######## block 1 ########
Fig. 1: block 1, congestion heat map
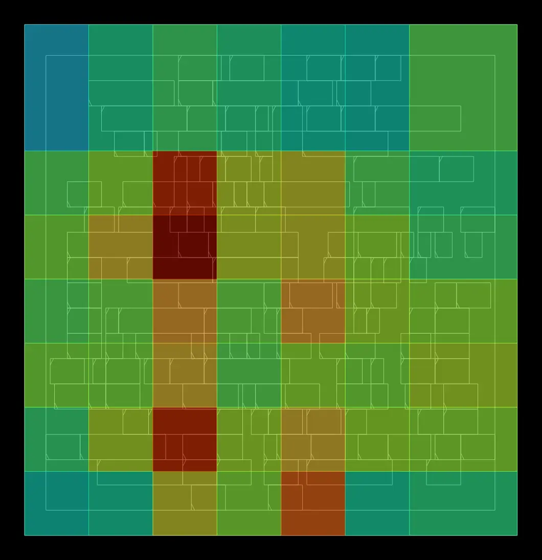

### config.mk
export PLATFORM = sky130hd
export DESIGN_NAME = sreg_update_arbiter
export DESIGN_NICKNAME = d
export VERILOG_FILES = /design/src/rtl/sreg_update_arbiter_pkg.sv /design/src/rtl/sreg_update_arbiter_cond_eval.sv /design/src/rtl/sreg_update_arbiter.sv
export SDC_FILE = /design/constraint.sdc
export NUM_CORES = 1
export LEC_CHECK = 0
export CAP_MARGIN = 30
export CORE_AREA = 2 2 51 53
export DETAILED_ROUTE_END_ITERATION = 12
export DIE_AREA = 0 0 53 55
export PLACE_DENSITY = 0.76
export SETUP_SLACK_MARGIN = 0.05
export SLEW_MARGIN = 40
export SYNTH_ARGS = -nofsm -noshare
export SYNTH_HDL_FRONTEND = slang
export SYNTH_SLANG_ARGS = --single-unit
### constraint.sdc
create_clock -name clk -period 1.9 [get_ports clk]
set_clock_uncertainty 0.1 [all_clocks]
set_input_delay 0.285 -clock clk [delete_from_list [all_inputs] [get_ports clk]]
set_output_delay 0.285 -clock clk [all_outputs]
set_load 0.02 [all_outputs]
### src/rtl/sreg_update_arbiter_pkg.sv
// Shared constants for the NZCV status-register arbiter and the B.cond evaluator.
// Holds the condition-code encodings, the flag bit positions and the round-robin pointer type.
package sreg_update_arbiter_pkg;

    localparam int FLAG_N = 3;
    localparam int FLAG_Z = 2;
    localparam int FLAG_C = 1;
    localparam int FLAG_V = 0;

    localparam logic [3:0] COND_EQ = 4'h0;
    localparam logic [3:0] COND_NE = 4'h1;
    localparam logic [3:0] COND_HS = 4'h2;
    localparam logic [3:0] COND_LO = 4'h3;
    localparam logic [3:0] COND_MI = 4'h4;
    localparam logic [3:0] COND_PL = 4'h5;
    localparam logic [3:0] COND_VS = 4'h6;
    localparam logic [3:0] COND_VC = 4'h7;
    localparam logic [3:0] COND_HI = 4'h8;
    localparam logic [3:0] COND_LS = 4'h9;
    localparam logic [3:0] COND_GE = 4'hA;
    localparam logic [3:0] COND_LT = 4'hB;
    localparam logic [3:0] COND_GT = 4'hC;
    localparam logic [3:0] COND_LE = 4'hD;
    localparam logic [3:0] COND_AL = 4'hE;
    localparam logic [3:0] COND_NV = 4'hF;

    typedef enum logic {
        RR_REQ0 = 1'b0,
        RR_REQ1 = 1'b1
    } rr_e;

endpackage

### src/rtl/sreg_update_arbiter_cond_eval.sv
// Combinational LEGv8 B.cond resolver: (flags {N,Z,C,V}, condition code) -> taken.
// Shared with the branch unit, so it carries no state.
module cond_eval
    import sreg_update_arbiter_pkg::*;
#(
    parameter int FLAG_W = 4,
    parameter int COND_W = 4
) (
    input  logic [FLAG_W-1:0] flags,
    input  logic [COND_W-1:0] cond_code,
    output logic              taken
);

    logic n, z, c, v;

    assign n = flags[FLAG_N];
    assign z = flags[FLAG_Z];
    assign c = flags[FLAG_C];
    assign v = flags[FLAG_V];

    always_comb begin
        // NOTE: default assignment first so every path writes taken and no latch is inferred.
        taken = 1'b1;
        case (cond_code)
            COND_EQ: taken = z;
            COND_NE: taken = !z;
            COND_HS: taken = c;
            COND_LO: taken = !c;
            COND_MI: taken = n;
            COND_PL: taken = !n;
            COND_VS: taken = v;
            COND_VC: taken = !v;
            COND_HI: taken = c & !z;
            COND_LS: taken = !(c & !z);
            COND_GE: taken = (n == v);
            COND_LT: taken = (n != v);
            COND_GT: taken = !z & (n == v);
            COND_LE: taken = !(!z & (n == v));
            default: taken = 1'b1;
        endcase
    end

endmodule

### src/rtl/sreg_update_arbiter.sv
// Round-robin arbiter sharing the NZCV status register between two flag producers, plus B.cond resolution.
// Build option FLAG_BYPASS_EN: forward in-flight flags to the condition check instead of stalling it.
module sreg_update_arbiter
    import sreg_update_arbiter_pkg::*;
#(
    parameter int FLAG_W   = 4,
    parameter int COND_W   = 4,
    parameter int STALL_CW = 8
) (
    input  logic                clk,
    input  logic                reset_n,
    input  logic                hold,
    input  logic                req0_valid,
    input  logic [FLAG_W-1:0]   req0_nzcv,
    output logic                req0_ready,
    input  logic                req1_valid,
    input  logic [FLAG_W-1:0]   req1_nzcv,
    output logic                req1_ready,
    output logic                sreg_update,
    output logic [FLAG_W-1:0]   sreg_nzcv,
    input  logic [FLAG_W-1:0]   flags_cur,
    input  logic                cond_valid,
    input  logic [COND_W-1:0]   cond_code,
    output logic                cond_ready,
    output logic                cond_done,
    output logic                cond_taken,
    output logic [STALL_CW-1:0] stall_cnt
);

    rr_e                 rr_ptr_q, rr_ptr_d;
    logic                sreg_update_q, sreg_update_d;
    logic [FLAG_W-1:0]   sreg_nzcv_q, sreg_nzcv_d;
    logic                cond_done_q, cond_done_d;
    logic                cond_taken_q, cond_taken_d;
    logic [STALL_CW-1:0] stall_cnt_q, stall_cnt_d;

    logic              grant0, grant1, grant_any;
    logic [FLAG_W-1:0] grant_nzcv;
    logic [FLAG_W-1:0] eval_flags;
    logic              eval_taken;

    // Contention is resolved by the pointer; a lone requester always wins.
    assign grant0    = !hold & req0_valid & (!req1_valid | (rr_ptr_q == RR_REQ0));
    assign grant1    = !hold & req1_valid & (!req0_valid | (rr_ptr_q == RR_REQ1));
    assign grant_any = grant0 | grant1;
    assign grant_nzcv = grant0 ? req0_nzcv : req1_nzcv;

`ifdef FLAG_BYPASS_EN
    assign cond_ready = cond_valid;
    assign eval_flags = grant_any     ? grant_nzcv  :
                        sreg_update_q ? sreg_nzcv_q : flags_cur;
`else
    // A grant this cycle is older than the branch, so the branch waits until the write lands.
    assign cond_ready = cond_valid & !(grant_any | sreg_update_q);
    assign eval_flags = flags_cur;
`endif

    cond_eval #(
        .FLAG_W (FLAG_W),
        .COND_W (COND_W)
    ) u_cond_eval (
        .flags     (eval_flags),
        .cond_code (cond_code),
        .taken     (eval_taken)
    );

    always_comb begin
        rr_ptr_d = rr_ptr_q;
        if (grant0) begin
            rr_ptr_d = RR_REQ1;
        end else if (grant1) begin
            rr_ptr_d = RR_REQ0;
        end

        sreg_update_d = grant_any;
        sreg_nzcv_d   = grant_any ? grant_nzcv : sreg_nzcv_q;

        cond_done_d  = cond_ready;
        cond_taken_d = cond_ready ? eval_taken : cond_taken_q;

`ifdef FLAG_BYPASS_EN
        stall_cnt_d = '0;
`else
        stall_cnt_d = stall_cnt_q;
        if (cond_valid && !cond_ready && (stall_cnt_q != '1)) begin
            stall_cnt_d = stall_cnt_q + STALL_CW'(1);
        end
`endif
    end

    // NOTE: state registers use non-blocking assignments so every flop samples pre-edge values.
    always_ff @(posedge clk or negedge reset_n) begin
        if (!reset_n) begin
            rr_ptr_q      <= RR_REQ0;
            sreg_update_q <= 1'b0;
            sreg_nzcv_q   <= '0;
            cond_done_q   <= 1'b0;
            cond_taken_q  <= 1'b0;
            stall_cnt_q   <= '0;
        end else begin
            rr_ptr_q      <= rr_ptr_d;
            sreg_update_q <= sreg_update_d;
            sreg_nzcv_q   <= sreg_nzcv_d;
            cond_done_q   <= cond_done_d;
            cond_taken_q  <= cond_taken_d;
            stall_cnt_q   <= stall_cnt_d;
        end
    end

    assign req0_ready  = grant0;
    assign req1_ready  = grant1;
    assign sreg_update = sreg_update_q;
    assign sreg_nzcv   = sreg_nzcv_q;
    assign cond_done   = cond_done_q;
    assign cond_taken  = cond_taken_q;
    assign stall_cnt   = stall_cnt_q;

endmodule

######## block 2 ########
==> src/rtl/block_check_arbiter.sv <==
// Round-robin arbiter that lends one BlockChecker to two byte-stream requesters, one message at a time.
// Optional stall watchdog: define BLOCK_CHECK_ARBITER_WATCHDOG_EN.
module block_check_arbiter #(
  parameter logic [7:0] IDLE_CHAR = 8'h20,
  parameter int         SETTLE    = 2,
  parameter int         TIMEOUT   = 16
) (
  input  logic       clk,
  input  logic       reset,
  input  logic       req0_valid,
  input  logic [7:0] req0_data,
  input  logic       req0_last,
  output logic       req0_ready,
  input  logic       req1_valid,
  input  logic [7:0] req1_data,
  input  logic       req1_last,
  output logic       req1_ready,
  output logic       chk_reset,
  output logic [7:0] chk_in,
  input  logic       chk_result,
  output logic [1:0] done,
  output logic [1:0] result,
  output logic [1:0] err,
  output logic       busy,
  output logic       owner
);

  // One counter serves both the settle delay and the stall watchdog.
  localparam int CNT_MAX = (TIMEOUT > SETTLE) ? TIMEOUT : SETTLE;
  localparam int CNT_W   = $clog2(CNT_MAX + 1);

  typedef enum logic [2:0] {S_IDLE, S_CLR, S_XFER, S_SETTLE, S_REPORT} state_t;

  state_t            state, state_n;
  logic [1:0]        vld, lst;
  logic [1:0][7:0]   dat;
  logic [CNT_W-1:0]  cnt, cnt_n;
  logic              last_grant, last_grant_n, owner_n, chk_reset_n, busy_n;
  logic [7:0]        chk_in_n;
  logic [1:0]        done_n, result_n;
  logic              grant, hs;

  assign vld = {req1_valid, req0_valid};
  assign lst = {req1_last, req0_last};
  assign dat = {req1_data, req0_data};

  assign req0_ready = (state == S_XFER) && !owner;
  assign req1_ready = (state == S_XFER) && owner;

`ifdef BLOCK_CHECK_ARBITER_WATCHDOG_EN
  logic [1:0] err_q, err_n;
  assign err = err_q;
`else
  assign err = 2'b00;
`endif

  always_comb begin
    state_n      = state;
    cnt_n        = cnt;
    last_grant_n = last_grant;
    owner_n      = owner;
    chk_reset_n  = chk_reset;
    chk_in_n     = IDLE_CHAR;
    done_n       = 2'b00;
    result_n     = result;
`ifdef BLOCK_CHECK_ARBITER_WATCHDOG_EN
    err_n        = err_q;
`endif
    grant        = 1'b0;
    hs           = (state == S_XFER) && vld[owner];
    case (state)
      S_IDLE: begin
        if (|vld) begin
          grant        = (vld == 2'b11) ? ~last_grant : vld[1];
          owner_n      = grant;
          last_grant_n = grant;
          chk_reset_n  = 1'b1;
          state_n      = S_CLR;
        end
      end
      S_CLR: begin
        chk_reset_n = 1'b0;
        cnt_n       = '0;
        state_n     = S_XFER;
      end
      S_XFER: begin
        if (hs) begin
          chk_in_n = dat[owner];
          cnt_n    = '0;
          if (lst[owner]) state_n = S_SETTLE;
        end
`ifdef BLOCK_CHECK_ARBITER_WATCHDOG_EN
        else if (cnt == CNT_W'(TIMEOUT - 1)) begin
          result_n[owner] = 1'b0;
          err_n[owner]    = 1'b1;
          done_n[owner]   = 1'b1;
          state_n         = S_REPORT;
        end
        else cnt_n = cnt + 1'b1;
`endif
      end
      S_SETTLE: begin
        // Sample only after the trailing delimiters have been consumed.
        if (cnt == CNT_W'(SETTLE)) begin
          result_n[owner] = chk_result;
          done_n[owner]   = 1'b1;
`ifdef BLOCK_CHECK_ARBITER_WATCHDOG_EN
          err_n[owner]    = 1'b0;
`endif
          state_n         = S_REPORT;
        end else begin
          cnt_n = cnt + 1'b1;
        end
      end
      S_REPORT: state_n = S_IDLE;
      default:  state_n = S_IDLE;
    endcase
    busy_n = (state_n != S_IDLE);
  end

  always_ff @(posedge clk or posedge reset) begin
    if (reset) begin
      state      <= S_IDLE;
      cnt        <= '0;
      last_grant <= 1'b1;
      owner      <= 1'b1;
      chk_reset  <= 1'b0;
      chk_in     <= IDLE_CHAR;
      done       <= 2'b00;
      result     <= 2'b00;
      busy       <= 1'b0;
`ifdef BLOCK_CHECK_ARBITER_WATCHDOG_EN
      err_q      <= 2'b00;
`endif
    end else begin
      state      <= state_n;
      cnt        <= cnt_n;
      last_grant <= last_grant_n;
      owner      <= owner_n;
      chk_reset  <= chk_reset_n;
      chk_in     <= chk_in_n;
      done       <= done_n;
      result     <= result_n;
      busy       <= busy_n;
`ifdef BLOCK_CHECK_ARBITER_WATCHDOG_EN
      err_q      <= err_n;
`endif
    end
  end

endmodule
==> config.mk <==
export PLATFORM = sky130hd
export DESIGN_NAME = block_check_arbiter
export DESIGN_NICKNAME = d
export VERILOG_FILES = /design/src/rtl/block_check_arbiter.sv
export SDC_FILE = /design/constraint.sdc
export NUM_CORES = 1
export LEC_CHECK = 0
export ABC_AREA = 1
export CORE_AREA = 2 2 56 63
export CTS_BUF_LIST = sky130_fd_sc_hd__clkbuf_4 sky130_fd_sc_hd__clkbuf_8 sky130_fd_sc_hd__clkbuf_16
export DETAILED_ROUTE_END_ITERATION = 12
export DIE_AREA = 0 0 58 65
export MAX_ROUTING_LAYER = met4
export PLACE_DENSITY = 0.65
export SETUP_SLACK_MARGIN = 0.4
export SLEW_MARGIN = 15
export SYNTH_ARGS = -nofsm -noshare
export SYNTH_HDL_FRONTEND = slang
export SYNTH_SLANG_ARGS = --single-unit
==> constraint.sdc <==
create_clock -name clk -period 1.5 [get_ports clk]
set_input_delay 0.15 -clock clk [delete_from_list [all_inputs] [get_ports clk]]
set_output_delay 0.15 -clock clk [all_outputs]
set_load 0.02 [all_outputs]

==> gallery <==
Met2 routing.
image #1
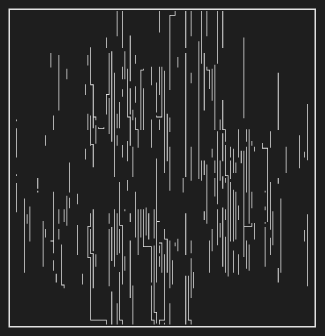
image #2
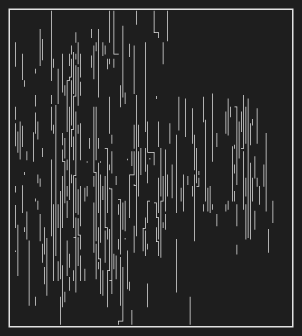
| from | picture |
|---|---|
| block 2 | image #2 |
| block 1 | image #1 |

Key to image #1:
The longest straight run is 23.8 um. 151 nets have wire on it. The wires run mostly vertical. The layer carries 1160 um of wire. The layer holds 52% of the routed length.

Fig. 2: block 2, cell density map
Scale bar: 20 um. 6 x 6 tiles, from black (low) to pale yellow (high), 0 to 100% covered.
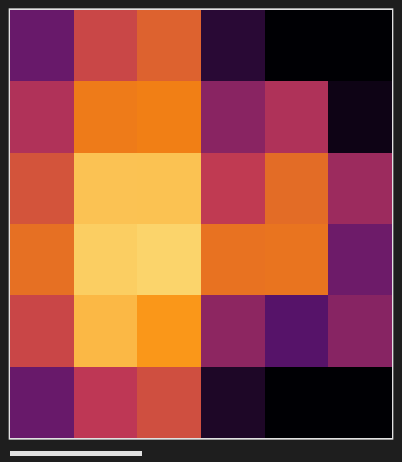
The fullest tile reaches 91%. 17% of the tiles are over 75% full. The mean over all tiles is 47%. The emptiest ninth of the die: upper right. 11% of the tiles are nearly empty.
Core Util, Final: 0.569
core area: 3190 um^2

==> GITHUB_STEP_SUMMARY, block 2 <==
### Metrics collected by this job

| Metric | Value |
|---|---|
| Post-DP Area | `1600 um^2` |
| Top flop regs | `chk_in x8, cnt x5, state x3` |
| Setup crit start kind | `flip-flop` |
| Initial antenna violation count | `0` |
| Mapped Area | `1090 um^2` |
| Worst slack, placed | `-0.0227 ns` |
| Mean Syn Cell Area | `8.17 um^2` |
| Ys flops | `23` |
| Ant diodes | `0` |
| Pint | `0.00178 W` |
| Layout clock area frac | `0.0165` |
| CTS tree | `yes` |
| Status | `finished, final reports clean` |
| Total setup buffers inserted after CTS | `5` |
| Worst Skew | `0.00485 ns` |
| Non-Filler Instances | `230` |
| Seq_cells | `23` |
| RSZ-0062 raised after global routing | `yes` |
| Logic pwr share | `0.613` |
| Clock buf count | `4` |
| Sequential share of power | `0.290` |
| Total clock sinks | `23` |
| Clock net power | `0.000306 W` |
| Sum of negative setup slack | `0 ns` |
| Total track usage | `0.167` |
| Init Core Util | `0.343` |
| Fmax achieved | `728 MHz` |
| Htree depth | `1` |
| Top logic family | `simple AND/OR/NAND/NOR gates` |
| Area fraction in mux cells | `0` |
| Maximum vdd drop | `0.00118 V` |
| Clock Latency Late Sink | `0.32 ns` |
| Most Crowded Layer GR | `met2` |
| Multi-input logic portion of the cell area | `0.325` |
| Comb gates | `95` |
| CTS root buf | `clkbuf_4` |
| IO Count | `42` |
| Netlist cell types | `23` |
| Overflow after GRT | `0` |
| Endpoint class of the critical path | `primary output` |
| Clock buffer depth | `2` |
-- block 2: critical path, stage by stage (launching register included) --
cell     delay (ns)
dfrtp_1        0.41
inv_2          0.08
nand2_4        0.05
nor2_4         0.10
inv_2          0.07
nor2_4         0.08
buf_6          0.12
-- block 2: worst paths after layout --
path	endpoint	from	cells past startpoint	slack, ns
min in group clk	chk_in[5]	req1_data[5]	3	0.37
worst max register to register	cnt[3]	last_grant	9	0.16
worst min register to register	result[1]	result[1]	2	0.51
max in group asynchronous	last_grant	reset	3	1.06
worst min-delay path	cnt[3]	reset	3	0.15
worst max-delay path	req0_ready	state[2]	6	0.13
-- block 2: synth_stat cells (all sizes together), types with 3 or more instances --
cell type  count  area [um^2]
a21oi          7         35.0
buf            4         27.5
dfrtp         21          526
inv           12         45.0
nand2         52          208
nand3         10         50.1
nand4          3         18.8
nor2          11         53.8
o21ai          3         15.0
-- block 2: cell usage in the layout (no fill, tap or decap), drive strengths merged, types with 3 or more instances in the layout --
master / instances
inv: 12
nand2: 52
dfrtp: 21
clkbuf: 4
nor2: 11
nand3: 10
nand4: 3
a21oi: 7
buf: 38
o21ai: 3
clkdlybuf4s50: 22
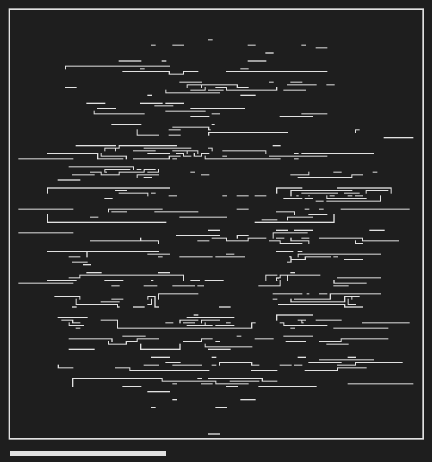
Fig. 3. Metal 1 (block 1).
Scale bar: 20 um.
The layer carries 990 um of wire. The wires run mostly horizontal. The longest straight run is 17.2 um. The layer holds 44% of the routed length. 147 nets have wire on it.
Detailed Route WL: 2250 um
via count: 881

About Fig. 1:
met3 GRT Util: 0.0242
Most Crowded Layer GR: met2

==> GITHUB_STEP_SUMMARY, block 1 <==
### Metrics collected by this job

| Metric | Value |
|---|---|
| Area fraction in mux cells | `0.0550` |
| Crit path arrival time | `1.43 ns` |
| Max-area cell class | `logic gates` |
| Non-clk invs | `6` |
| Total setup buffers inserted after CTS | `0` |
| Std cell rows | `18` |
| Period Utilization, post-route | `0.958` |
| Synth async-reset ratio | `1.00` |
| Die H | `55 um` |
| Status | `finished, final reports clean` |
| Final worst setup slack | `0.0801 ns` |
| FILL cells | `198` |
| Total CTS buffers | `3` |
| Seq_cells | `16` |
| Largest net degree at the start of global routing | `17` |
| Mapped Area | `932 um^2` |
| Area grow syn2layout | `60.5%` |
| Psw | `0.000482 W` |
## block 1: registers in the layout, indices dropped and copies added, names as in the netlist
name,count
rr_ptr_q,1
cond_done,1
stall_cnt,8
sreg_update,1
sreg_nzcv,4
cond_taken,1
## block 1: worst max-delay path by stage
stage / depth (start not counted) / end / slack [ns] / from
2_1_floorplan: 4 / stall_cnt[1] / 0.26 / stall_cnt[0]
3_3_place_gp: 5 / cond_ready / -0.32 / req0_valid
3_5_place_dp: 5 / cond_ready / -0.33 / req0_valid
4_1_cts: 5 / cond_ready / 0.02 / req0_valid
5_1_grt: 4 / req1_ready / 0.06 / req0_valid
6_report: 4 / req1_ready / 0.08 / req0_valid
## block 1: worst max-delay path, stage by stage
cell             delay, ns
clkdlybuf4s50_1       0.53
inv_1                 0.10
o211a_1               0.23
clkdlybuf4s15_1       0.28
## block 1: layer usage
layer,up-vias,routed length (um),global-route usage
met2,27,1160,0.306
met5,-,0,0
met4,0,19,0.0684
met1,420,990,0.195
met3,2,79,0.0242
li1,432,-,-
## block 1: stage by stage
stage	hold slack [ns]	utilization
after floorplan	-0.111	-
after global placement	0.374	0.621
after detailed placement	0.383	0.621
after CTS	0.204	0.637
after global routing	0.212	0.633
final	0.198	0.633

######## block 3 ########
Fig. 4: block 3, cell density map
Scale bar: 20 um. 7 x 7 tiles, from black (low) to pale yellow (high), 0 to 100% covered.
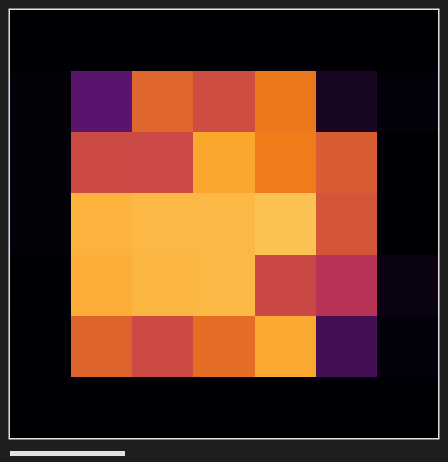

--- src/rtl/clkgen_req_sequencer.sv ---
// Two-requester arbiter/sequencer in front of the MMCM reprogrammer: grants a
// profile change, pulses start, waits for done/locked, acks. Optional retry/timeout: CLKSEQ_TIMEOUT_EN.
module clkgen_req_sequencer #(
  parameter int unsigned START_LEN   = 7,
  parameter int unsigned TIMEOUT_CYC = 1048576,
  parameter int unsigned MAX_RETRY   = 2
) (
  input  logic       clk,
  input  logic       rst_n,
  input  logic [1:0] req,
  input  logic [1:0] sel0,
  input  logic [1:0] sel1,
  output logic [1:0] ack,
  output logic       err,
  output logic       busy,
  output logic [1:0] cur_sel,
  output logic [7:0] cg_O,
  output logic [3:0] cg_D,
  output logic [6:0] cg_M,
  output logic       cg_start,
  input  logic       cg_done,
  input  logic       cg_locked
);

  localparam int unsigned SW = 4;
  localparam logic [SW-1:0] START_LAST = SW'(START_LEN - 1);

  typedef struct packed {
    logic [6:0] m;
    logic [3:0] d;
    logic [7:0] o;
  } profile_t;

  typedef enum logic [2:0] {
    S_IDLE, S_START, S_WAIT_BUSY, S_WAIT_DONE, S_WAIT_LOCK, S_ACK
  } state_t;

  function automatic profile_t profile(input logic [1:0] s);
    profile_t p;
    p = '{m: 7'd7, d: 4'd4, o: 8'd100};
    case (s)
      2'd1:    p = '{m: 7'd35, d: 4'd8, o: 8'd125};
      2'd2:    p = '{m: 7'd7,  d: 4'd4, o: 8'd25};
      2'd3:    p = '{m: 7'd42, d: 4'd4, o: 8'd25};
      default: p = '{m: 7'd7,  d: 4'd4, o: 8'd100};
    endcase
    return p;
  endfunction

  state_t          state_q;
  profile_t        prof_q;
  logic [SW-1:0]   start_cnt_q;
  logic [1:0]      ack_q, sel_q, cur_sel_q;
  logic            busy_q, cg_start_q, gnt_q, rr_q, applied_q;

  logic            gnt_idx_c, fast_c;
  logic [1:0]      gnt_sel_c;

  // Round-robin pick when both request; rr_q names the favoured requester.
  always_comb begin
    gnt_idx_c = (req == 2'b11) ? rr_q : req[1];
    gnt_sel_c = gnt_idx_c ? sel1 : sel0;
    fast_c    = applied_q && cg_locked && (gnt_sel_c == cur_sel_q);
  end

`ifdef CLKSEQ_TIMEOUT_EN
  localparam int unsigned TW = 20;
  localparam int unsigned RW = 4;
  localparam logic [TW-1:0] TMO_LAST = TW'(TIMEOUT_CYC - 1);

  logic [TW-1:0] tmo_q;
  logic [RW-1:0] retry_q;
  logic          err_q;
  logic          tmo_hit_c;

  assign tmo_hit_c = (tmo_q == TMO_LAST);
  assign err       = err_q;
`else
  logic unused_cfg_c;
  assign unused_cfg_c = ^{TIMEOUT_CYC, MAX_RETRY};
  assign err          = 1'b0;
`endif

  always_ff @(posedge clk or negedge rst_n) begin
    if (!rst_n) begin
      state_q     <= S_IDLE;
      prof_q      <= profile(2'd0);
      start_cnt_q <= '0;
      ack_q       <= '0;
      sel_q       <= '0;
      cur_sel_q   <= '0;
      busy_q      <= 1'b0;
      cg_start_q  <= 1'b0;
      gnt_q       <= 1'b0;
      rr_q        <= 1'b0;
      applied_q   <= 1'b0;
`ifdef CLKSEQ_TIMEOUT_EN
      tmo_q       <= '0;
      retry_q     <= '0;
      err_q       <= 1'b0;
`endif
    end else begin
      ack_q <= '0;
      case (state_q)
        S_IDLE: begin
          if (cg_done && (req != 2'b00)) begin
            busy_q <= 1'b1;
            gnt_q  <= gnt_idx_c;
            sel_q  <= gnt_sel_c;
            rr_q   <= ~gnt_idx_c;
            prof_q <= profile(gnt_sel_c);
`ifdef CLKSEQ_TIMEOUT_EN
            err_q   <= 1'b0;
            retry_q <= '0;
`endif
            if (fast_c) begin
              ack_q   <= gnt_idx_c ? 2'b10 : 2'b01;
              state_q <= S_ACK;
            end else begin
              cg_start_q  <= 1'b1;
              start_cnt_q <= START_LAST;
              state_q     <= S_START;
            end
          end
        end
        S_START: begin
          if (start_cnt_q == '0) begin
            cg_start_q <= 1'b0;
            state_q    <= S_WAIT_BUSY;
          end else begin
            start_cnt_q <= start_cnt_q - SW'(1);
          end
        end
        S_WAIT_BUSY: begin
          if (!cg_done) begin
            state_q <= S_WAIT_DONE;
`ifdef CLKSEQ_TIMEOUT_EN
            tmo_q   <= '0;
`endif
          end
        end
        S_WAIT_DONE: begin
          if (cg_done) state_q <= S_WAIT_LOCK;
        end
        S_WAIT_LOCK: begin
          if (cg_locked) begin
            ack_q     <= gnt_q ? 2'b10 : 2'b01;
            cur_sel_q <= sel_q;
            applied_q <= 1'b1;
            state_q   <= S_ACK;
          end
        end
        S_ACK: begin
          busy_q  <= 1'b0;
          state_q <= S_IDLE;
        end
        default: state_q <= S_IDLE;
      endcase
`ifdef CLKSEQ_TIMEOUT_EN
      // Timeout overrides the waits; a lock in the same cycle still wins.
      if ((state_q == S_WAIT_DONE) || ((state_q == S_WAIT_LOCK) && !cg_locked)) begin
        if (tmo_hit_c) begin
          if (retry_q == RW'(MAX_RETRY)) begin
            ack_q     <= gnt_q ? 2'b10 : 2'b01;
            err_q     <= 1'b1;
            applied_q <= 1'b0;
            state_q   <= S_ACK;
          end else begin
            retry_q     <= retry_q + RW'(1);
            cg_start_q  <= 1'b1;
            start_cnt_q <= START_LAST;
            state_q     <= S_START;
          end
        end else if (tmo_q != '1) begin
          tmo_q <= tmo_q + TW'(1);
        end
      end
`endif
    end
  end

  assign ack      = ack_q;
  assign busy     = busy_q;
  assign cur_sel  = cur_sel_q;
  assign cg_M     = prof_q.m;
  assign cg_D     = prof_q.d;
  assign cg_O     = prof_q.o;
  assign cg_start = cg_start_q;

endmodule
--- config.mk ---
export PLATFORM = sky130hd
export DESIGN_NAME = clkgen_req_sequencer
export DESIGN_NICKNAME = d
export VERILOG_FILES = /design/src/rtl/clkgen_req_sequencer.sv
export SDC_FILE = /design/constraint.sdc
export NUM_CORES = 1
export LEC_CHECK = 0
export CAP_MARGIN = 20
export CORE_MARGIN = 10
export CORE_UTILIZATION = 48
export CTS_BUF_LIST = sky130_fd_sc_hd__clkbuf_16
export DETAILED_ROUTE_END_ITERATION = 10
export PLACE_DENSITY = 0.74
export SLEW_MARGIN = 10
export SYNTH_ARGS = -nofsm -noshare
export SYNTH_HDL_FRONTEND = slang
export SYNTH_SLANG_ARGS = --single-unit
--- constraint.sdc ---
create_clock -name clk -period 1.78 [get_ports clk]
set_input_delay 0.267 -clock clk [delete_from_list [all_inputs] [get_ports clk]]
set_output_delay 0.267 -clock clk [all_outputs]
set_load 0.01 [all_outputs]
######## block 4 ########
### config.mk
export PLATFORM = sky130hd
export DESIGN_NAME = uart_tx_flat
export DESIGN_NICKNAME = d
export VERILOG_FILES = /design/src/rtl/uart_tx_if.sv /design/src/rtl/uart_tx.sv /design/src/flat_wrapper.sv
export SDC_FILE = /design/constraint.sdc
export NUM_CORES = 1
export LEC_CHECK = 0
export CAP_MARGIN = 25
export CORE_MARGIN = 2
export CORE_UTILIZATION = 31
export CTS_BUF_LIST = sky130_fd_sc_hd__clkbuf_4 sky130_fd_sc_hd__clkbuf_8 sky130_fd_sc_hd__clkbuf_16
export DETAILED_ROUTE_END_ITERATION = 7
export GPL_TIMING_DRIVEN = 0
export REMOVE_ABC_BUFFERS = 1
export SLEW_MARGIN = 20
export SYNTH_ARGS = -nofsm -noshare
export SYNTH_HDL_FRONTEND = slang
export SYNTH_SLANG_ARGS = --single-unit
### constraint.sdc
create_clock -name clk -period 2 [get_ports clk]
set_input_delay 0.4 -clock clk [delete_from_list [all_inputs] [get_ports clk]]
set_output_delay 0.4 -clock clk [all_outputs]
set_load 0.1 [all_outputs]
### src/rtl/uart_tx_if.sv
`default_nettype none
// +----------------------------------------------------------------------+
// | Module   : uart_tx_if                                                |
// | Purpose  : Byte-request / TX-line bundle between a byte source and   |
// |            the uart_tx serialiser.                                   |
// | Signals  : data       [7:0] byte to send (source -> tx)              |
// |            data_ready       level request to send (source -> tx)     |
// |            done             1 = idle / frame complete (tx -> source) |
// |            serial           TX line, idle-high (tx -> pin)           |
// | Modports : master = byte source, slave = transmitter                 |
// | Revision : 1.0  initial release                                      |
// +----------------------------------------------------------------------+
interface uart_tx_if;
  logic [7:0] data;
  logic       data_ready;
  logic       done;
  logic       serial;

  modport master (
    output data,
    output data_ready,
    input  done,
    input  serial
  );

  modport slave (
    input  data,
    input  data_ready,
    output done,
    output serial
  );
endinterface
`default_nettype wire

### src/rtl/uart_tx.sv
`default_nettype none
// +----------------------------------------------------------------------+
// | Module   : uart_tx                                                   |
// | Purpose  : UART transmitter, 8N1 framing, LSB first. One byte is     |
// |            accepted per IDLE visit while data_ready is high and      |
// |            shifted out with CLK_PER_BIT clocks per bit.              |
// | Ports    : clk              system clock, rising edge               |
// |            rst              synchronous active-high reset           |
// |            bus (slave)      data, data_ready in; done, serial out   |
// | Params   : CLK_PER_BIT      clocks per serial bit, >= 2             |
// | Macro    : UART_TX_PARITY_EN adds an even-parity bit after data     |
// |            bit 7 (11-bit frame); undefined gives plain 8N1.         |
// | Revision : 1.0  initial release                                      |
// +----------------------------------------------------------------------+
module uart_tx #(
  parameter int CLK_PER_BIT = 100
) (
  input  wire logic clk,
  input  wire logic rst,
  uart_tx_if.slave  bus
);

  localparam int              c_cnt_w    = (CLK_PER_BIT > 1) ? $clog2(CLK_PER_BIT) : 1;
  localparam logic [c_cnt_w-1:0] c_cyc_last = c_cnt_w'(CLK_PER_BIT - 1);

  typedef enum logic [2:0] {
    S_IDLE   = 3'd0,
    S_START  = 3'd1,
    S_DATA   = 3'd2,
    S_PARITY = 3'd3,
    S_STOP   = 3'd4
  } state_t;

  state_t             r_state, w_state;
  logic [c_cnt_w-1:0] r_cyc,   w_cyc;
  logic [2:0]         r_bit,   w_bit;
  logic [7:0]         r_shift, w_shift;
  logic               r_serial, w_serial;
  logic               r_done,   w_done;
  logic               w_bit_end;
  logic               w_accept;

  assign w_bit_end = (r_cyc == c_cyc_last);

  always_ff @(posedge clk) begin
    if (rst) begin
      r_state  <= S_IDLE;
      r_cyc    <= '0;
      r_bit    <= '0;
      r_shift  <= '0;
      r_serial <= 1'b1;
      r_done   <= 1'b1;
    end else begin
      r_state  <= w_state;
      r_cyc    <= w_cyc;
      r_bit    <= w_bit;
      r_shift  <= w_shift;
      r_serial <= w_serial;
      r_done   <= w_done;
    end
  end

  always_comb begin
    w_state  = r_state;
    w_cyc    = r_cyc;
    w_bit    = r_bit;
    w_shift  = r_shift;
    w_serial = r_serial;
    w_done   = r_done;
    w_accept = 1'b0;

    // Bit-period counter runs only inside a frame and wraps at each bit edge.
    if (r_state != S_IDLE) begin
      w_cyc = w_bit_end ? '0 : r_cyc + 1'b1;
    end

    // serial is registered, so every branch loads the value of the NEXT bit
    // on the edge that ends the current one.
    case (r_state)
      S_IDLE: begin
        w_serial = 1'b1;
        w_done   = 1'b1;
        w_accept = bus.data_ready;
      end
      S_START: begin
        if (w_bit_end) begin
          w_state  = S_DATA;
          w_bit    = 3'd0;
          w_serial = r_shift[0];
        end
      end
      S_DATA: begin
        if (w_bit_end) begin
          if (r_bit == 3'd7) begin
`ifdef UART_TX_PARITY_EN
            w_state  = S_PARITY;
            w_serial = ^r_shift;
`else
            w_state  = S_STOP;
            w_serial = 1'b1;
`endif
          end else begin
            w_bit    = r_bit + 3'd1;
            w_serial = r_shift[w_bit];
          end
        end
      end
`ifdef UART_TX_PARITY_EN
      S_PARITY: begin
        if (w_bit_end) begin
          w_state  = S_STOP;
          w_serial = 1'b1;
        end
      end
`endif
      S_STOP: begin
        if (w_bit_end) begin
          // The stop-bit end edge is the first IDLE edge; a request still
          // pending here starts the next frame at once, with no idle gap.
          if (bus.data_ready) begin
            w_accept = 1'b1;
          end else begin
            w_state  = S_IDLE;
            w_done   = 1'b1;
            w_serial = 1'b1;
          end
        end
      end
      default: begin
        w_state  = S_IDLE;
        w_serial = 1'b1;
        w_done   = 1'b1;
      end
    endcase

    // Acceptance edge: latch the byte and drive the start bit immediately.
    if (w_accept) begin
      w_state  = S_START;
      w_shift  = bus.data;
      w_serial = 1'b0;
      w_done   = 1'b0;
      w_bit    = 3'd0;
      w_cyc    = '0;
    end
  end

  assign bus.done   = r_done;
  assign bus.serial = r_serial;

endmodule
`default_nettype wire

### src/flat_wrapper.sv
// flat-port wrapper written by rule: the top's interface ports become plain ports
module uart_tx_flat 
#(
  parameter int CLK_PER_BIT = 100
)
  (clk, rst, bus_data, bus_data_ready, bus_done, bus_serial);
  uart_tx_if bus_i ();
  input  wire logic clk;
  input  wire logic rst;
  input wire logic [$bits(bus_i.data)-1:0] bus_data;
  input wire logic [$bits(bus_i.data_ready)-1:0] bus_data_ready;
  output wire logic [$bits(bus_i.done)-1:0] bus_done;
  output wire logic [$bits(bus_i.serial)-1:0] bus_serial;
  assign bus_i.data = bus_data;
  assign bus_i.data_ready = bus_data_ready;
  assign bus_done = bus_i.done;
  assign bus_serial = bus_i.serial;
  uart_tx #(.CLK_PER_BIT(CLK_PER_BIT)) u_core (.clk(clk), .rst(rst), .bus(bus_i));
endmodule
Fig. 5: block 3, metal 1
Scale bar: 20 um.
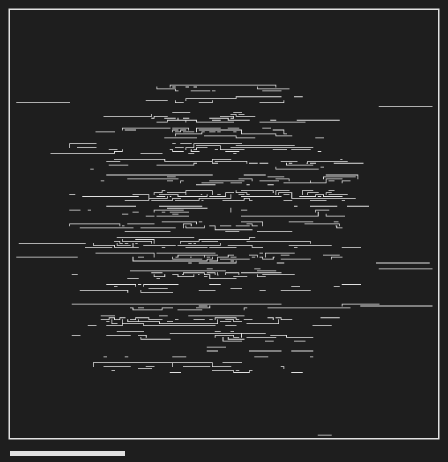
The longest straight run is 36.3 um. The wires run mostly horizontal.
via count: 1080
met1 track demand over resource: 0.158
Detailed Route WL: 3280 um

About Fig. 4:
The emptiest ninth of the die: upper right. The densest ninth of the die: center. The fullest tile reaches 87%.
Init Core Util: 0.507
core area: 2810 um^2
Core Util, Final: 0.655

==> GITHUB_STEP_SUMMARY, block 3 <==
### Metrics collected by this job

| Metric | Value |
|---|---|
| Post-synth EDFFs | `0` |
| Wire length per cell | `15.8 um` |
| Post-synth top area share | `0.387` |
| WP depth | `6` |
| And+or+nand+nor area frac | `0.234` |
| Synth area leader | `dfrtp_1` |
| Status | `finished, final reports clean` |
| Std cell rows | `19` |
| Cell Pwr Density | `1620 nW/um^2` |
| Die area | `5540 um^2` |
| Design Power | `0.00298 W` |
| Overflow after GRT | `0` |
| Synth cell count leaders | `dfrtp_1, nand2_1, buf_4, nand2b_1, nor2_1` |
| Worst stage delay on the critical path | `0.59 ns` |
| Nets | `188` |
| MaxCap Viol Count | `0` |
block 3: where the power goes:
part | leakage (nW) | switching [W] | internal [W]
logic | 0.465 | 0.000585 | 0.000767
clock network | 0.0385 | 0.000200 | 0.000301
registers | 0.306 | 0.000254 | 0.000868
total | 0.809 | 0.00104 | 0.00194
block 3: state kept, by name (all words and copies together) (netlist names), 2 cells and up:
register and flops:
state_q 3, sel_q 2, cg_D 2, cur_sel 2
cg_M 4, ack 2, start_cnt_q 4, cg_O 2
block 3: layout make-up:
type / count / area [um^2]
fillers: 228 / 968
multi-input cells: 101 / 671
flip-flops and latches: 26 / 656
repair buffers: 40 / 374
clock buffers: 3 / 75.1
well taps: 31 / 38.8
inverters: 5 / 18.8
clock inverters: 1 / 3.75
block 3: metal layers:
metal  routed length, um  vias up  track usage
met5                   0        -            0
met4                  46        0       0.0504
met3                 155        7       0.0359
met2                1620       20        0.211
li1                    -      535            -
met1                1460      518        0.158
block 3: through the flow:
step                setup TNS (ns)  instance area, um^2
finish                           0                 1840
global route               -0.0267                 1840
CTS                              0                 1820
detailed placement           -2.16                 1740
global placement             -1.33                 1740
floorplan                        0                 1440
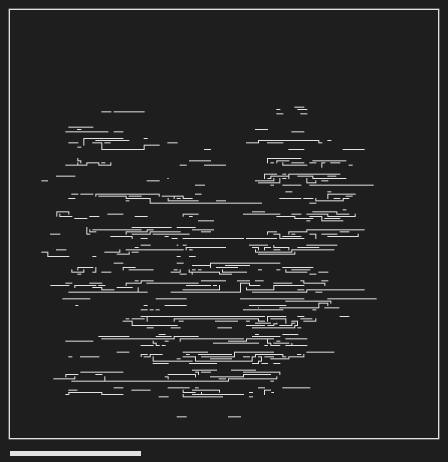
Fig. 6. Metal 1 (block 4).
Scale bar: 20 um.
149 nets have wire on it. The layer holds 45% of the routed length. The layer carries 1070 um of wire.
via count: 993
met1 track demand over resource: 0.147
Detailed Route WL: 2420 um

==> GITHUB_STEP_SUMMARY, block 4 <==
### Metrics collected by this job

| Metric | Value |
|---|---|
| Clock buf count | `4` |
| Sequential share of cell area | `0.326` |
| Post-synth top area share | `0.395` |
| Failing checks | `setup timing` |
| Ys flops | `23` |
| DRC violation count after routing | `0` |
| Init Core Util | `0.321` |
| Repair and plain buffers | `16` |
| Min cycle time layout | `2.02 ns` |
| Max-area cell class | `logic gates` |
| FF-to-FF End | `u_core.r_bit[0]` |
| Tap Count | `48` |
| Reg2Reg Setup Slack | `-0.02 ns` |
| Setup crit start kind | `flip-flop` |
| Status | `complete, but fails checks` |
| Slew HR | `0.369` |
| Ant diodes | `0` |
| Static Leak | `0.565 nW` |
| Routed Antenna Nets | `0` |
| Final worst setup slack | `-0.0178 ns` |
| Placer congestion estimate | `0.790` |
| Final setup viols | `1` |
| Number of DRC markers in iteration 0 | `36` |
| Fmax achieved | `496 MHz` |
| Worst Skew | `0.00161 ns` |
| Post-synth seq share | `0.395` |
| Top cells, area | `dfxtp_1, mux2i_1, nor2_1, ha_1, nand2_1` |
| Buffer share of cell area | `0.104` |
| Core area | `3630 um^2` |
[block 4: logic make-up after synthesis]
logic type      after synthesis
compound gates               18
xor+xnor                      6
fa+ha+maj                     3
buf+inv                      10
flops                        23
mux                          16
simple gates                 59
[block 4: where the power goes]
part	internal [W]	leakage [nW]	switching, W	total, W
combinational	0.0000482	0.349	0.0000625	0.000111
sequential	0.000473	0.190	0.0000146	0.000488
clock	0.000156	0.0262	0.000146	0.000302
total	0.000678	0.565	0.000223	0.000901
[block 4: per-layer routing]
| metal | part of all wire | routed length (um) | track usage | up-vias |
|---|---|---|---|---|
| li1 | - | - | - | 494 |
| met4 | 0.021 | 50 | 0.0651 | 0 |
| met1 | 0.44 | 1070 | 0.147 | 474 |
| met2 | 0.49 | 1180 | 0.217 | 18 |
| met5 | 0 | 0 | 0 | - |
| met3 | 0.046 | 110 | 0.0360 | 7 |
[block 4: what timing repair did]
action / CTS / global route
hold endpoints to repair: 0 / 0
setup buffers: 4 / 0
resized: 10 / 5
pin swaps: 5 / 2
setup endpoints to repair: 18 / 11
[block 4: critical path: stages (launching register included)]
cell	delay [ns]
dfxtp_2	0.33
or4b_4	0.56
or2_4	0.25
or3_4	0.33
or3_4	0.37
a21oi_2	0.12

######## block 5 ########
<file path="src/rtl/uart_rx_frame_ctrl.sv">
// uart_rx_frame_ctrl: frame sequencer for the Hamming-code serial receive path.
// Detects a start bit, samples 15 codeword bits MSB-first at mid-bit, checks
// the stop bit and buffers good codewords in a small valid/ready FIFO.
// Sticky frame_err_ctrl / overrun_ctrl flags report bad stop bits and dropped words.
// Optional macro RX_SYNC_EN: when defined, msg_in_ctrl passes through a
// 2-flop synchronizer (reset to 1) before any FSM logic.
module uart_rx_frame_ctrl #(
    parameter int CLKS_PER_BIT = 4,
    parameter int FIFO_DEPTH   = 2
) (
    input  logic                          clk_ctrl,
    input  logic                          rst_ctrl,
    input  logic                          msg_in_ctrl,
    output logic                          bit_tick_ctrl,
    output logic                          busy_ctrl,
    output logic [14:0]                   word_out_ctrl,
    output logic                          word_valid_ctrl,
    input  logic                          word_ready_ctrl,
    output logic                          frame_err_ctrl,
    output logic                          overrun_ctrl,
    input  logic                          clr_err_ctrl,
    output logic [$clog2(FIFO_DEPTH):0]   fifo_level_ctrl
);

    localparam int HALF  = CLKS_PER_BIT / 2;
    localparam int TMR_W = (CLKS_PER_BIT > 1) ? $clog2(CLKS_PER_BIT) : 1;
    localparam int PTR_W = $clog2(FIFO_DEPTH);
    localparam int LVL_W = PTR_W + 1;

    localparam logic [TMR_W-1:0] BIT_LAST  = TMR_W'(CLKS_PER_BIT - 1);
    localparam logic [TMR_W-1:0] HALF_LAST = TMR_W'((HALF > 0) ? HALF - 1 : 0);
    localparam logic [LVL_W-1:0] LVL_FULL  = LVL_W'(FIFO_DEPTH);

    typedef enum logic [2:0] {
        S_IDLE,
        S_START,
        S_DATA,
        S_STOP,
        S_WAIT_HIGH
    } state_t;

    logic line;

`ifdef RX_SYNC_EN
    logic [1:0] sync_q;
    logic [1:0] sync_d;

    // Shift the raw line through two flops; idle level is high
    always_comb begin
        sync_d = {sync_q[0], msg_in_ctrl};
    end

    // Synchronizer flops reset to the idle (high) line level
    always_ff @(posedge clk_ctrl or posedge rst_ctrl) begin
        if (rst_ctrl) sync_q <= 2'b11;
        else          sync_q <= sync_d;
    end

    assign line = sync_q[1];
`else
    assign line = msg_in_ctrl;
`endif

    state_t             state_q, state_d;
    logic [TMR_W-1:0]   timer_q, timer_d;
    logic [3:0]         bit_cnt_q, bit_cnt_d;
    logic               tick_q, tick_d;
    logic               busy_q, busy_d;
    logic [14:0]        shift_q, shift_d;
    logic               push;
    logic               frame_set;

    // Frame timing: start confirm at T0+HALF, then one sample every CLKS_PER_BIT
    always_comb begin
        state_d   = state_q;
        timer_d   = timer_q;
        bit_cnt_d = bit_cnt_q;
        shift_d   = shift_q;
        tick_d    = 1'b0;
        push      = 1'b0;
        frame_set = 1'b0;
        case (state_q)
            S_IDLE: begin
                if (!line) begin
                    timer_d   = '0;
                    bit_cnt_d = '0;
                    // With a 1-clock bit the detecting sample is the confirmation
                    if (HALF == 0) begin
                        tick_d  = 1'b1;
                        state_d = S_DATA;
                    end else begin
                        state_d = S_START;
                    end
                end
            end
            S_START: begin
                if (timer_q == HALF_LAST) begin
                    timer_d = '0;
                    if (!line) begin
                        tick_d  = 1'b1;
                        state_d = S_DATA;
                    end else begin
                        state_d = S_IDLE;
                    end
                end else begin
                    timer_d = timer_q + 1'b1;
                end
            end
            S_DATA: begin
                if (timer_q == BIT_LAST) begin
                    timer_d = '0;
                    tick_d  = 1'b1;
                    shift_d = {shift_q[13:0], line};
                    if (bit_cnt_q == 4'd14) begin
                        bit_cnt_d = '0;
                        state_d   = S_STOP;
                    end else begin
                        bit_cnt_d = bit_cnt_q + 4'd1;
                    end
                end else begin
                    timer_d = timer_q + 1'b1;
                end
            end
            S_STOP: begin
                if (timer_q == BIT_LAST) begin
                    timer_d = '0;
                    tick_d  = 1'b1;
                    if (line) begin
                        push    = 1'b1;
                        state_d = S_IDLE;
                    end else begin
                        frame_set = 1'b1;
                        state_d   = S_WAIT_HIGH;
                    end
                end else begin
                    timer_d = timer_q + 1'b1;
                end
            end
            S_WAIT_HIGH: begin
                // A stuck-low line must not be mistaken for a stream of start bits
                if (line) state_d = S_IDLE;
            end
            default: state_d = S_IDLE;
        endcase
        busy_d = (state_d != S_IDLE);
    end

    // FSM state, counters and registered strobes
    always_ff @(posedge clk_ctrl or posedge rst_ctrl) begin
        if (rst_ctrl) begin
            state_q   <= S_IDLE;
            timer_q   <= '0;
            bit_cnt_q <= '0;
            tick_q    <= 1'b0;
            busy_q    <= 1'b0;
        end else begin
            state_q   <= state_d;
            timer_q   <= timer_d;
            bit_cnt_q <= bit_cnt_d;
            tick_q    <= tick_d;
            busy_q    <= busy_d;
        end
    end

    // Received-bit shift register (data only, no reset needed)
    always_ff @(posedge clk_ctrl) begin
        shift_q <= shift_d;
    end

    logic [14:0]      mem_q [FIFO_DEPTH];
    logic [PTR_W-1:0] wr_ptr_q, wr_ptr_d;
    logic [PTR_W-1:0] rd_ptr_q, rd_ptr_d;
    logic [LVL_W-1:0] level_q, level_d;
    logic             frame_err_q, frame_err_d;
    logic             overrun_q, overrun_d;
    logic             pop, full, wr_en, ovr_set;

    // FIFO bookkeeping: a pop on a full FIFO frees the slot for a same-cycle push
    always_comb begin
        pop      = word_valid_ctrl && word_ready_ctrl;
        full     = (level_q == LVL_FULL);
        wr_en    = push && (!full || pop);
        ovr_set  = push && full && !pop;
        wr_ptr_d = wr_en ? wr_ptr_q + 1'b1 : wr_ptr_q;
        rd_ptr_d = pop   ? rd_ptr_q + 1'b1 : rd_ptr_q;
        level_d  = level_q;
        if (wr_en && !pop)      level_d = level_q + 1'b1;
        else if (!wr_en && pop) level_d = level_q - 1'b1;
        // Set has priority over clear so an event in the clear cycle is not lost
        frame_err_d = frame_set | (frame_err_q & ~clr_err_ctrl);
        overrun_d   = ovr_set   | (overrun_q   & ~clr_err_ctrl);
    end

    // FIFO pointers, occupancy and sticky error flags
    always_ff @(posedge clk_ctrl or posedge rst_ctrl) begin
        if (rst_ctrl) begin
            wr_ptr_q    <= '0;
            rd_ptr_q    <= '0;
            level_q     <= '0;
            frame_err_q <= 1'b0;
            overrun_q   <= 1'b0;
        end else begin
            wr_ptr_q    <= wr_ptr_d;
            rd_ptr_q    <= rd_ptr_d;
            level_q     <= level_d;
            frame_err_q <= frame_err_d;
            overrun_q   <= overrun_d;
        end
    end

    // Codeword storage (data only, no reset needed)
    always_ff @(posedge clk_ctrl) begin
        if (wr_en) mem_q[wr_ptr_q] <= shift_q;
    end

    assign bit_tick_ctrl   = tick_q;
    assign busy_ctrl       = busy_q;
    assign word_valid_ctrl = (level_q != '0);
    assign word_out_ctrl   = word_valid_ctrl ? mem_q[rd_ptr_q] : 15'h7FFF;
    assign frame_err_ctrl  = frame_err_q;
    assign overrun_ctrl    = overrun_q;
    assign fifo_level_ctrl = level_q;

endmodule

</file>
<file path="config.mk">
export PLATFORM = sky130hd
export DESIGN_NAME = uart_rx_frame_ctrl
export DESIGN_NICKNAME = d
export VERILOG_FILES = /design/src/rtl/uart_rx_frame_ctrl.sv
export SDC_FILE = /design/constraint.sdc
export NUM_CORES = 1
export LEC_CHECK = 0
export CAP_MARGIN = 20
export CELL_PAD_IN_SITES_DETAIL_PLACEMENT = 0
export CELL_PAD_IN_SITES_GLOBAL_PLACEMENT = 1
export CORE_MARGIN = 3
export CORE_UTILIZATION = 49
export DETAILED_ROUTE_END_ITERATION = 6
export GPL_ROUTABILITY_DRIVEN = 0
export GPL_TIMING_DRIVEN = 0
export PLACE_DENSITY = 0.91
export SYNTH_ARGS = -nofsm -noshare
export SYNTH_HDL_FRONTEND = slang
export SYNTH_SLANG_ARGS = --single-unit
</file>
<file path="constraint.sdc">
create_clock -name clk_ctrl -period 4.3 [get_ports clk_ctrl]
set_input_delay 1.075 -clock clk_ctrl [delete_from_list [all_inputs] [get_ports clk_ctrl]]
set_output_delay 1.075 -clock clk_ctrl [all_outputs]
set_load 0.02 [all_outputs]
</file>
######## block 6 ########
### config.mk
export PLATFORM = sky130hd
export DESIGN_NAME = ioctl_upload_reader
export DESIGN_NICKNAME = d
export VERILOG_FILES = /design/src/rtl/einstein_pkg.sv /design/src/rtl/byte_fifo2.sv /design/src/rtl/ioctl_upload_reader.sv
export SDC_FILE = /design/constraint.sdc
export NUM_CORES = 1
export LEC_CHECK = 0
export CAP_MARGIN = 15
export CORE_AREA = 2 2 96 98
export DETAILED_ROUTE_END_ITERATION = 8
export DIE_AREA = 0 0 98 100
export PLACE_DENSITY = 0.74
export SYNTH_ARGS = -nofsm -noshare
export SYNTH_HDL_FRONTEND = slang
export SYNTH_HIERARCHICAL = 1
export SYNTH_SLANG_ARGS = --single-unit
### constraint.sdc
create_clock -name clk_sys -period 2.6 [get_ports clk_sys]
set_input_delay 0.26 -clock clk_sys [delete_from_list [all_inputs] [get_ports clk_sys]]
set_output_delay 0.26 -clock clk_sys [all_outputs]
set_load 0.05 [all_outputs]
### src/rtl/einstein_pkg.sv
// ============================================================================
//  Module  : einstein_pkg
//  Purpose : Shared types and constants for the ioctl upload reader:
//            controller state encoding, byte-FIFO depth, pointer widths and
//            a saturating-increment helper.
//  Ports   : (package - none)
//  Rev     : 1.0  initial release
// ============================================================================
`default_nettype none

package einstein_pkg;

  // Upload controller states
  typedef enum logic [2:0] {
    ST_IDLE  = 3'd0,
    ST_ARB   = 3'd1,
    ST_READ  = 3'd2,
    ST_STORE = 3'd3,
    ST_DONE  = 3'd4
  } state_e;

  // Host-side byte buffer depth and its occupancy-counter width
  localparam int FIFO_DEPTH = 2;
  localparam int FIFO_CNT_W = 2;

  // Fetch pointer / byte counter width
  localparam int PTR_W = 17;

  // Byte presented when no data is available or past the end of the image
  localparam logic [7:0] FILL_BYTE = 8'hFF;

  // Increment that sticks at lim once reached
  function automatic logic [PTR_W-1:0] sat_inc17(input logic [PTR_W-1:0] v,
                                                 input logic [PTR_W-1:0] lim);
    return (v < lim) ? v + 17'd1 : lim;
  endfunction

endpackage

`default_nettype wire

### src/rtl/byte_fifo2.sv
// ============================================================================
//  Module  : byte_fifo2
//  Purpose : Two-entry byte FIFO. A push and a pop in the same cycle both
//            take effect even when full, leaving occupancy unchanged.
//  Ports   : clk_sys      - clock (rising edge)
//            reset        - synchronous active-high reset
//            clr_i        - synchronous flush (empties the FIFO)
//            push_i       - write push_data_i
//            push_data_i  - byte to write
//            pop_i        - discard head (ignored when empty)
//            full_o       - both entries occupied
//            empty_o      - no entries occupied
//            head_o       - oldest entry (undefined contents when empty)
//  Rev     : 1.0  initial release
// ============================================================================
`default_nettype none

module byte_fifo2
  import einstein_pkg::*;
(
  input  logic       clk_sys,
  input  logic       reset,
  input  logic       clr_i,
  input  logic       push_i,
  input  logic [7:0] push_data_i,
  input  logic       pop_i,
  output logic       full_o,
  output logic       empty_o,
  output logic [7:0] head_o
);

  localparam logic [FIFO_CNT_W-1:0] DEPTH_CNT = FIFO_CNT_W'(FIFO_DEPTH);

  logic [7:0]            mem_q [FIFO_DEPTH];
  logic                  rd_ptr_q;
  logic                  wr_ptr_q;
  logic [FIFO_CNT_W-1:0] cnt_q;

  logic w_do_pop;
  logic w_do_push;

  assign empty_o = (cnt_q == '0);
  assign full_o  = (cnt_q == DEPTH_CNT);
  assign head_o  = mem_q[rd_ptr_q];

  // A pop in the same cycle frees the slot a full-FIFO push needs
  assign w_do_pop  = pop_i && !empty_o;
  assign w_do_push = push_i && (!full_o || w_do_pop);

  always_ff @(posedge clk_sys) begin
    if (reset || clr_i) begin
      rd_ptr_q <= 1'b0;
      wr_ptr_q <= 1'b0;
      cnt_q    <= '0;
    end else begin
      if (w_do_push) wr_ptr_q <= ~wr_ptr_q;
      if (w_do_pop)  rd_ptr_q <= ~rd_ptr_q;
      case ({w_do_push, w_do_pop})
        2'b10:   cnt_q <= cnt_q + 1'b1;
        2'b01:   cnt_q <= cnt_q - 1'b1;
        default: cnt_q <= cnt_q;
      endcase
    end
  end

  // Storage needs no reset; occupancy decides what is visible
  always_ff @(posedge clk_sys) begin
    if (w_do_push) mem_q[wr_ptr_q] <= push_data_i;
  end

endmodule

`default_nettype wire

### src/rtl/ioctl_upload_reader.sv
// ============================================================================
//  Module  : ioctl_upload_reader
//  Purpose : Streams a RAM image from SDRAM to the host ioctl upload port.
//            Fetches bytes through the CPU-side arbiter into a 2-entry FIFO;
//            bytes at or beyond SIZE are served as 8'hFF without SDRAM access.
//  Ports   : clk_sys      - clock (rising edge)
//            reset        - synchronous active-high reset
//            ioctl_upload - upload session active (level)
//            ioctl_rd     - host consumed ioctl_din, wants next byte (pulse)
//            ioctl_din    - byte presented to host (FF when buffer empty)
//            mem_req      - SDRAM ownership request to arbiter
//            mem_gnt      - arbiter grant (level)
//            mem_addr     - SDRAM byte address
//            mem_rd       - read command, held until mem_ready
//            mem_dout     - SDRAM read data, valid with mem_ready
//            mem_ready    - read-completion pulse
//            underrun     - sticky: host read with buffer empty
//            byte_count   - bytes consumed by host this session (saturating)
//  Rev     : 1.0  initial release
// ============================================================================
`default_nettype none

module ioctl_upload_reader
  import einstein_pkg::*;
#(
  parameter logic [22:0] BASE_ADDR = 23'h010000,
  parameter int          SIZE      = 65536
)(
  input  logic        clk_sys,
  input  logic        reset,
  input  logic        ioctl_upload,
  input  logic        ioctl_rd,
  output logic [7:0]  ioctl_din,
  output logic        mem_req,
  input  logic        mem_gnt,
  output logic [22:0] mem_addr,
  output logic        mem_rd,
  input  logic [7:0]  mem_dout,
  input  logic        mem_ready,
  output logic        underrun,
  output logic [16:0] byte_count
);

  localparam logic [PTR_W-1:0] SIZE_LIM  = PTR_W'(SIZE);
  localparam logic [PTR_W-1:0] COUNT_MAX = 17'h1FFFF;

  state_e           state_q,    state_d;
  logic             upload_q;
  logic             abort_q,    abort_d;
  logic             have_q,     have_d;
  logic [7:0]       data_q,     data_d;
  logic [PTR_W-1:0] ptr_q,      ptr_d;
  logic [PTR_W-1:0] count_q,    count_d;
  logic             underrun_q, underrun_d;

  logic       w_start;
  logic       w_fall;
  logic       w_push;
  logic [7:0] w_push_data;
  logic       w_full;
  logic       w_empty;
  logic [7:0] w_head;

  // Session start only recognised in IDLE; a drop is seen in any state
  assign w_start = (state_q == ST_IDLE) && ioctl_upload && !upload_q;
  assign w_fall  = upload_q && !ioctl_upload;

  byte_fifo2 u_fifo (
    .clk_sys     (clk_sys),
    .reset       (reset),
    .clr_i       (w_start),
    .push_i      (w_push),
    .push_data_i (w_push_data),
    .pop_i       (ioctl_rd),
    .full_o      (w_full),
    .empty_o     (w_empty),
    .head_o      (w_head)
  );

  assign ioctl_din  = w_empty ? FILL_BYTE : w_head;
  assign underrun   = underrun_q;
  assign byte_count = count_q;

  always_ff @(posedge clk_sys) begin
    if (reset) begin
      state_q    <= ST_IDLE;
      upload_q   <= 1'b0;
      abort_q    <= 1'b0;
      have_q     <= 1'b0;
      data_q     <= FILL_BYTE;
      ptr_q      <= '0;
      count_q    <= '0;
      underrun_q <= 1'b0;
    end else begin
      state_q    <= state_d;
      upload_q   <= ioctl_upload;
      abort_q    <= abort_d;
      have_q     <= have_d;
      data_q     <= data_d;
      ptr_q      <= ptr_d;
      count_q    <= count_d;
      underrun_q <= underrun_d;
    end
  end

  // Host-side accounting: every ioctl_rd counts, even into an empty buffer
  always_comb begin
    count_d    = count_q;
    underrun_d = underrun_q;
    if (w_start) begin
      count_d    = '0;
      underrun_d = 1'b0;
    end else if (ioctl_rd) begin
      count_d = sat_inc17(count_q, COUNT_MAX);
      if (w_empty) underrun_d = 1'b1;
    end
  end

  // Fetch controller
  always_comb begin
    state_d     = state_q;
    abort_d     = abort_q;
    have_d      = have_q;
    data_d      = data_q;
    ptr_d       = ptr_q;
    w_push      = 1'b0;
    w_push_data = data_q;
    mem_req     = 1'b0;
    mem_rd      = 1'b0;
    mem_addr    = '0;

    case (state_q)
      ST_IDLE: begin
        abort_d = 1'b0;
        have_d  = 1'b0;
        if (w_start) begin
          ptr_d   = '0;
          state_d = (SIZE_LIM == '0) ? ST_STORE : ST_ARB;
        end
      end

      ST_ARB: begin
        mem_req  = 1'b1;
        mem_addr = BASE_ADDR + {6'd0, ptr_q};
        if (w_fall)       state_d = ST_DONE;
        else if (mem_gnt) state_d = ST_READ;
      end

      ST_READ: begin
        // Grant loss does not cancel an issued read; a drop of the upload
        // is remembered and acted on once the read completes.
        mem_req  = 1'b1;
        mem_rd   = 1'b1;
        mem_addr = BASE_ADDR + {6'd0, ptr_q};
        if (w_fall) abort_d = 1'b1;
        if (mem_ready) begin
          if (abort_q || w_fall) begin
            state_d = ST_DONE;
          end else begin
            data_d  = mem_dout;
            have_d  = 1'b1;
            state_d = ST_STORE;
          end
        end
      end

      ST_STORE: begin
        if (w_fall) begin
          have_d  = 1'b0;
          state_d = ST_DONE;
        end else if (have_q) begin
          // Place the fetched byte; a same-cycle pop makes room when full
          if (!w_full || ioctl_rd) begin
            w_push = 1'b1;
            have_d = 1'b0;
            ptr_d  = sat_inc17(ptr_q, SIZE_LIM);
          end
        end else if (ptr_q < SIZE_LIM) begin
          if (!w_full) state_d = ST_ARB;
        end else begin
          // Past the image: fill with FF locally, no SDRAM traffic
          if (!w_full || ioctl_rd) begin
            w_push      = 1'b1;
            w_push_data = FILL_BYTE;
          end
        end
      end

      ST_DONE: begin
        abort_d = 1'b0;
        have_d  = 1'b0;
        state_d = ST_IDLE;
      end

      default: state_d = ST_IDLE;
    endcase
  end

endmodule

`default_nettype wire
######## block 7 ########
--- config.mk ---
export PLATFORM = sky130hd
export DESIGN_NAME = masked_max_scan
export DESIGN_NICKNAME = d
export VERILOG_FILES = /design/src/rtl/masked_max_scan.sv
export SDC_FILE = /design/constraint.sdc
export NUM_CORES = 1
export LEC_CHECK = 0
export CAP_MARGIN = 20
export CORE_MARGIN = 2
export CORE_UTILIZATION = 50
export CTS_BUF_LIST = sky130_fd_sc_hd__clkbuf_4 sky130_fd_sc_hd__clkbuf_8
export DETAILED_ROUTE_END_ITERATION = 8
export GPL_TIMING_DRIVEN = 1
export PLACE_DENSITY_LB_ADDON = 0.15
export SKIP_CTS_REPAIR_TIMING = 1
export SLEW_MARGIN = 20
export SYNTH_ARGS = -nofsm -noshare
export SYNTH_HDL_FRONTEND = slang
export SYNTH_SLANG_ARGS = --single-unit
--- constraint.sdc ---
create_clock -name clk -period 4.9 [get_ports clk]
set_input_delay 1.225 -clock clk [delete_from_list [all_inputs] [get_ports clk]]
set_output_delay 1.225 -clock clk [all_outputs]
set_load 0.005 [all_outputs]
--- src/rtl/masked_max_scan.sv ---
`default_nettype none
// ============================================================================
//  Module   : masked_max_scan
//  Purpose  : Sequential arg-max over NUM masked candidate channels. A start
//             strobe snapshots the candidate values and masks, then one
//             channel is evaluated per clock. The largest unmasked value and
//             its channel number are published together with a one-cycle
//             done pulse. On ties the lowest channel index wins.
//  Ports    : clk    - clock; all state updates on the rising edge
//             rst_n  - asynchronous reset, active low
//             start  - single-cycle request for a new scan
//             abort  - cancel the scan in progress (wins over start)
//             values - NUM packed candidates, channel i at [i*WIDTH +: WIDTH]
//             masks  - per-channel participate flag (1 = participates)
//             busy   - scan in progress
//             done   - one-cycle pulse, result outputs just updated
//             max    - largest unmasked value of the last completed scan
//             index  - channel number of max
//             valid  - at least one channel was unmasked in that scan
//  Revision : 1.0 - initial release
// ============================================================================
module masked_max_scan #(
  parameter int WIDTH    = 16,
  parameter int NUM      = 8,
  parameter int IDX_BITS = 3
) (
  input  logic                    clk,
  input  logic                    rst_n,
  input  logic                    start,
  input  logic                    abort,
  input  logic [NUM*WIDTH-1:0]    values,
  input  logic [NUM-1:0]          masks,
  output logic                    busy,
  output logic                    done,
  output logic [WIDTH-1:0]        max,
  output logic [IDX_BITS-1:0]     index,
  output logic                    valid
);

  typedef enum logic [1:0] {
    ST_IDLE = 2'd0,
    ST_SCAN = 2'd1,
    ST_DONE = 2'd2
  } state_e;

  // Counter is one bit wider than the index so that NUM == 2**IDX_BITS
  // never wraps before the last channel has been evaluated.
  localparam logic [IDX_BITS:0] LAST_CH = (IDX_BITS + 1)'(NUM - 1);

  state_e                 state_q,     state_d;
  logic [NUM*WIDTH-1:0]   vals_q,      vals_d;
  logic [NUM-1:0]         msk_q,       msk_d;
  logic [IDX_BITS:0]      cnt_q,       cnt_d;
  logic [WIDTH-1:0]       run_max_q,   run_max_d;
  logic [IDX_BITS-1:0]    run_idx_q,   run_idx_d;
  logic                   run_valid_q, run_valid_d;
  logic [WIDTH-1:0]       max_q,       max_d;
  logic [IDX_BITS-1:0]    index_q,     index_d;
  logic                   valid_q,     valid_d;

  // Channel currently under evaluation and its running-result update.
  logic [WIDTH-1:0]       ch_val;
  logic                   ch_mask;
  logic                   take;
  logic [WIDTH-1:0]       nxt_max;
  logic [IDX_BITS-1:0]    nxt_idx;
  logic                   nxt_valid;

  always_comb begin
    ch_val  = '0;
    ch_mask = 1'b0;
    for (int i = 0; i < NUM; i++) begin
      if (cnt_q == (IDX_BITS + 1)'(i)) begin
        ch_val  = vals_q[i*WIDTH +: WIDTH];
        ch_mask = msk_q[i];
      end
    end

    // Strictly greater: an equal later channel never displaces an earlier one.
    take      = ch_mask && (!run_valid_q || (ch_val > run_max_q));
    nxt_max   = take ? ch_val : run_max_q;
    nxt_idx   = take ? cnt_q[IDX_BITS-1:0] : run_idx_q;
    nxt_valid = run_valid_q | take;
  end

  always_comb begin
    state_d     = state_q;
    vals_d      = vals_q;
    msk_d       = msk_q;
    cnt_d       = cnt_q;
    run_max_d   = run_max_q;
    run_idx_d   = run_idx_q;
    run_valid_d = run_valid_q;
    max_d       = max_q;
    index_d     = index_q;
    valid_d     = valid_q;

    case (state_q)
      ST_IDLE, ST_DONE: begin
        // Abort beats start; DONE always leaves after its single cycle.
        state_d = ST_IDLE;
        if (!abort && start) begin
          state_d     = ST_SCAN;
          vals_d      = values;
          msk_d       = masks;
          cnt_d       = '0;
          run_max_d   = '0;
          run_idx_d   = '0;
          run_valid_d = 1'b0;
        end
      end

      ST_SCAN: begin
        if (abort) begin
          // Published result is left untouched on cancel.
          state_d = ST_IDLE;
        end else begin
          run_max_d   = nxt_max;
          run_idx_d   = nxt_idx;
          run_valid_d = nxt_valid;
          cnt_d       = cnt_q + 1'b1;
          if (cnt_q == LAST_CH) begin
            state_d = ST_DONE;
            valid_d = nxt_valid;
            // An all-masked scan reports zeros rather than stale running data.
            max_d   = nxt_valid ? nxt_max : '0;
            index_d = nxt_valid ? nxt_idx : '0;
          end
        end
      end

      default: begin
        state_d = ST_IDLE;
      end
    endcase
  end

  always_ff @(posedge clk or negedge rst_n) begin
    if (!rst_n) begin
      state_q     <= ST_IDLE;
      vals_q      <= '0;
      msk_q       <= '0;
      cnt_q       <= '0;
      run_max_q   <= '0;
      run_idx_q   <= '0;
      run_valid_q <= 1'b0;
      max_q       <= '0;
      index_q     <= '0;
      valid_q     <= 1'b0;
    end else begin
      state_q     <= state_d;
      vals_q      <= vals_d;
      msk_q       <= msk_d;
      cnt_q       <= cnt_d;
      run_max_q   <= run_max_d;
      run_idx_q   <= run_idx_d;
      run_valid_q <= run_valid_d;
      max_q       <= max_d;
      index_q     <= index_d;
      valid_q     <= valid_d;
    end
  end

  assign busy  = (state_q == ST_SCAN);
  assign done  = (state_q == ST_DONE);
  assign max   = max_q;
  assign index = index_q;
  assign valid = valid_q;

endmodule
`default_nettype wire
######## block 8 ########
**config.mk**
```make
export PLATFORM = sky130hd
export DESIGN_NAME = demux_1to3_stage_flat
export DESIGN_NICKNAME = d
export VERILOG_FILES = /design/src/rtl/demux_1to3_stage_if.sv /design/src/rtl/demux_1to3_stage.sv /design/src/flat_wrapper.sv
export SDC_FILE = /design/constraint.sdc
export NUM_CORES = 1
export LEC_CHECK = 0
export CORE_MARGIN = 5
export CORE_UTILIZATION = 37
export DETAILED_ROUTE_END_ITERATION = 6
export GPL_TIMING_DRIVEN = 0
export PLACE_DENSITY = 0.79
export SLEW_MARGIN = 15
export SYNTH_ARGS = -nofsm -noshare
export SYNTH_HDL_FRONTEND = slang
export SYNTH_SLANG_ARGS = --single-unit
```
**constraint.sdc**
```tcl
create_clock -name i_clk -period 3.5 [get_ports i_clk]
set_clock_uncertainty 0.1 [all_clocks]
set_input_delay 0.7 -clock i_clk [delete_from_list [all_inputs] [get_ports i_clk]]
set_output_delay 0.7 -clock i_clk [all_outputs]
set_load 0.01 [all_outputs]
```
**src/rtl/demux_1to3_stage_if.sv**
```systemverilog
// Stream bundle for the 1-to-3 demultiplexer: one producer-side stream
// plus three consumer-side channels with their error/drop status.
interface demux_1to3_stage_if #(
  parameter int DATA_WIDTH = 32,
  parameter int CNT_WIDTH  = 8
);
  // producer side
  logic [DATA_WIDTH-1:0] i_data;
  logic                  i_valid;
  logic [1:0]            i_sel;
  logic                  o_ready;

  // consumer channels
  logic [DATA_WIDTH-1:0] o_data1;
  logic [DATA_WIDTH-1:0] o_data2;
  logic [DATA_WIDTH-1:0] o_data3;
  logic                  o_valid1;
  logic                  o_valid2;
  logic                  o_valid3;
  logic                  i_ready1;
  logic                  i_ready2;
  logic                  i_ready3;

  // drop status
  logic                  o_err;
  logic [CNT_WIDTH-1:0]  o_drop_cnt;

  // driver of the inputs (producer plus consumers)
  modport master (
    output i_data, i_valid, i_sel, i_ready1, i_ready2, i_ready3,
    input  o_ready, o_data1, o_data2, o_data3,
    input  o_valid1, o_valid2, o_valid3, o_err, o_drop_cnt
  );

  // the demultiplexer itself
  modport slave (
    input  i_data, i_valid, i_sel, i_ready1, i_ready2, i_ready3,
    output o_ready, o_data1, o_data2, o_data3,
    output o_valid1, o_valid2, o_valid3, o_err, o_drop_cnt
  );
endinterface

```
**src/rtl/demux_1to3_stage.sv**
```systemverilog
// Registered 1-to-3 stream demultiplexer. Each channel owns a single-entry
// output register, so only traffic aimed at a stalled consumer is blocked.
// Select 11 is accepted and discarded, raising o_err and bumping a
// saturating drop counter.
module demux_1to3_stage #(
  parameter int DATA_WIDTH = 32,
  parameter int CNT_WIDTH  = 8
) (
  input logic               i_clk,
  input logic               i_reset,
  demux_1to3_stage_if.slave bus
);

  localparam logic [1:0] SEL_DROP = 2'b11;

  logic [DATA_WIDTH-1:0] data_reg [3];
  logic [2:0]            valid_reg;
  logic [2:0]            ready_in;
  logic                  err_reg;
  logic [CNT_WIDTH-1:0]  drop_cnt_reg;
  logic                  ready_next;
  logic                  accept;
  logic                  drop;

  assign ready_in = {bus.i_ready3, bus.i_ready2, bus.i_ready1};

  // Ready looks only at the selected slot; select 11 always sinks.
  always_comb begin
    ready_next = 1'b1;
    case (bus.i_sel)
      2'b00:   ready_next = ~valid_reg[0] | ready_in[0];
      2'b01:   ready_next = ~valid_reg[1] | ready_in[1];
      2'b10:   ready_next = ~valid_reg[2] | ready_in[2];
      default: ready_next = 1'b1;
    endcase
  end

  assign bus.o_ready = ready_next;
  assign accept      = bus.i_valid & ready_next;
  assign drop        = accept & (bus.i_sel == SEL_DROP);

  genvar gi;
  generate
    for (gi = 0; gi < 3; gi++) begin : g_slot
      // A load wins over a drain, so a draining slot refills with no bubble.
      always_ff @(posedge i_clk) begin
        if (i_reset) begin
          data_reg[gi]  <= '0;
          valid_reg[gi] <= 1'b0;
        end else if (accept && (bus.i_sel == 2'(gi))) begin
          data_reg[gi]  <= bus.i_data;
          valid_reg[gi] <= 1'b1;
        end else if (valid_reg[gi] && ready_in[gi]) begin
          valid_reg[gi] <= 1'b0;
        end
      end
    end
  endgenerate

  // Error pulse and saturating count of invalid-select drops.
  always_ff @(posedge i_clk) begin
    if (i_reset) begin
      err_reg      <= 1'b0;
      drop_cnt_reg <= '0;
    end else begin
      err_reg <= drop;
      if (drop && (drop_cnt_reg != {CNT_WIDTH{1'b1}})) begin
        drop_cnt_reg <= drop_cnt_reg + 1'b1;
      end
    end
  end

  assign bus.o_data1    = data_reg[0];
  assign bus.o_data2    = data_reg[1];
  assign bus.o_data3    = data_reg[2];
  assign bus.o_valid1   = valid_reg[0];
  assign bus.o_valid2   = valid_reg[1];
  assign bus.o_valid3   = valid_reg[2];
  assign bus.o_err      = err_reg;
  assign bus.o_drop_cnt = drop_cnt_reg;

endmodule

```
**src/flat_wrapper.sv**
```systemverilog
// flat-port wrapper written by rule: the top's interface ports become plain ports
module demux_1to3_stage_flat 
#(
  parameter int DATA_WIDTH = 32,
  parameter int CNT_WIDTH  = 8
)
  (i_clk, i_reset, bus_i_data, bus_i_valid, bus_i_sel, bus_i_ready1, bus_i_ready2, bus_i_ready3, bus_o_ready, bus_o_data1, bus_o_data2, bus_o_data3, bus_o_valid1, bus_o_valid2, bus_o_valid3, bus_o_err, bus_o_drop_cnt);
  demux_1to3_stage_if #(.DATA_WIDTH(DATA_WIDTH), .CNT_WIDTH(CNT_WIDTH)) bus_i ();
  input logic i_clk;
  input logic i_reset;
  input wire logic [$bits(bus_i.i_data)-1:0] bus_i_data;
  input wire logic [$bits(bus_i.i_valid)-1:0] bus_i_valid;
  input wire logic [$bits(bus_i.i_sel)-1:0] bus_i_sel;
  input wire logic [$bits(bus_i.i_ready1)-1:0] bus_i_ready1;
  input wire logic [$bits(bus_i.i_ready2)-1:0] bus_i_ready2;
  input wire logic [$bits(bus_i.i_ready3)-1:0] bus_i_ready3;
  output wire logic [$bits(bus_i.o_ready)-1:0] bus_o_ready;
  output wire logic [$bits(bus_i.o_data1)-1:0] bus_o_data1;
  output wire logic [$bits(bus_i.o_data2)-1:0] bus_o_data2;
  output wire logic [$bits(bus_i.o_data3)-1:0] bus_o_data3;
  output wire logic [$bits(bus_i.o_valid1)-1:0] bus_o_valid1;
  output wire logic [$bits(bus_i.o_valid2)-1:0] bus_o_valid2;
  output wire logic [$bits(bus_i.o_valid3)-1:0] bus_o_valid3;
  output wire logic [$bits(bus_i.o_err)-1:0] bus_o_err;
  output wire logic [$bits(bus_i.o_drop_cnt)-1:0] bus_o_drop_cnt;
  assign bus_i.i_data = bus_i_data;
  assign bus_i.i_valid = bus_i_valid;
  assign bus_i.i_sel = bus_i_sel;
  assign bus_i.i_ready1 = bus_i_ready1;
  assign bus_i.i_ready2 = bus_i_ready2;
  assign bus_i.i_ready3 = bus_i_ready3;
  assign bus_o_ready = bus_i.o_ready;
  assign bus_o_data1 = bus_i.o_data1;
  assign bus_o_data2 = bus_i.o_data2;
  assign bus_o_data3 = bus_i.o_data3;
  assign bus_o_valid1 = bus_i.o_valid1;
  assign bus_o_valid2 = bus_i.o_valid2;
  assign bus_o_valid3 = bus_i.o_valid3;
  assign bus_o_err = bus_i.o_err;
  assign bus_o_drop_cnt = bus_i.o_drop_cnt;
  demux_1to3_stage #(.DATA_WIDTH(DATA_WIDTH), .CNT_WIDTH(CNT_WIDTH)) u_core (.i_clk(i_clk), .i_reset(i_reset), .bus(bus_i));
endmodule
```
Fig. 7: block 5, metal 1
Scale bar: 20 um.
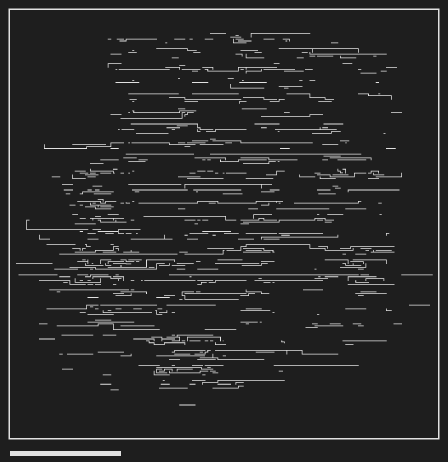
200 nets have wire on it. The layer carries 1800 um of wire. The wires run mostly horizontal.
via count: 1393
met1 track demand over resource: 0.180
Detailed Route WL: 4020 um

==> GITHUB_STEP_SUMMARY, block 5 <==
### Metrics collected by this job

| Metric | Value |
|---|---|
| Sum of negative setup slack | `0 ns` |
| Hold endpoint | `mem_q[1][14]` |
| Yosys cell count | `170` |
| Post-synth seq share | `0.716` |
| Synth Instances | `170` |
| Switch share | `0.323` |
| Register-to-Register Path Depth | `5` |
| Max-area cell class | `registers` |
| Status | `finished, final reports clean` |
| Clock buf count | `14` |
| DPL Wire Length | `2760 um` |
| Origin of the worst min-delay path | `shift_q[14]` |
| Main flop type | `edfxtp_1` |
| Met2 Use GR | `0.231` |
| Worst reg2reg path startpoint | `timer_q[0]` |
| Tool warnings | `29` |
| XORs/XNORs by Area | `0.0177` |
| Top flop regs | `mem_q x30, shift_q x15, bit_cnt_q x4` |
| Nets | `219` |
| Wire length per cell | `14.3 um` |
| MaxCap Viol Count | `0` |
| Netlist cell types | `35` |
| Clock Latency Late Sink | `0.32 ns` |
| Init Core Util | `0.515` |
| Max FO, Critical Path | `10` |
| Critical path cell sequence | `or2_2 -> clkbuf_1 -> buf_2 -> nand2_1 -> clkdlybuf4s50_1` |
| Total clock sinks | `62` |
| Worst stage delay on the critical path | `0.60 ns` |
| Psw | `0.000620 W` |
| Top Consumer | `registers` |
| Overflow after GRT | `0` |
| Worst Skew | `0.00573 ns` |
| Syn Nets | `181` |
-- block 5: synthesized netlist by cell type, drive strengths merged (2+ instances only) --
cell / count / share of area
a21oi: 3 / 0.0060
or2: 2 / 0.0050
buf: 4 / 0.0091
o21ai: 3 / 0.0060
xnor2: 3 / 0.011
nand3: 4 / 0.0081
and2: 3 / 0.0076
dfrtp: 17 / 0.17
nand2b: 3 / 0.0076
o22ai: 3 / 0.0076
mux2i: 15 / 0.061
xor2: 2 / 0.0071
edfxtp: 45 / 0.54
ha: 6 / 0.030
inv: 10 / 0.015
nand2: 26 / 0.039
a21o: 2 / 0.0066
nor2: 6 / 0.0091
-- block 5: metrics by stage --
stage / hold slack, ns / instances / worst slack [ns] / total power (W) / util
6_report: 0.475 / 280 / 1.06 / 0.00192 / 0.625
5_1_grt: 0.473 / 280 / 0.947 / 0.00203 / 0.625
4_1_cts: 0.471 / 280 / 1.03 / 0.00194 / 0.625
3_5_place_dp: 0.456 / 264 / 1.30 / 0.00148 / 0.589
3_3_place_gp: 0.428 / 263 / 1.03 / 0.00145 / 0.586
2_1_floorplan: 0.421 / 170 / 1.88 / 0.00122 / -
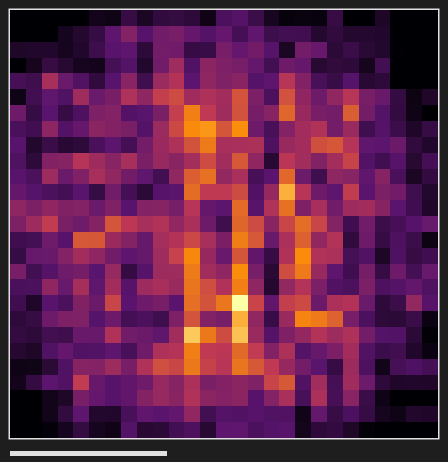
Fig. 8. Wire density map (block 7).
Scale bar: 50 um. 27 x 27 tiles, from black (low) to pale yellow (high), scaled to the fullest tile. Values are wire area over tile area, all layers added.
12% of the tiles are over half the peak. 6.0% of the tiles are nearly empty. The fullest tile reaches 0.65. The mean over all tiles is 0.19.
total track usage: 0.250
Detailed Route WL: 22000 um
wire length per cell: 19.6 um
via count: 6423

==> GITHUB_STEP_SUMMARY, block 7 <==
### Metrics collected by this job

| Metric | Value |
|---|---|
| MaxCap Viol Count | `0` |
| Logic pwr share | `0.402` |
| Vias/cell | `5.75` |
| Total CTS buffers | `17` |
| Met3 WL | `1120 um` |
| Main flop type | `dfrtp_1` |
| Clock Latency Late Sink | `0.47 ns` |
| Hold Slack | `0.482 ns` |
| Top Consumer | `registers` |
| Top cells, area | `dfrtp_1, mux2_2, ha_1, mux2i_1, nand2_1` |
| Pint | `0.00317 W` |
| Period Utilization, post-route | `0.918` |
| Number of port buffers | `161` |
| Init Core Util | `0.507` |
| Met2 Use GR | `0.395` |
| Status | `finished, final reports clean` |
-- block 7: cell families after synthesis --
group	count (synthesis)
xor gates and xnor gates	2
muxes	137
and+or+nand+nor	117
DFF	182
buffers and inverters	95
adders and majority gates	20
AOI/OAI and AO/OA	179
-- block 7: flip-flops by register name (all words and copies together) (netlist names) --
signal and count:
state_q 2, run_valid_q 1, msk_q 8, vals_q 128, cnt_q 4, max 16
index 3, valid 1, run_idx_q 3, run_max_q 16
-- block 7: final cells by class --
| cell class | instances | share of cell area |
|---|---|---|
| sequential | 182 | 0.417 |
| multi-input combinational | 455 | 0.344 |
| timing repair buffer | 185 | 0.165 |
| tap | 225 | 0.0258 |
| clock buffer | 18 | 0.0227 |
| inverter | 39 | 0.0134 |
| clock inverter | 14 | 0.0124 |
-- block 7: per-stage QoR --
| step | instances | worst slack, ns | area (um^2) | power (W) |
|---|---|---|---|---|
| finish | 1118 | 0.404 | 10900 | 0.00503 |
| CTS | 1118 | 0.455 | 10900 | 0.00504 |
| global placement | 1086 | 0.626 | 10500 | 0.00399 |
| detailed placement | 1086 | 0.481 | 10500 | 0.00406 |
| global route | 1118 | 0.0357 | 10900 | 0.00533 |
| floorplan | 732 | 1.15 | 8710 | 0.00338 |
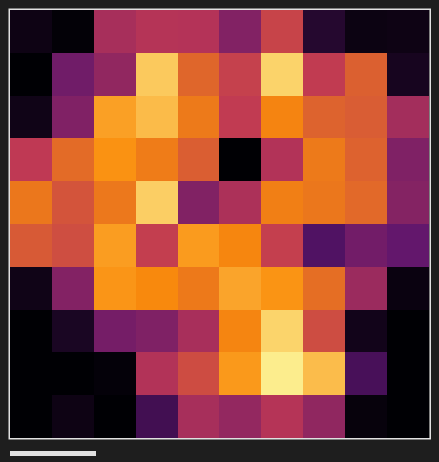
Fig. 9. Cell density map (block 6).
Scale bar: 20 um. 10 x 10 tiles, from black (low) to pale yellow (high), 0 to 100% covered.
The fullest tile reaches 96%. The emptiest ninth of the die: lower left. 15% of the tiles are over 75% full. The mean over all tiles is 44%.
Init Core Util: 0.384
Core Util, Final: 0.503
core area: 8890 um^2

==> GITHUB_STEP_SUMMARY, block 6 <==
### Metrics collected by this job

| Metric | Value |
|---|---|
| Final Cell Area | `4470 um^2` |
| DPL Wire Length | `5010 um` |
| Most instantiated library cell after synthesis | `dfxtp_1` |
| Cts repair resizes | `0` |
| FF-to-FF End | `u_fifo/cnt_q[1]` |
| Maximum vdd drop | `0.000611 V` |
| Endpoint class of the critical path | `primary output` |
| Status | `finished, final reports clean` |
| Tool warnings | `26` |
| CTS tree | `yes` |
| Number of DRC markers in iteration 0 | `116` |
| Synth warn | `6` |
| Critical path cell sequence | `mux2_2 -> or2_2 -> clkdlybuf4s50_1` |
| Post-synth top area share | `0.316` |
| Post-Route M1 WL | `3190 um` |
| Vias/cell | `4.96` |
| MaxCap Viol Count | `0` |
| Seq_cells | `70` |
## block 6: stage by stage
| stage | total power [W] | setup WS (ns) | util | hold slack (ns) | instances |
|---|---|---|---|---|---|
| 6_report | 0.00265 | 0.114 | 0.503 | 0.460 | 546 |
| 5_1_grt | 0.00278 | 0.0166 | 0.503 | 0.474 | 546 |
| 4_1_cts | 0.00268 | 0.0691 | 0.503 | 0.461 | 546 |
| 3_5_place_dp | 0.00185 | 0.261 | 0.482 | 0.444 | 530 |
| 3_3_place_gp | 0.00183 | 0.339 | 0.482 | 0.436 | 530 |
| 2_1_floorplan | 0.00163 | 0.342 | - | 0.388 | 373 |
## block 6: flip-flops by register name, indices dropped and copies added (netlist names), named ones only
signal and count:
state_q 3, data_q 8, u_fifo/cnt_q 2, u_fifo/mem_q 16, byte_count 17, upload_q 1, u_fifo/wr_ptr_q 1, underrun 1
u_fifo/rd_ptr_q 1, ptr_q 17, have_q 1, abort_q 1
## block 6: where the power goes
| group | total [W] | internal (W) | switching, W |
|---|---|---|---|
| registers | 0.00120 | 0.00115 | 0.0000520 |
| clock network | 0.000836 | 0.000408 | 0.000428 |
| logic | 0.000613 | 0.000234 | 0.000379 |
| total | 0.00265 | 0.00179 | 0.000859 |
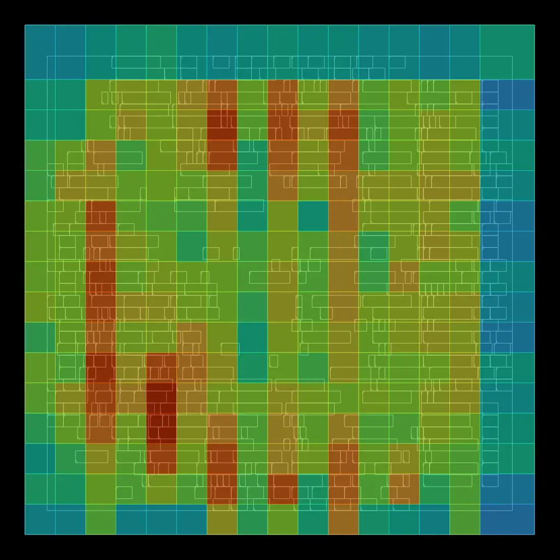
Fig. 10. Congestion heat map (block 8).
met1 track demand over resource: 0.198
total track usage: 0.162
met2 Use GR: 0.282

==> GITHUB_STEP_SUMMARY, block 8 <==
### Metrics collected by this job

| Metric | Value |
|---|---|
| Status | `finished, final reports clean` |
| Sum of negative setup slack | `0 ns` |
| Area grow syn2layout | `49.7%` |
| Overflow after GRT | `0` |
| Layout clock area frac | `0.0480` |
| Slew HR | `0.659` |
| Yosys aoi share | `0.0395` |
| Area fraction in mux cells | `0.0139` |
| Syn Nets | `356` |
| Adders+Majority by Area | `0.00302` |
| And+or+nand+nor area frac | `0.165` |
| Initial antenna violation count | `0` |
| Layout cells sized above 1 | `0.0979` |
| Maximum vdd drop | `0.000282 V` |
| Cell Pwr Density | `451 nW/um^2` |
| Non-clk invs | `1` |
| Clock Latency Late Sink | `0.34 ns` |
| Top cells, area | `edfxtp_1, nor2_1, dfxtp_1, nand2_1, buf_2` |
| Multi-input logic portion of the cell area | `0.153` |
| Number of global-route vias before repair | `3181` |
| Final setup viols | `0` |
| Fmax achieved | `345 MHz` |
| Post-synth top area share | `0.695` |
| Max reg flops | `96` |
| Sequential share of cell area | `0.503` |
| DPL Wire Length | `7840 um` |
| Yosys cell count | `315` |
| Clock buffer depth | `2` |
[block 8: worst paths after layout]
kind / from / endpoint / slack, ns / cells after the start
setup reg to reg: u_core.bus.o_valid2 / u_core.data_reg[1][22] / 1.61 / 4
setup / recovery: bus_i_ready1 / bus_o_ready / 0.60 / 5
hold reg to reg: u_core.bus.o_valid3 / u_core.bus.o_valid3 / 0.44 / 2
hold / removal: u_core.bus.o_valid3 / u_core.bus.o_valid3 / 0.44 / 2
[block 8: metrics by stage]
| stage | setup slack, ns | hold WS (ns) | instance area (um^2) |
|---|---|---|---|
| after floorplan | 0.361 | 0.428 | 4150 |
| after global placement | -1.41 | 0.414 | 5800 |
| after detailed placement | 0.607 | 0.425 | 5910 |
| after CTS | 0.597 | 0.441 | 6210 |
| after global routing | 0.517 | 0.480 | 6210 |
| final | 0.599 | 0.439 | 6210 |
[block 8: power by group]
group          internal [W]  switching (W)
logic              0.000162       0.000153
registers           0.00146      0.0000182
clock network      0.000558       0.000451
[block 8: worst max-delay path, cell delays in order]
cell and delay (ns):
clkdlybuf4s50_1 0.46, nand2b_1 0.14, mux2i_1 0.08, o21ai_0 0.16, clkdlybuf4s50_1 0.57


==> screenshots <==
Congestion heat map.
(a)
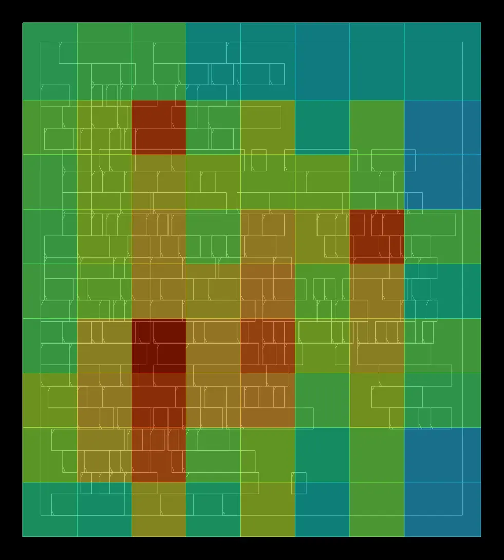
(b)
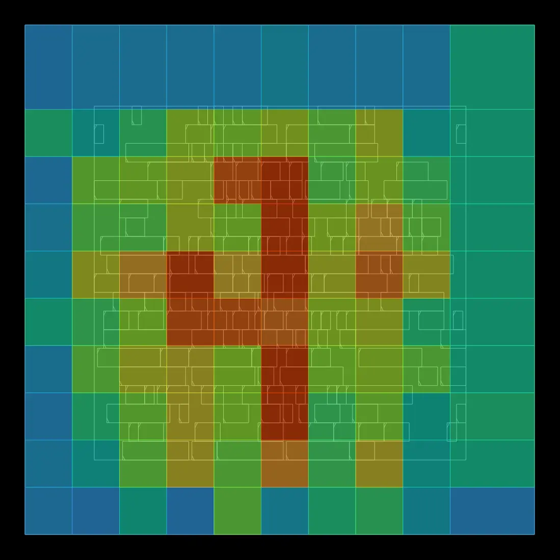
(c)
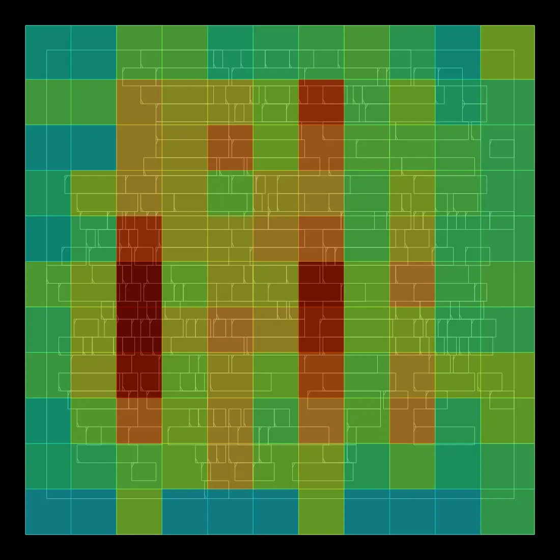
(d)
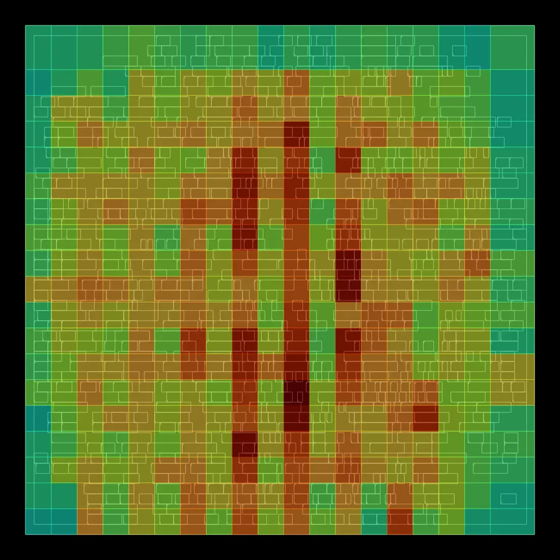
(e)
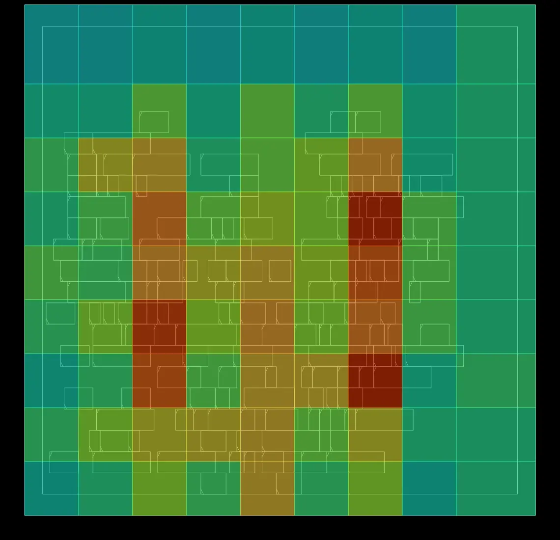
(f)
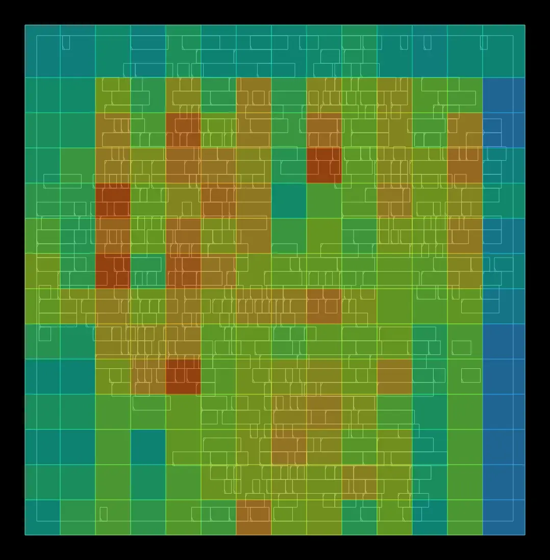
- block 4 = (e)
- block 6 = (f)
- block 3 = (b)
- block 5 = (c)
- block 7 = (d)
- block 2 = (a)
Of these, highest track usage: (d)
Of these, lowest utilization: (e)


==> layout pictures side by side <==
Wire density map.
shot_01.png
Scale bar: 20 um. 15 x 15 tiles, from black (low) to pale yellow (high), scaled to the fullest tile. Values are wire area over tile area, all layers added.
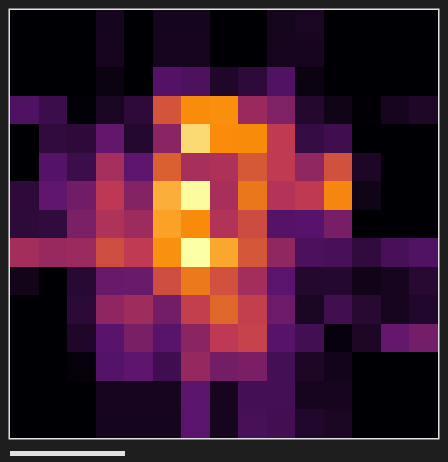
shot_02.png
Scale bar: 20 um. 23 x 23 tiles, from black (low) to pale yellow (high), scaled to the fullest tile. Values are wire area over tile area, all layers added.
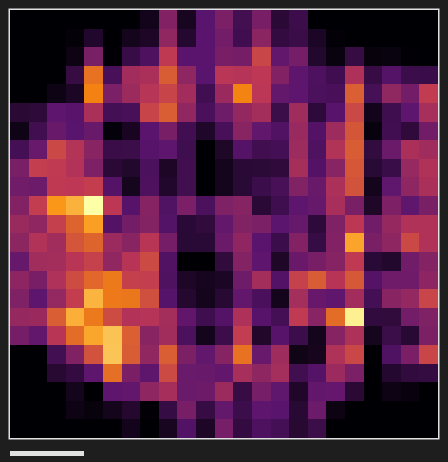
shot_03.png
Scale bar: 20 um. 20 x 20 tiles, from black (low) to pale yellow (high), scaled to the fullest tile. Values are wire area over tile area, all layers added.
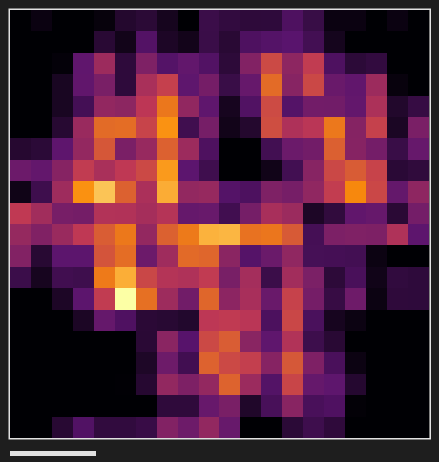
shot_04.png
Scale bar: 20 um. 13 x 13 tiles, from black (low) to pale yellow (high), scaled to the fullest tile. Values are wire area over tile area, all layers added.
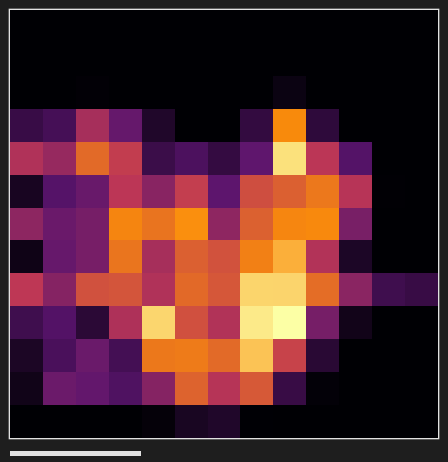
shot_05.png
Scale bar: 20 um. 15 x 15 tiles, from black (low) to pale yellow (high), scaled to the fullest tile. Values are wire area over tile area, all layers added.
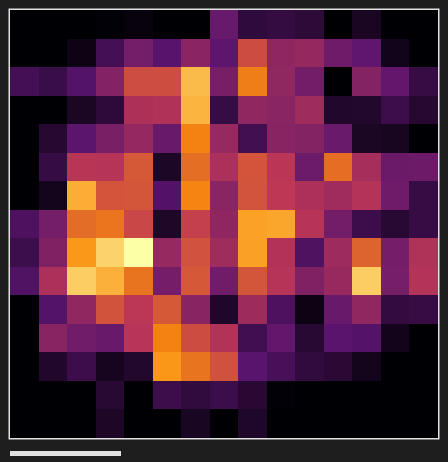
shot_06.png
Scale bar: 20 um. 12 x 13 tiles, from black (low) to pale yellow (high), scaled to the fullest tile. Values are wire area over tile area, all layers added.
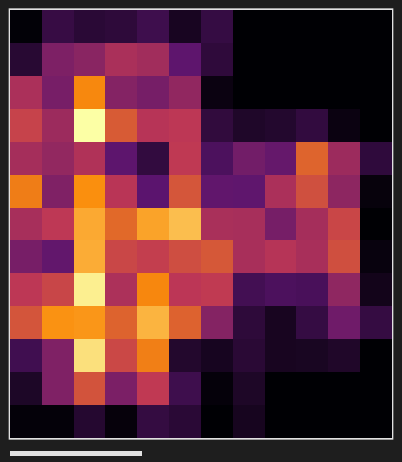
block 5 -> shot_05.png
block 6 -> shot_03.png
block 2 -> shot_06.png
block 3 -> shot_01.png
block 4 -> shot_04.png
block 8 -> shot_02.png
The one with the largest die is shot_02.png.

Key to shot_01.png:
The densest ninth of the die: center. The emptiest ninth of the die: upper right. The mean over all tiles is 0.093. 29% of the tiles are nearly empty. The fullest tile reaches 0.44.

Power figures rest on the tool's default switching activity, not on a simulated workload.
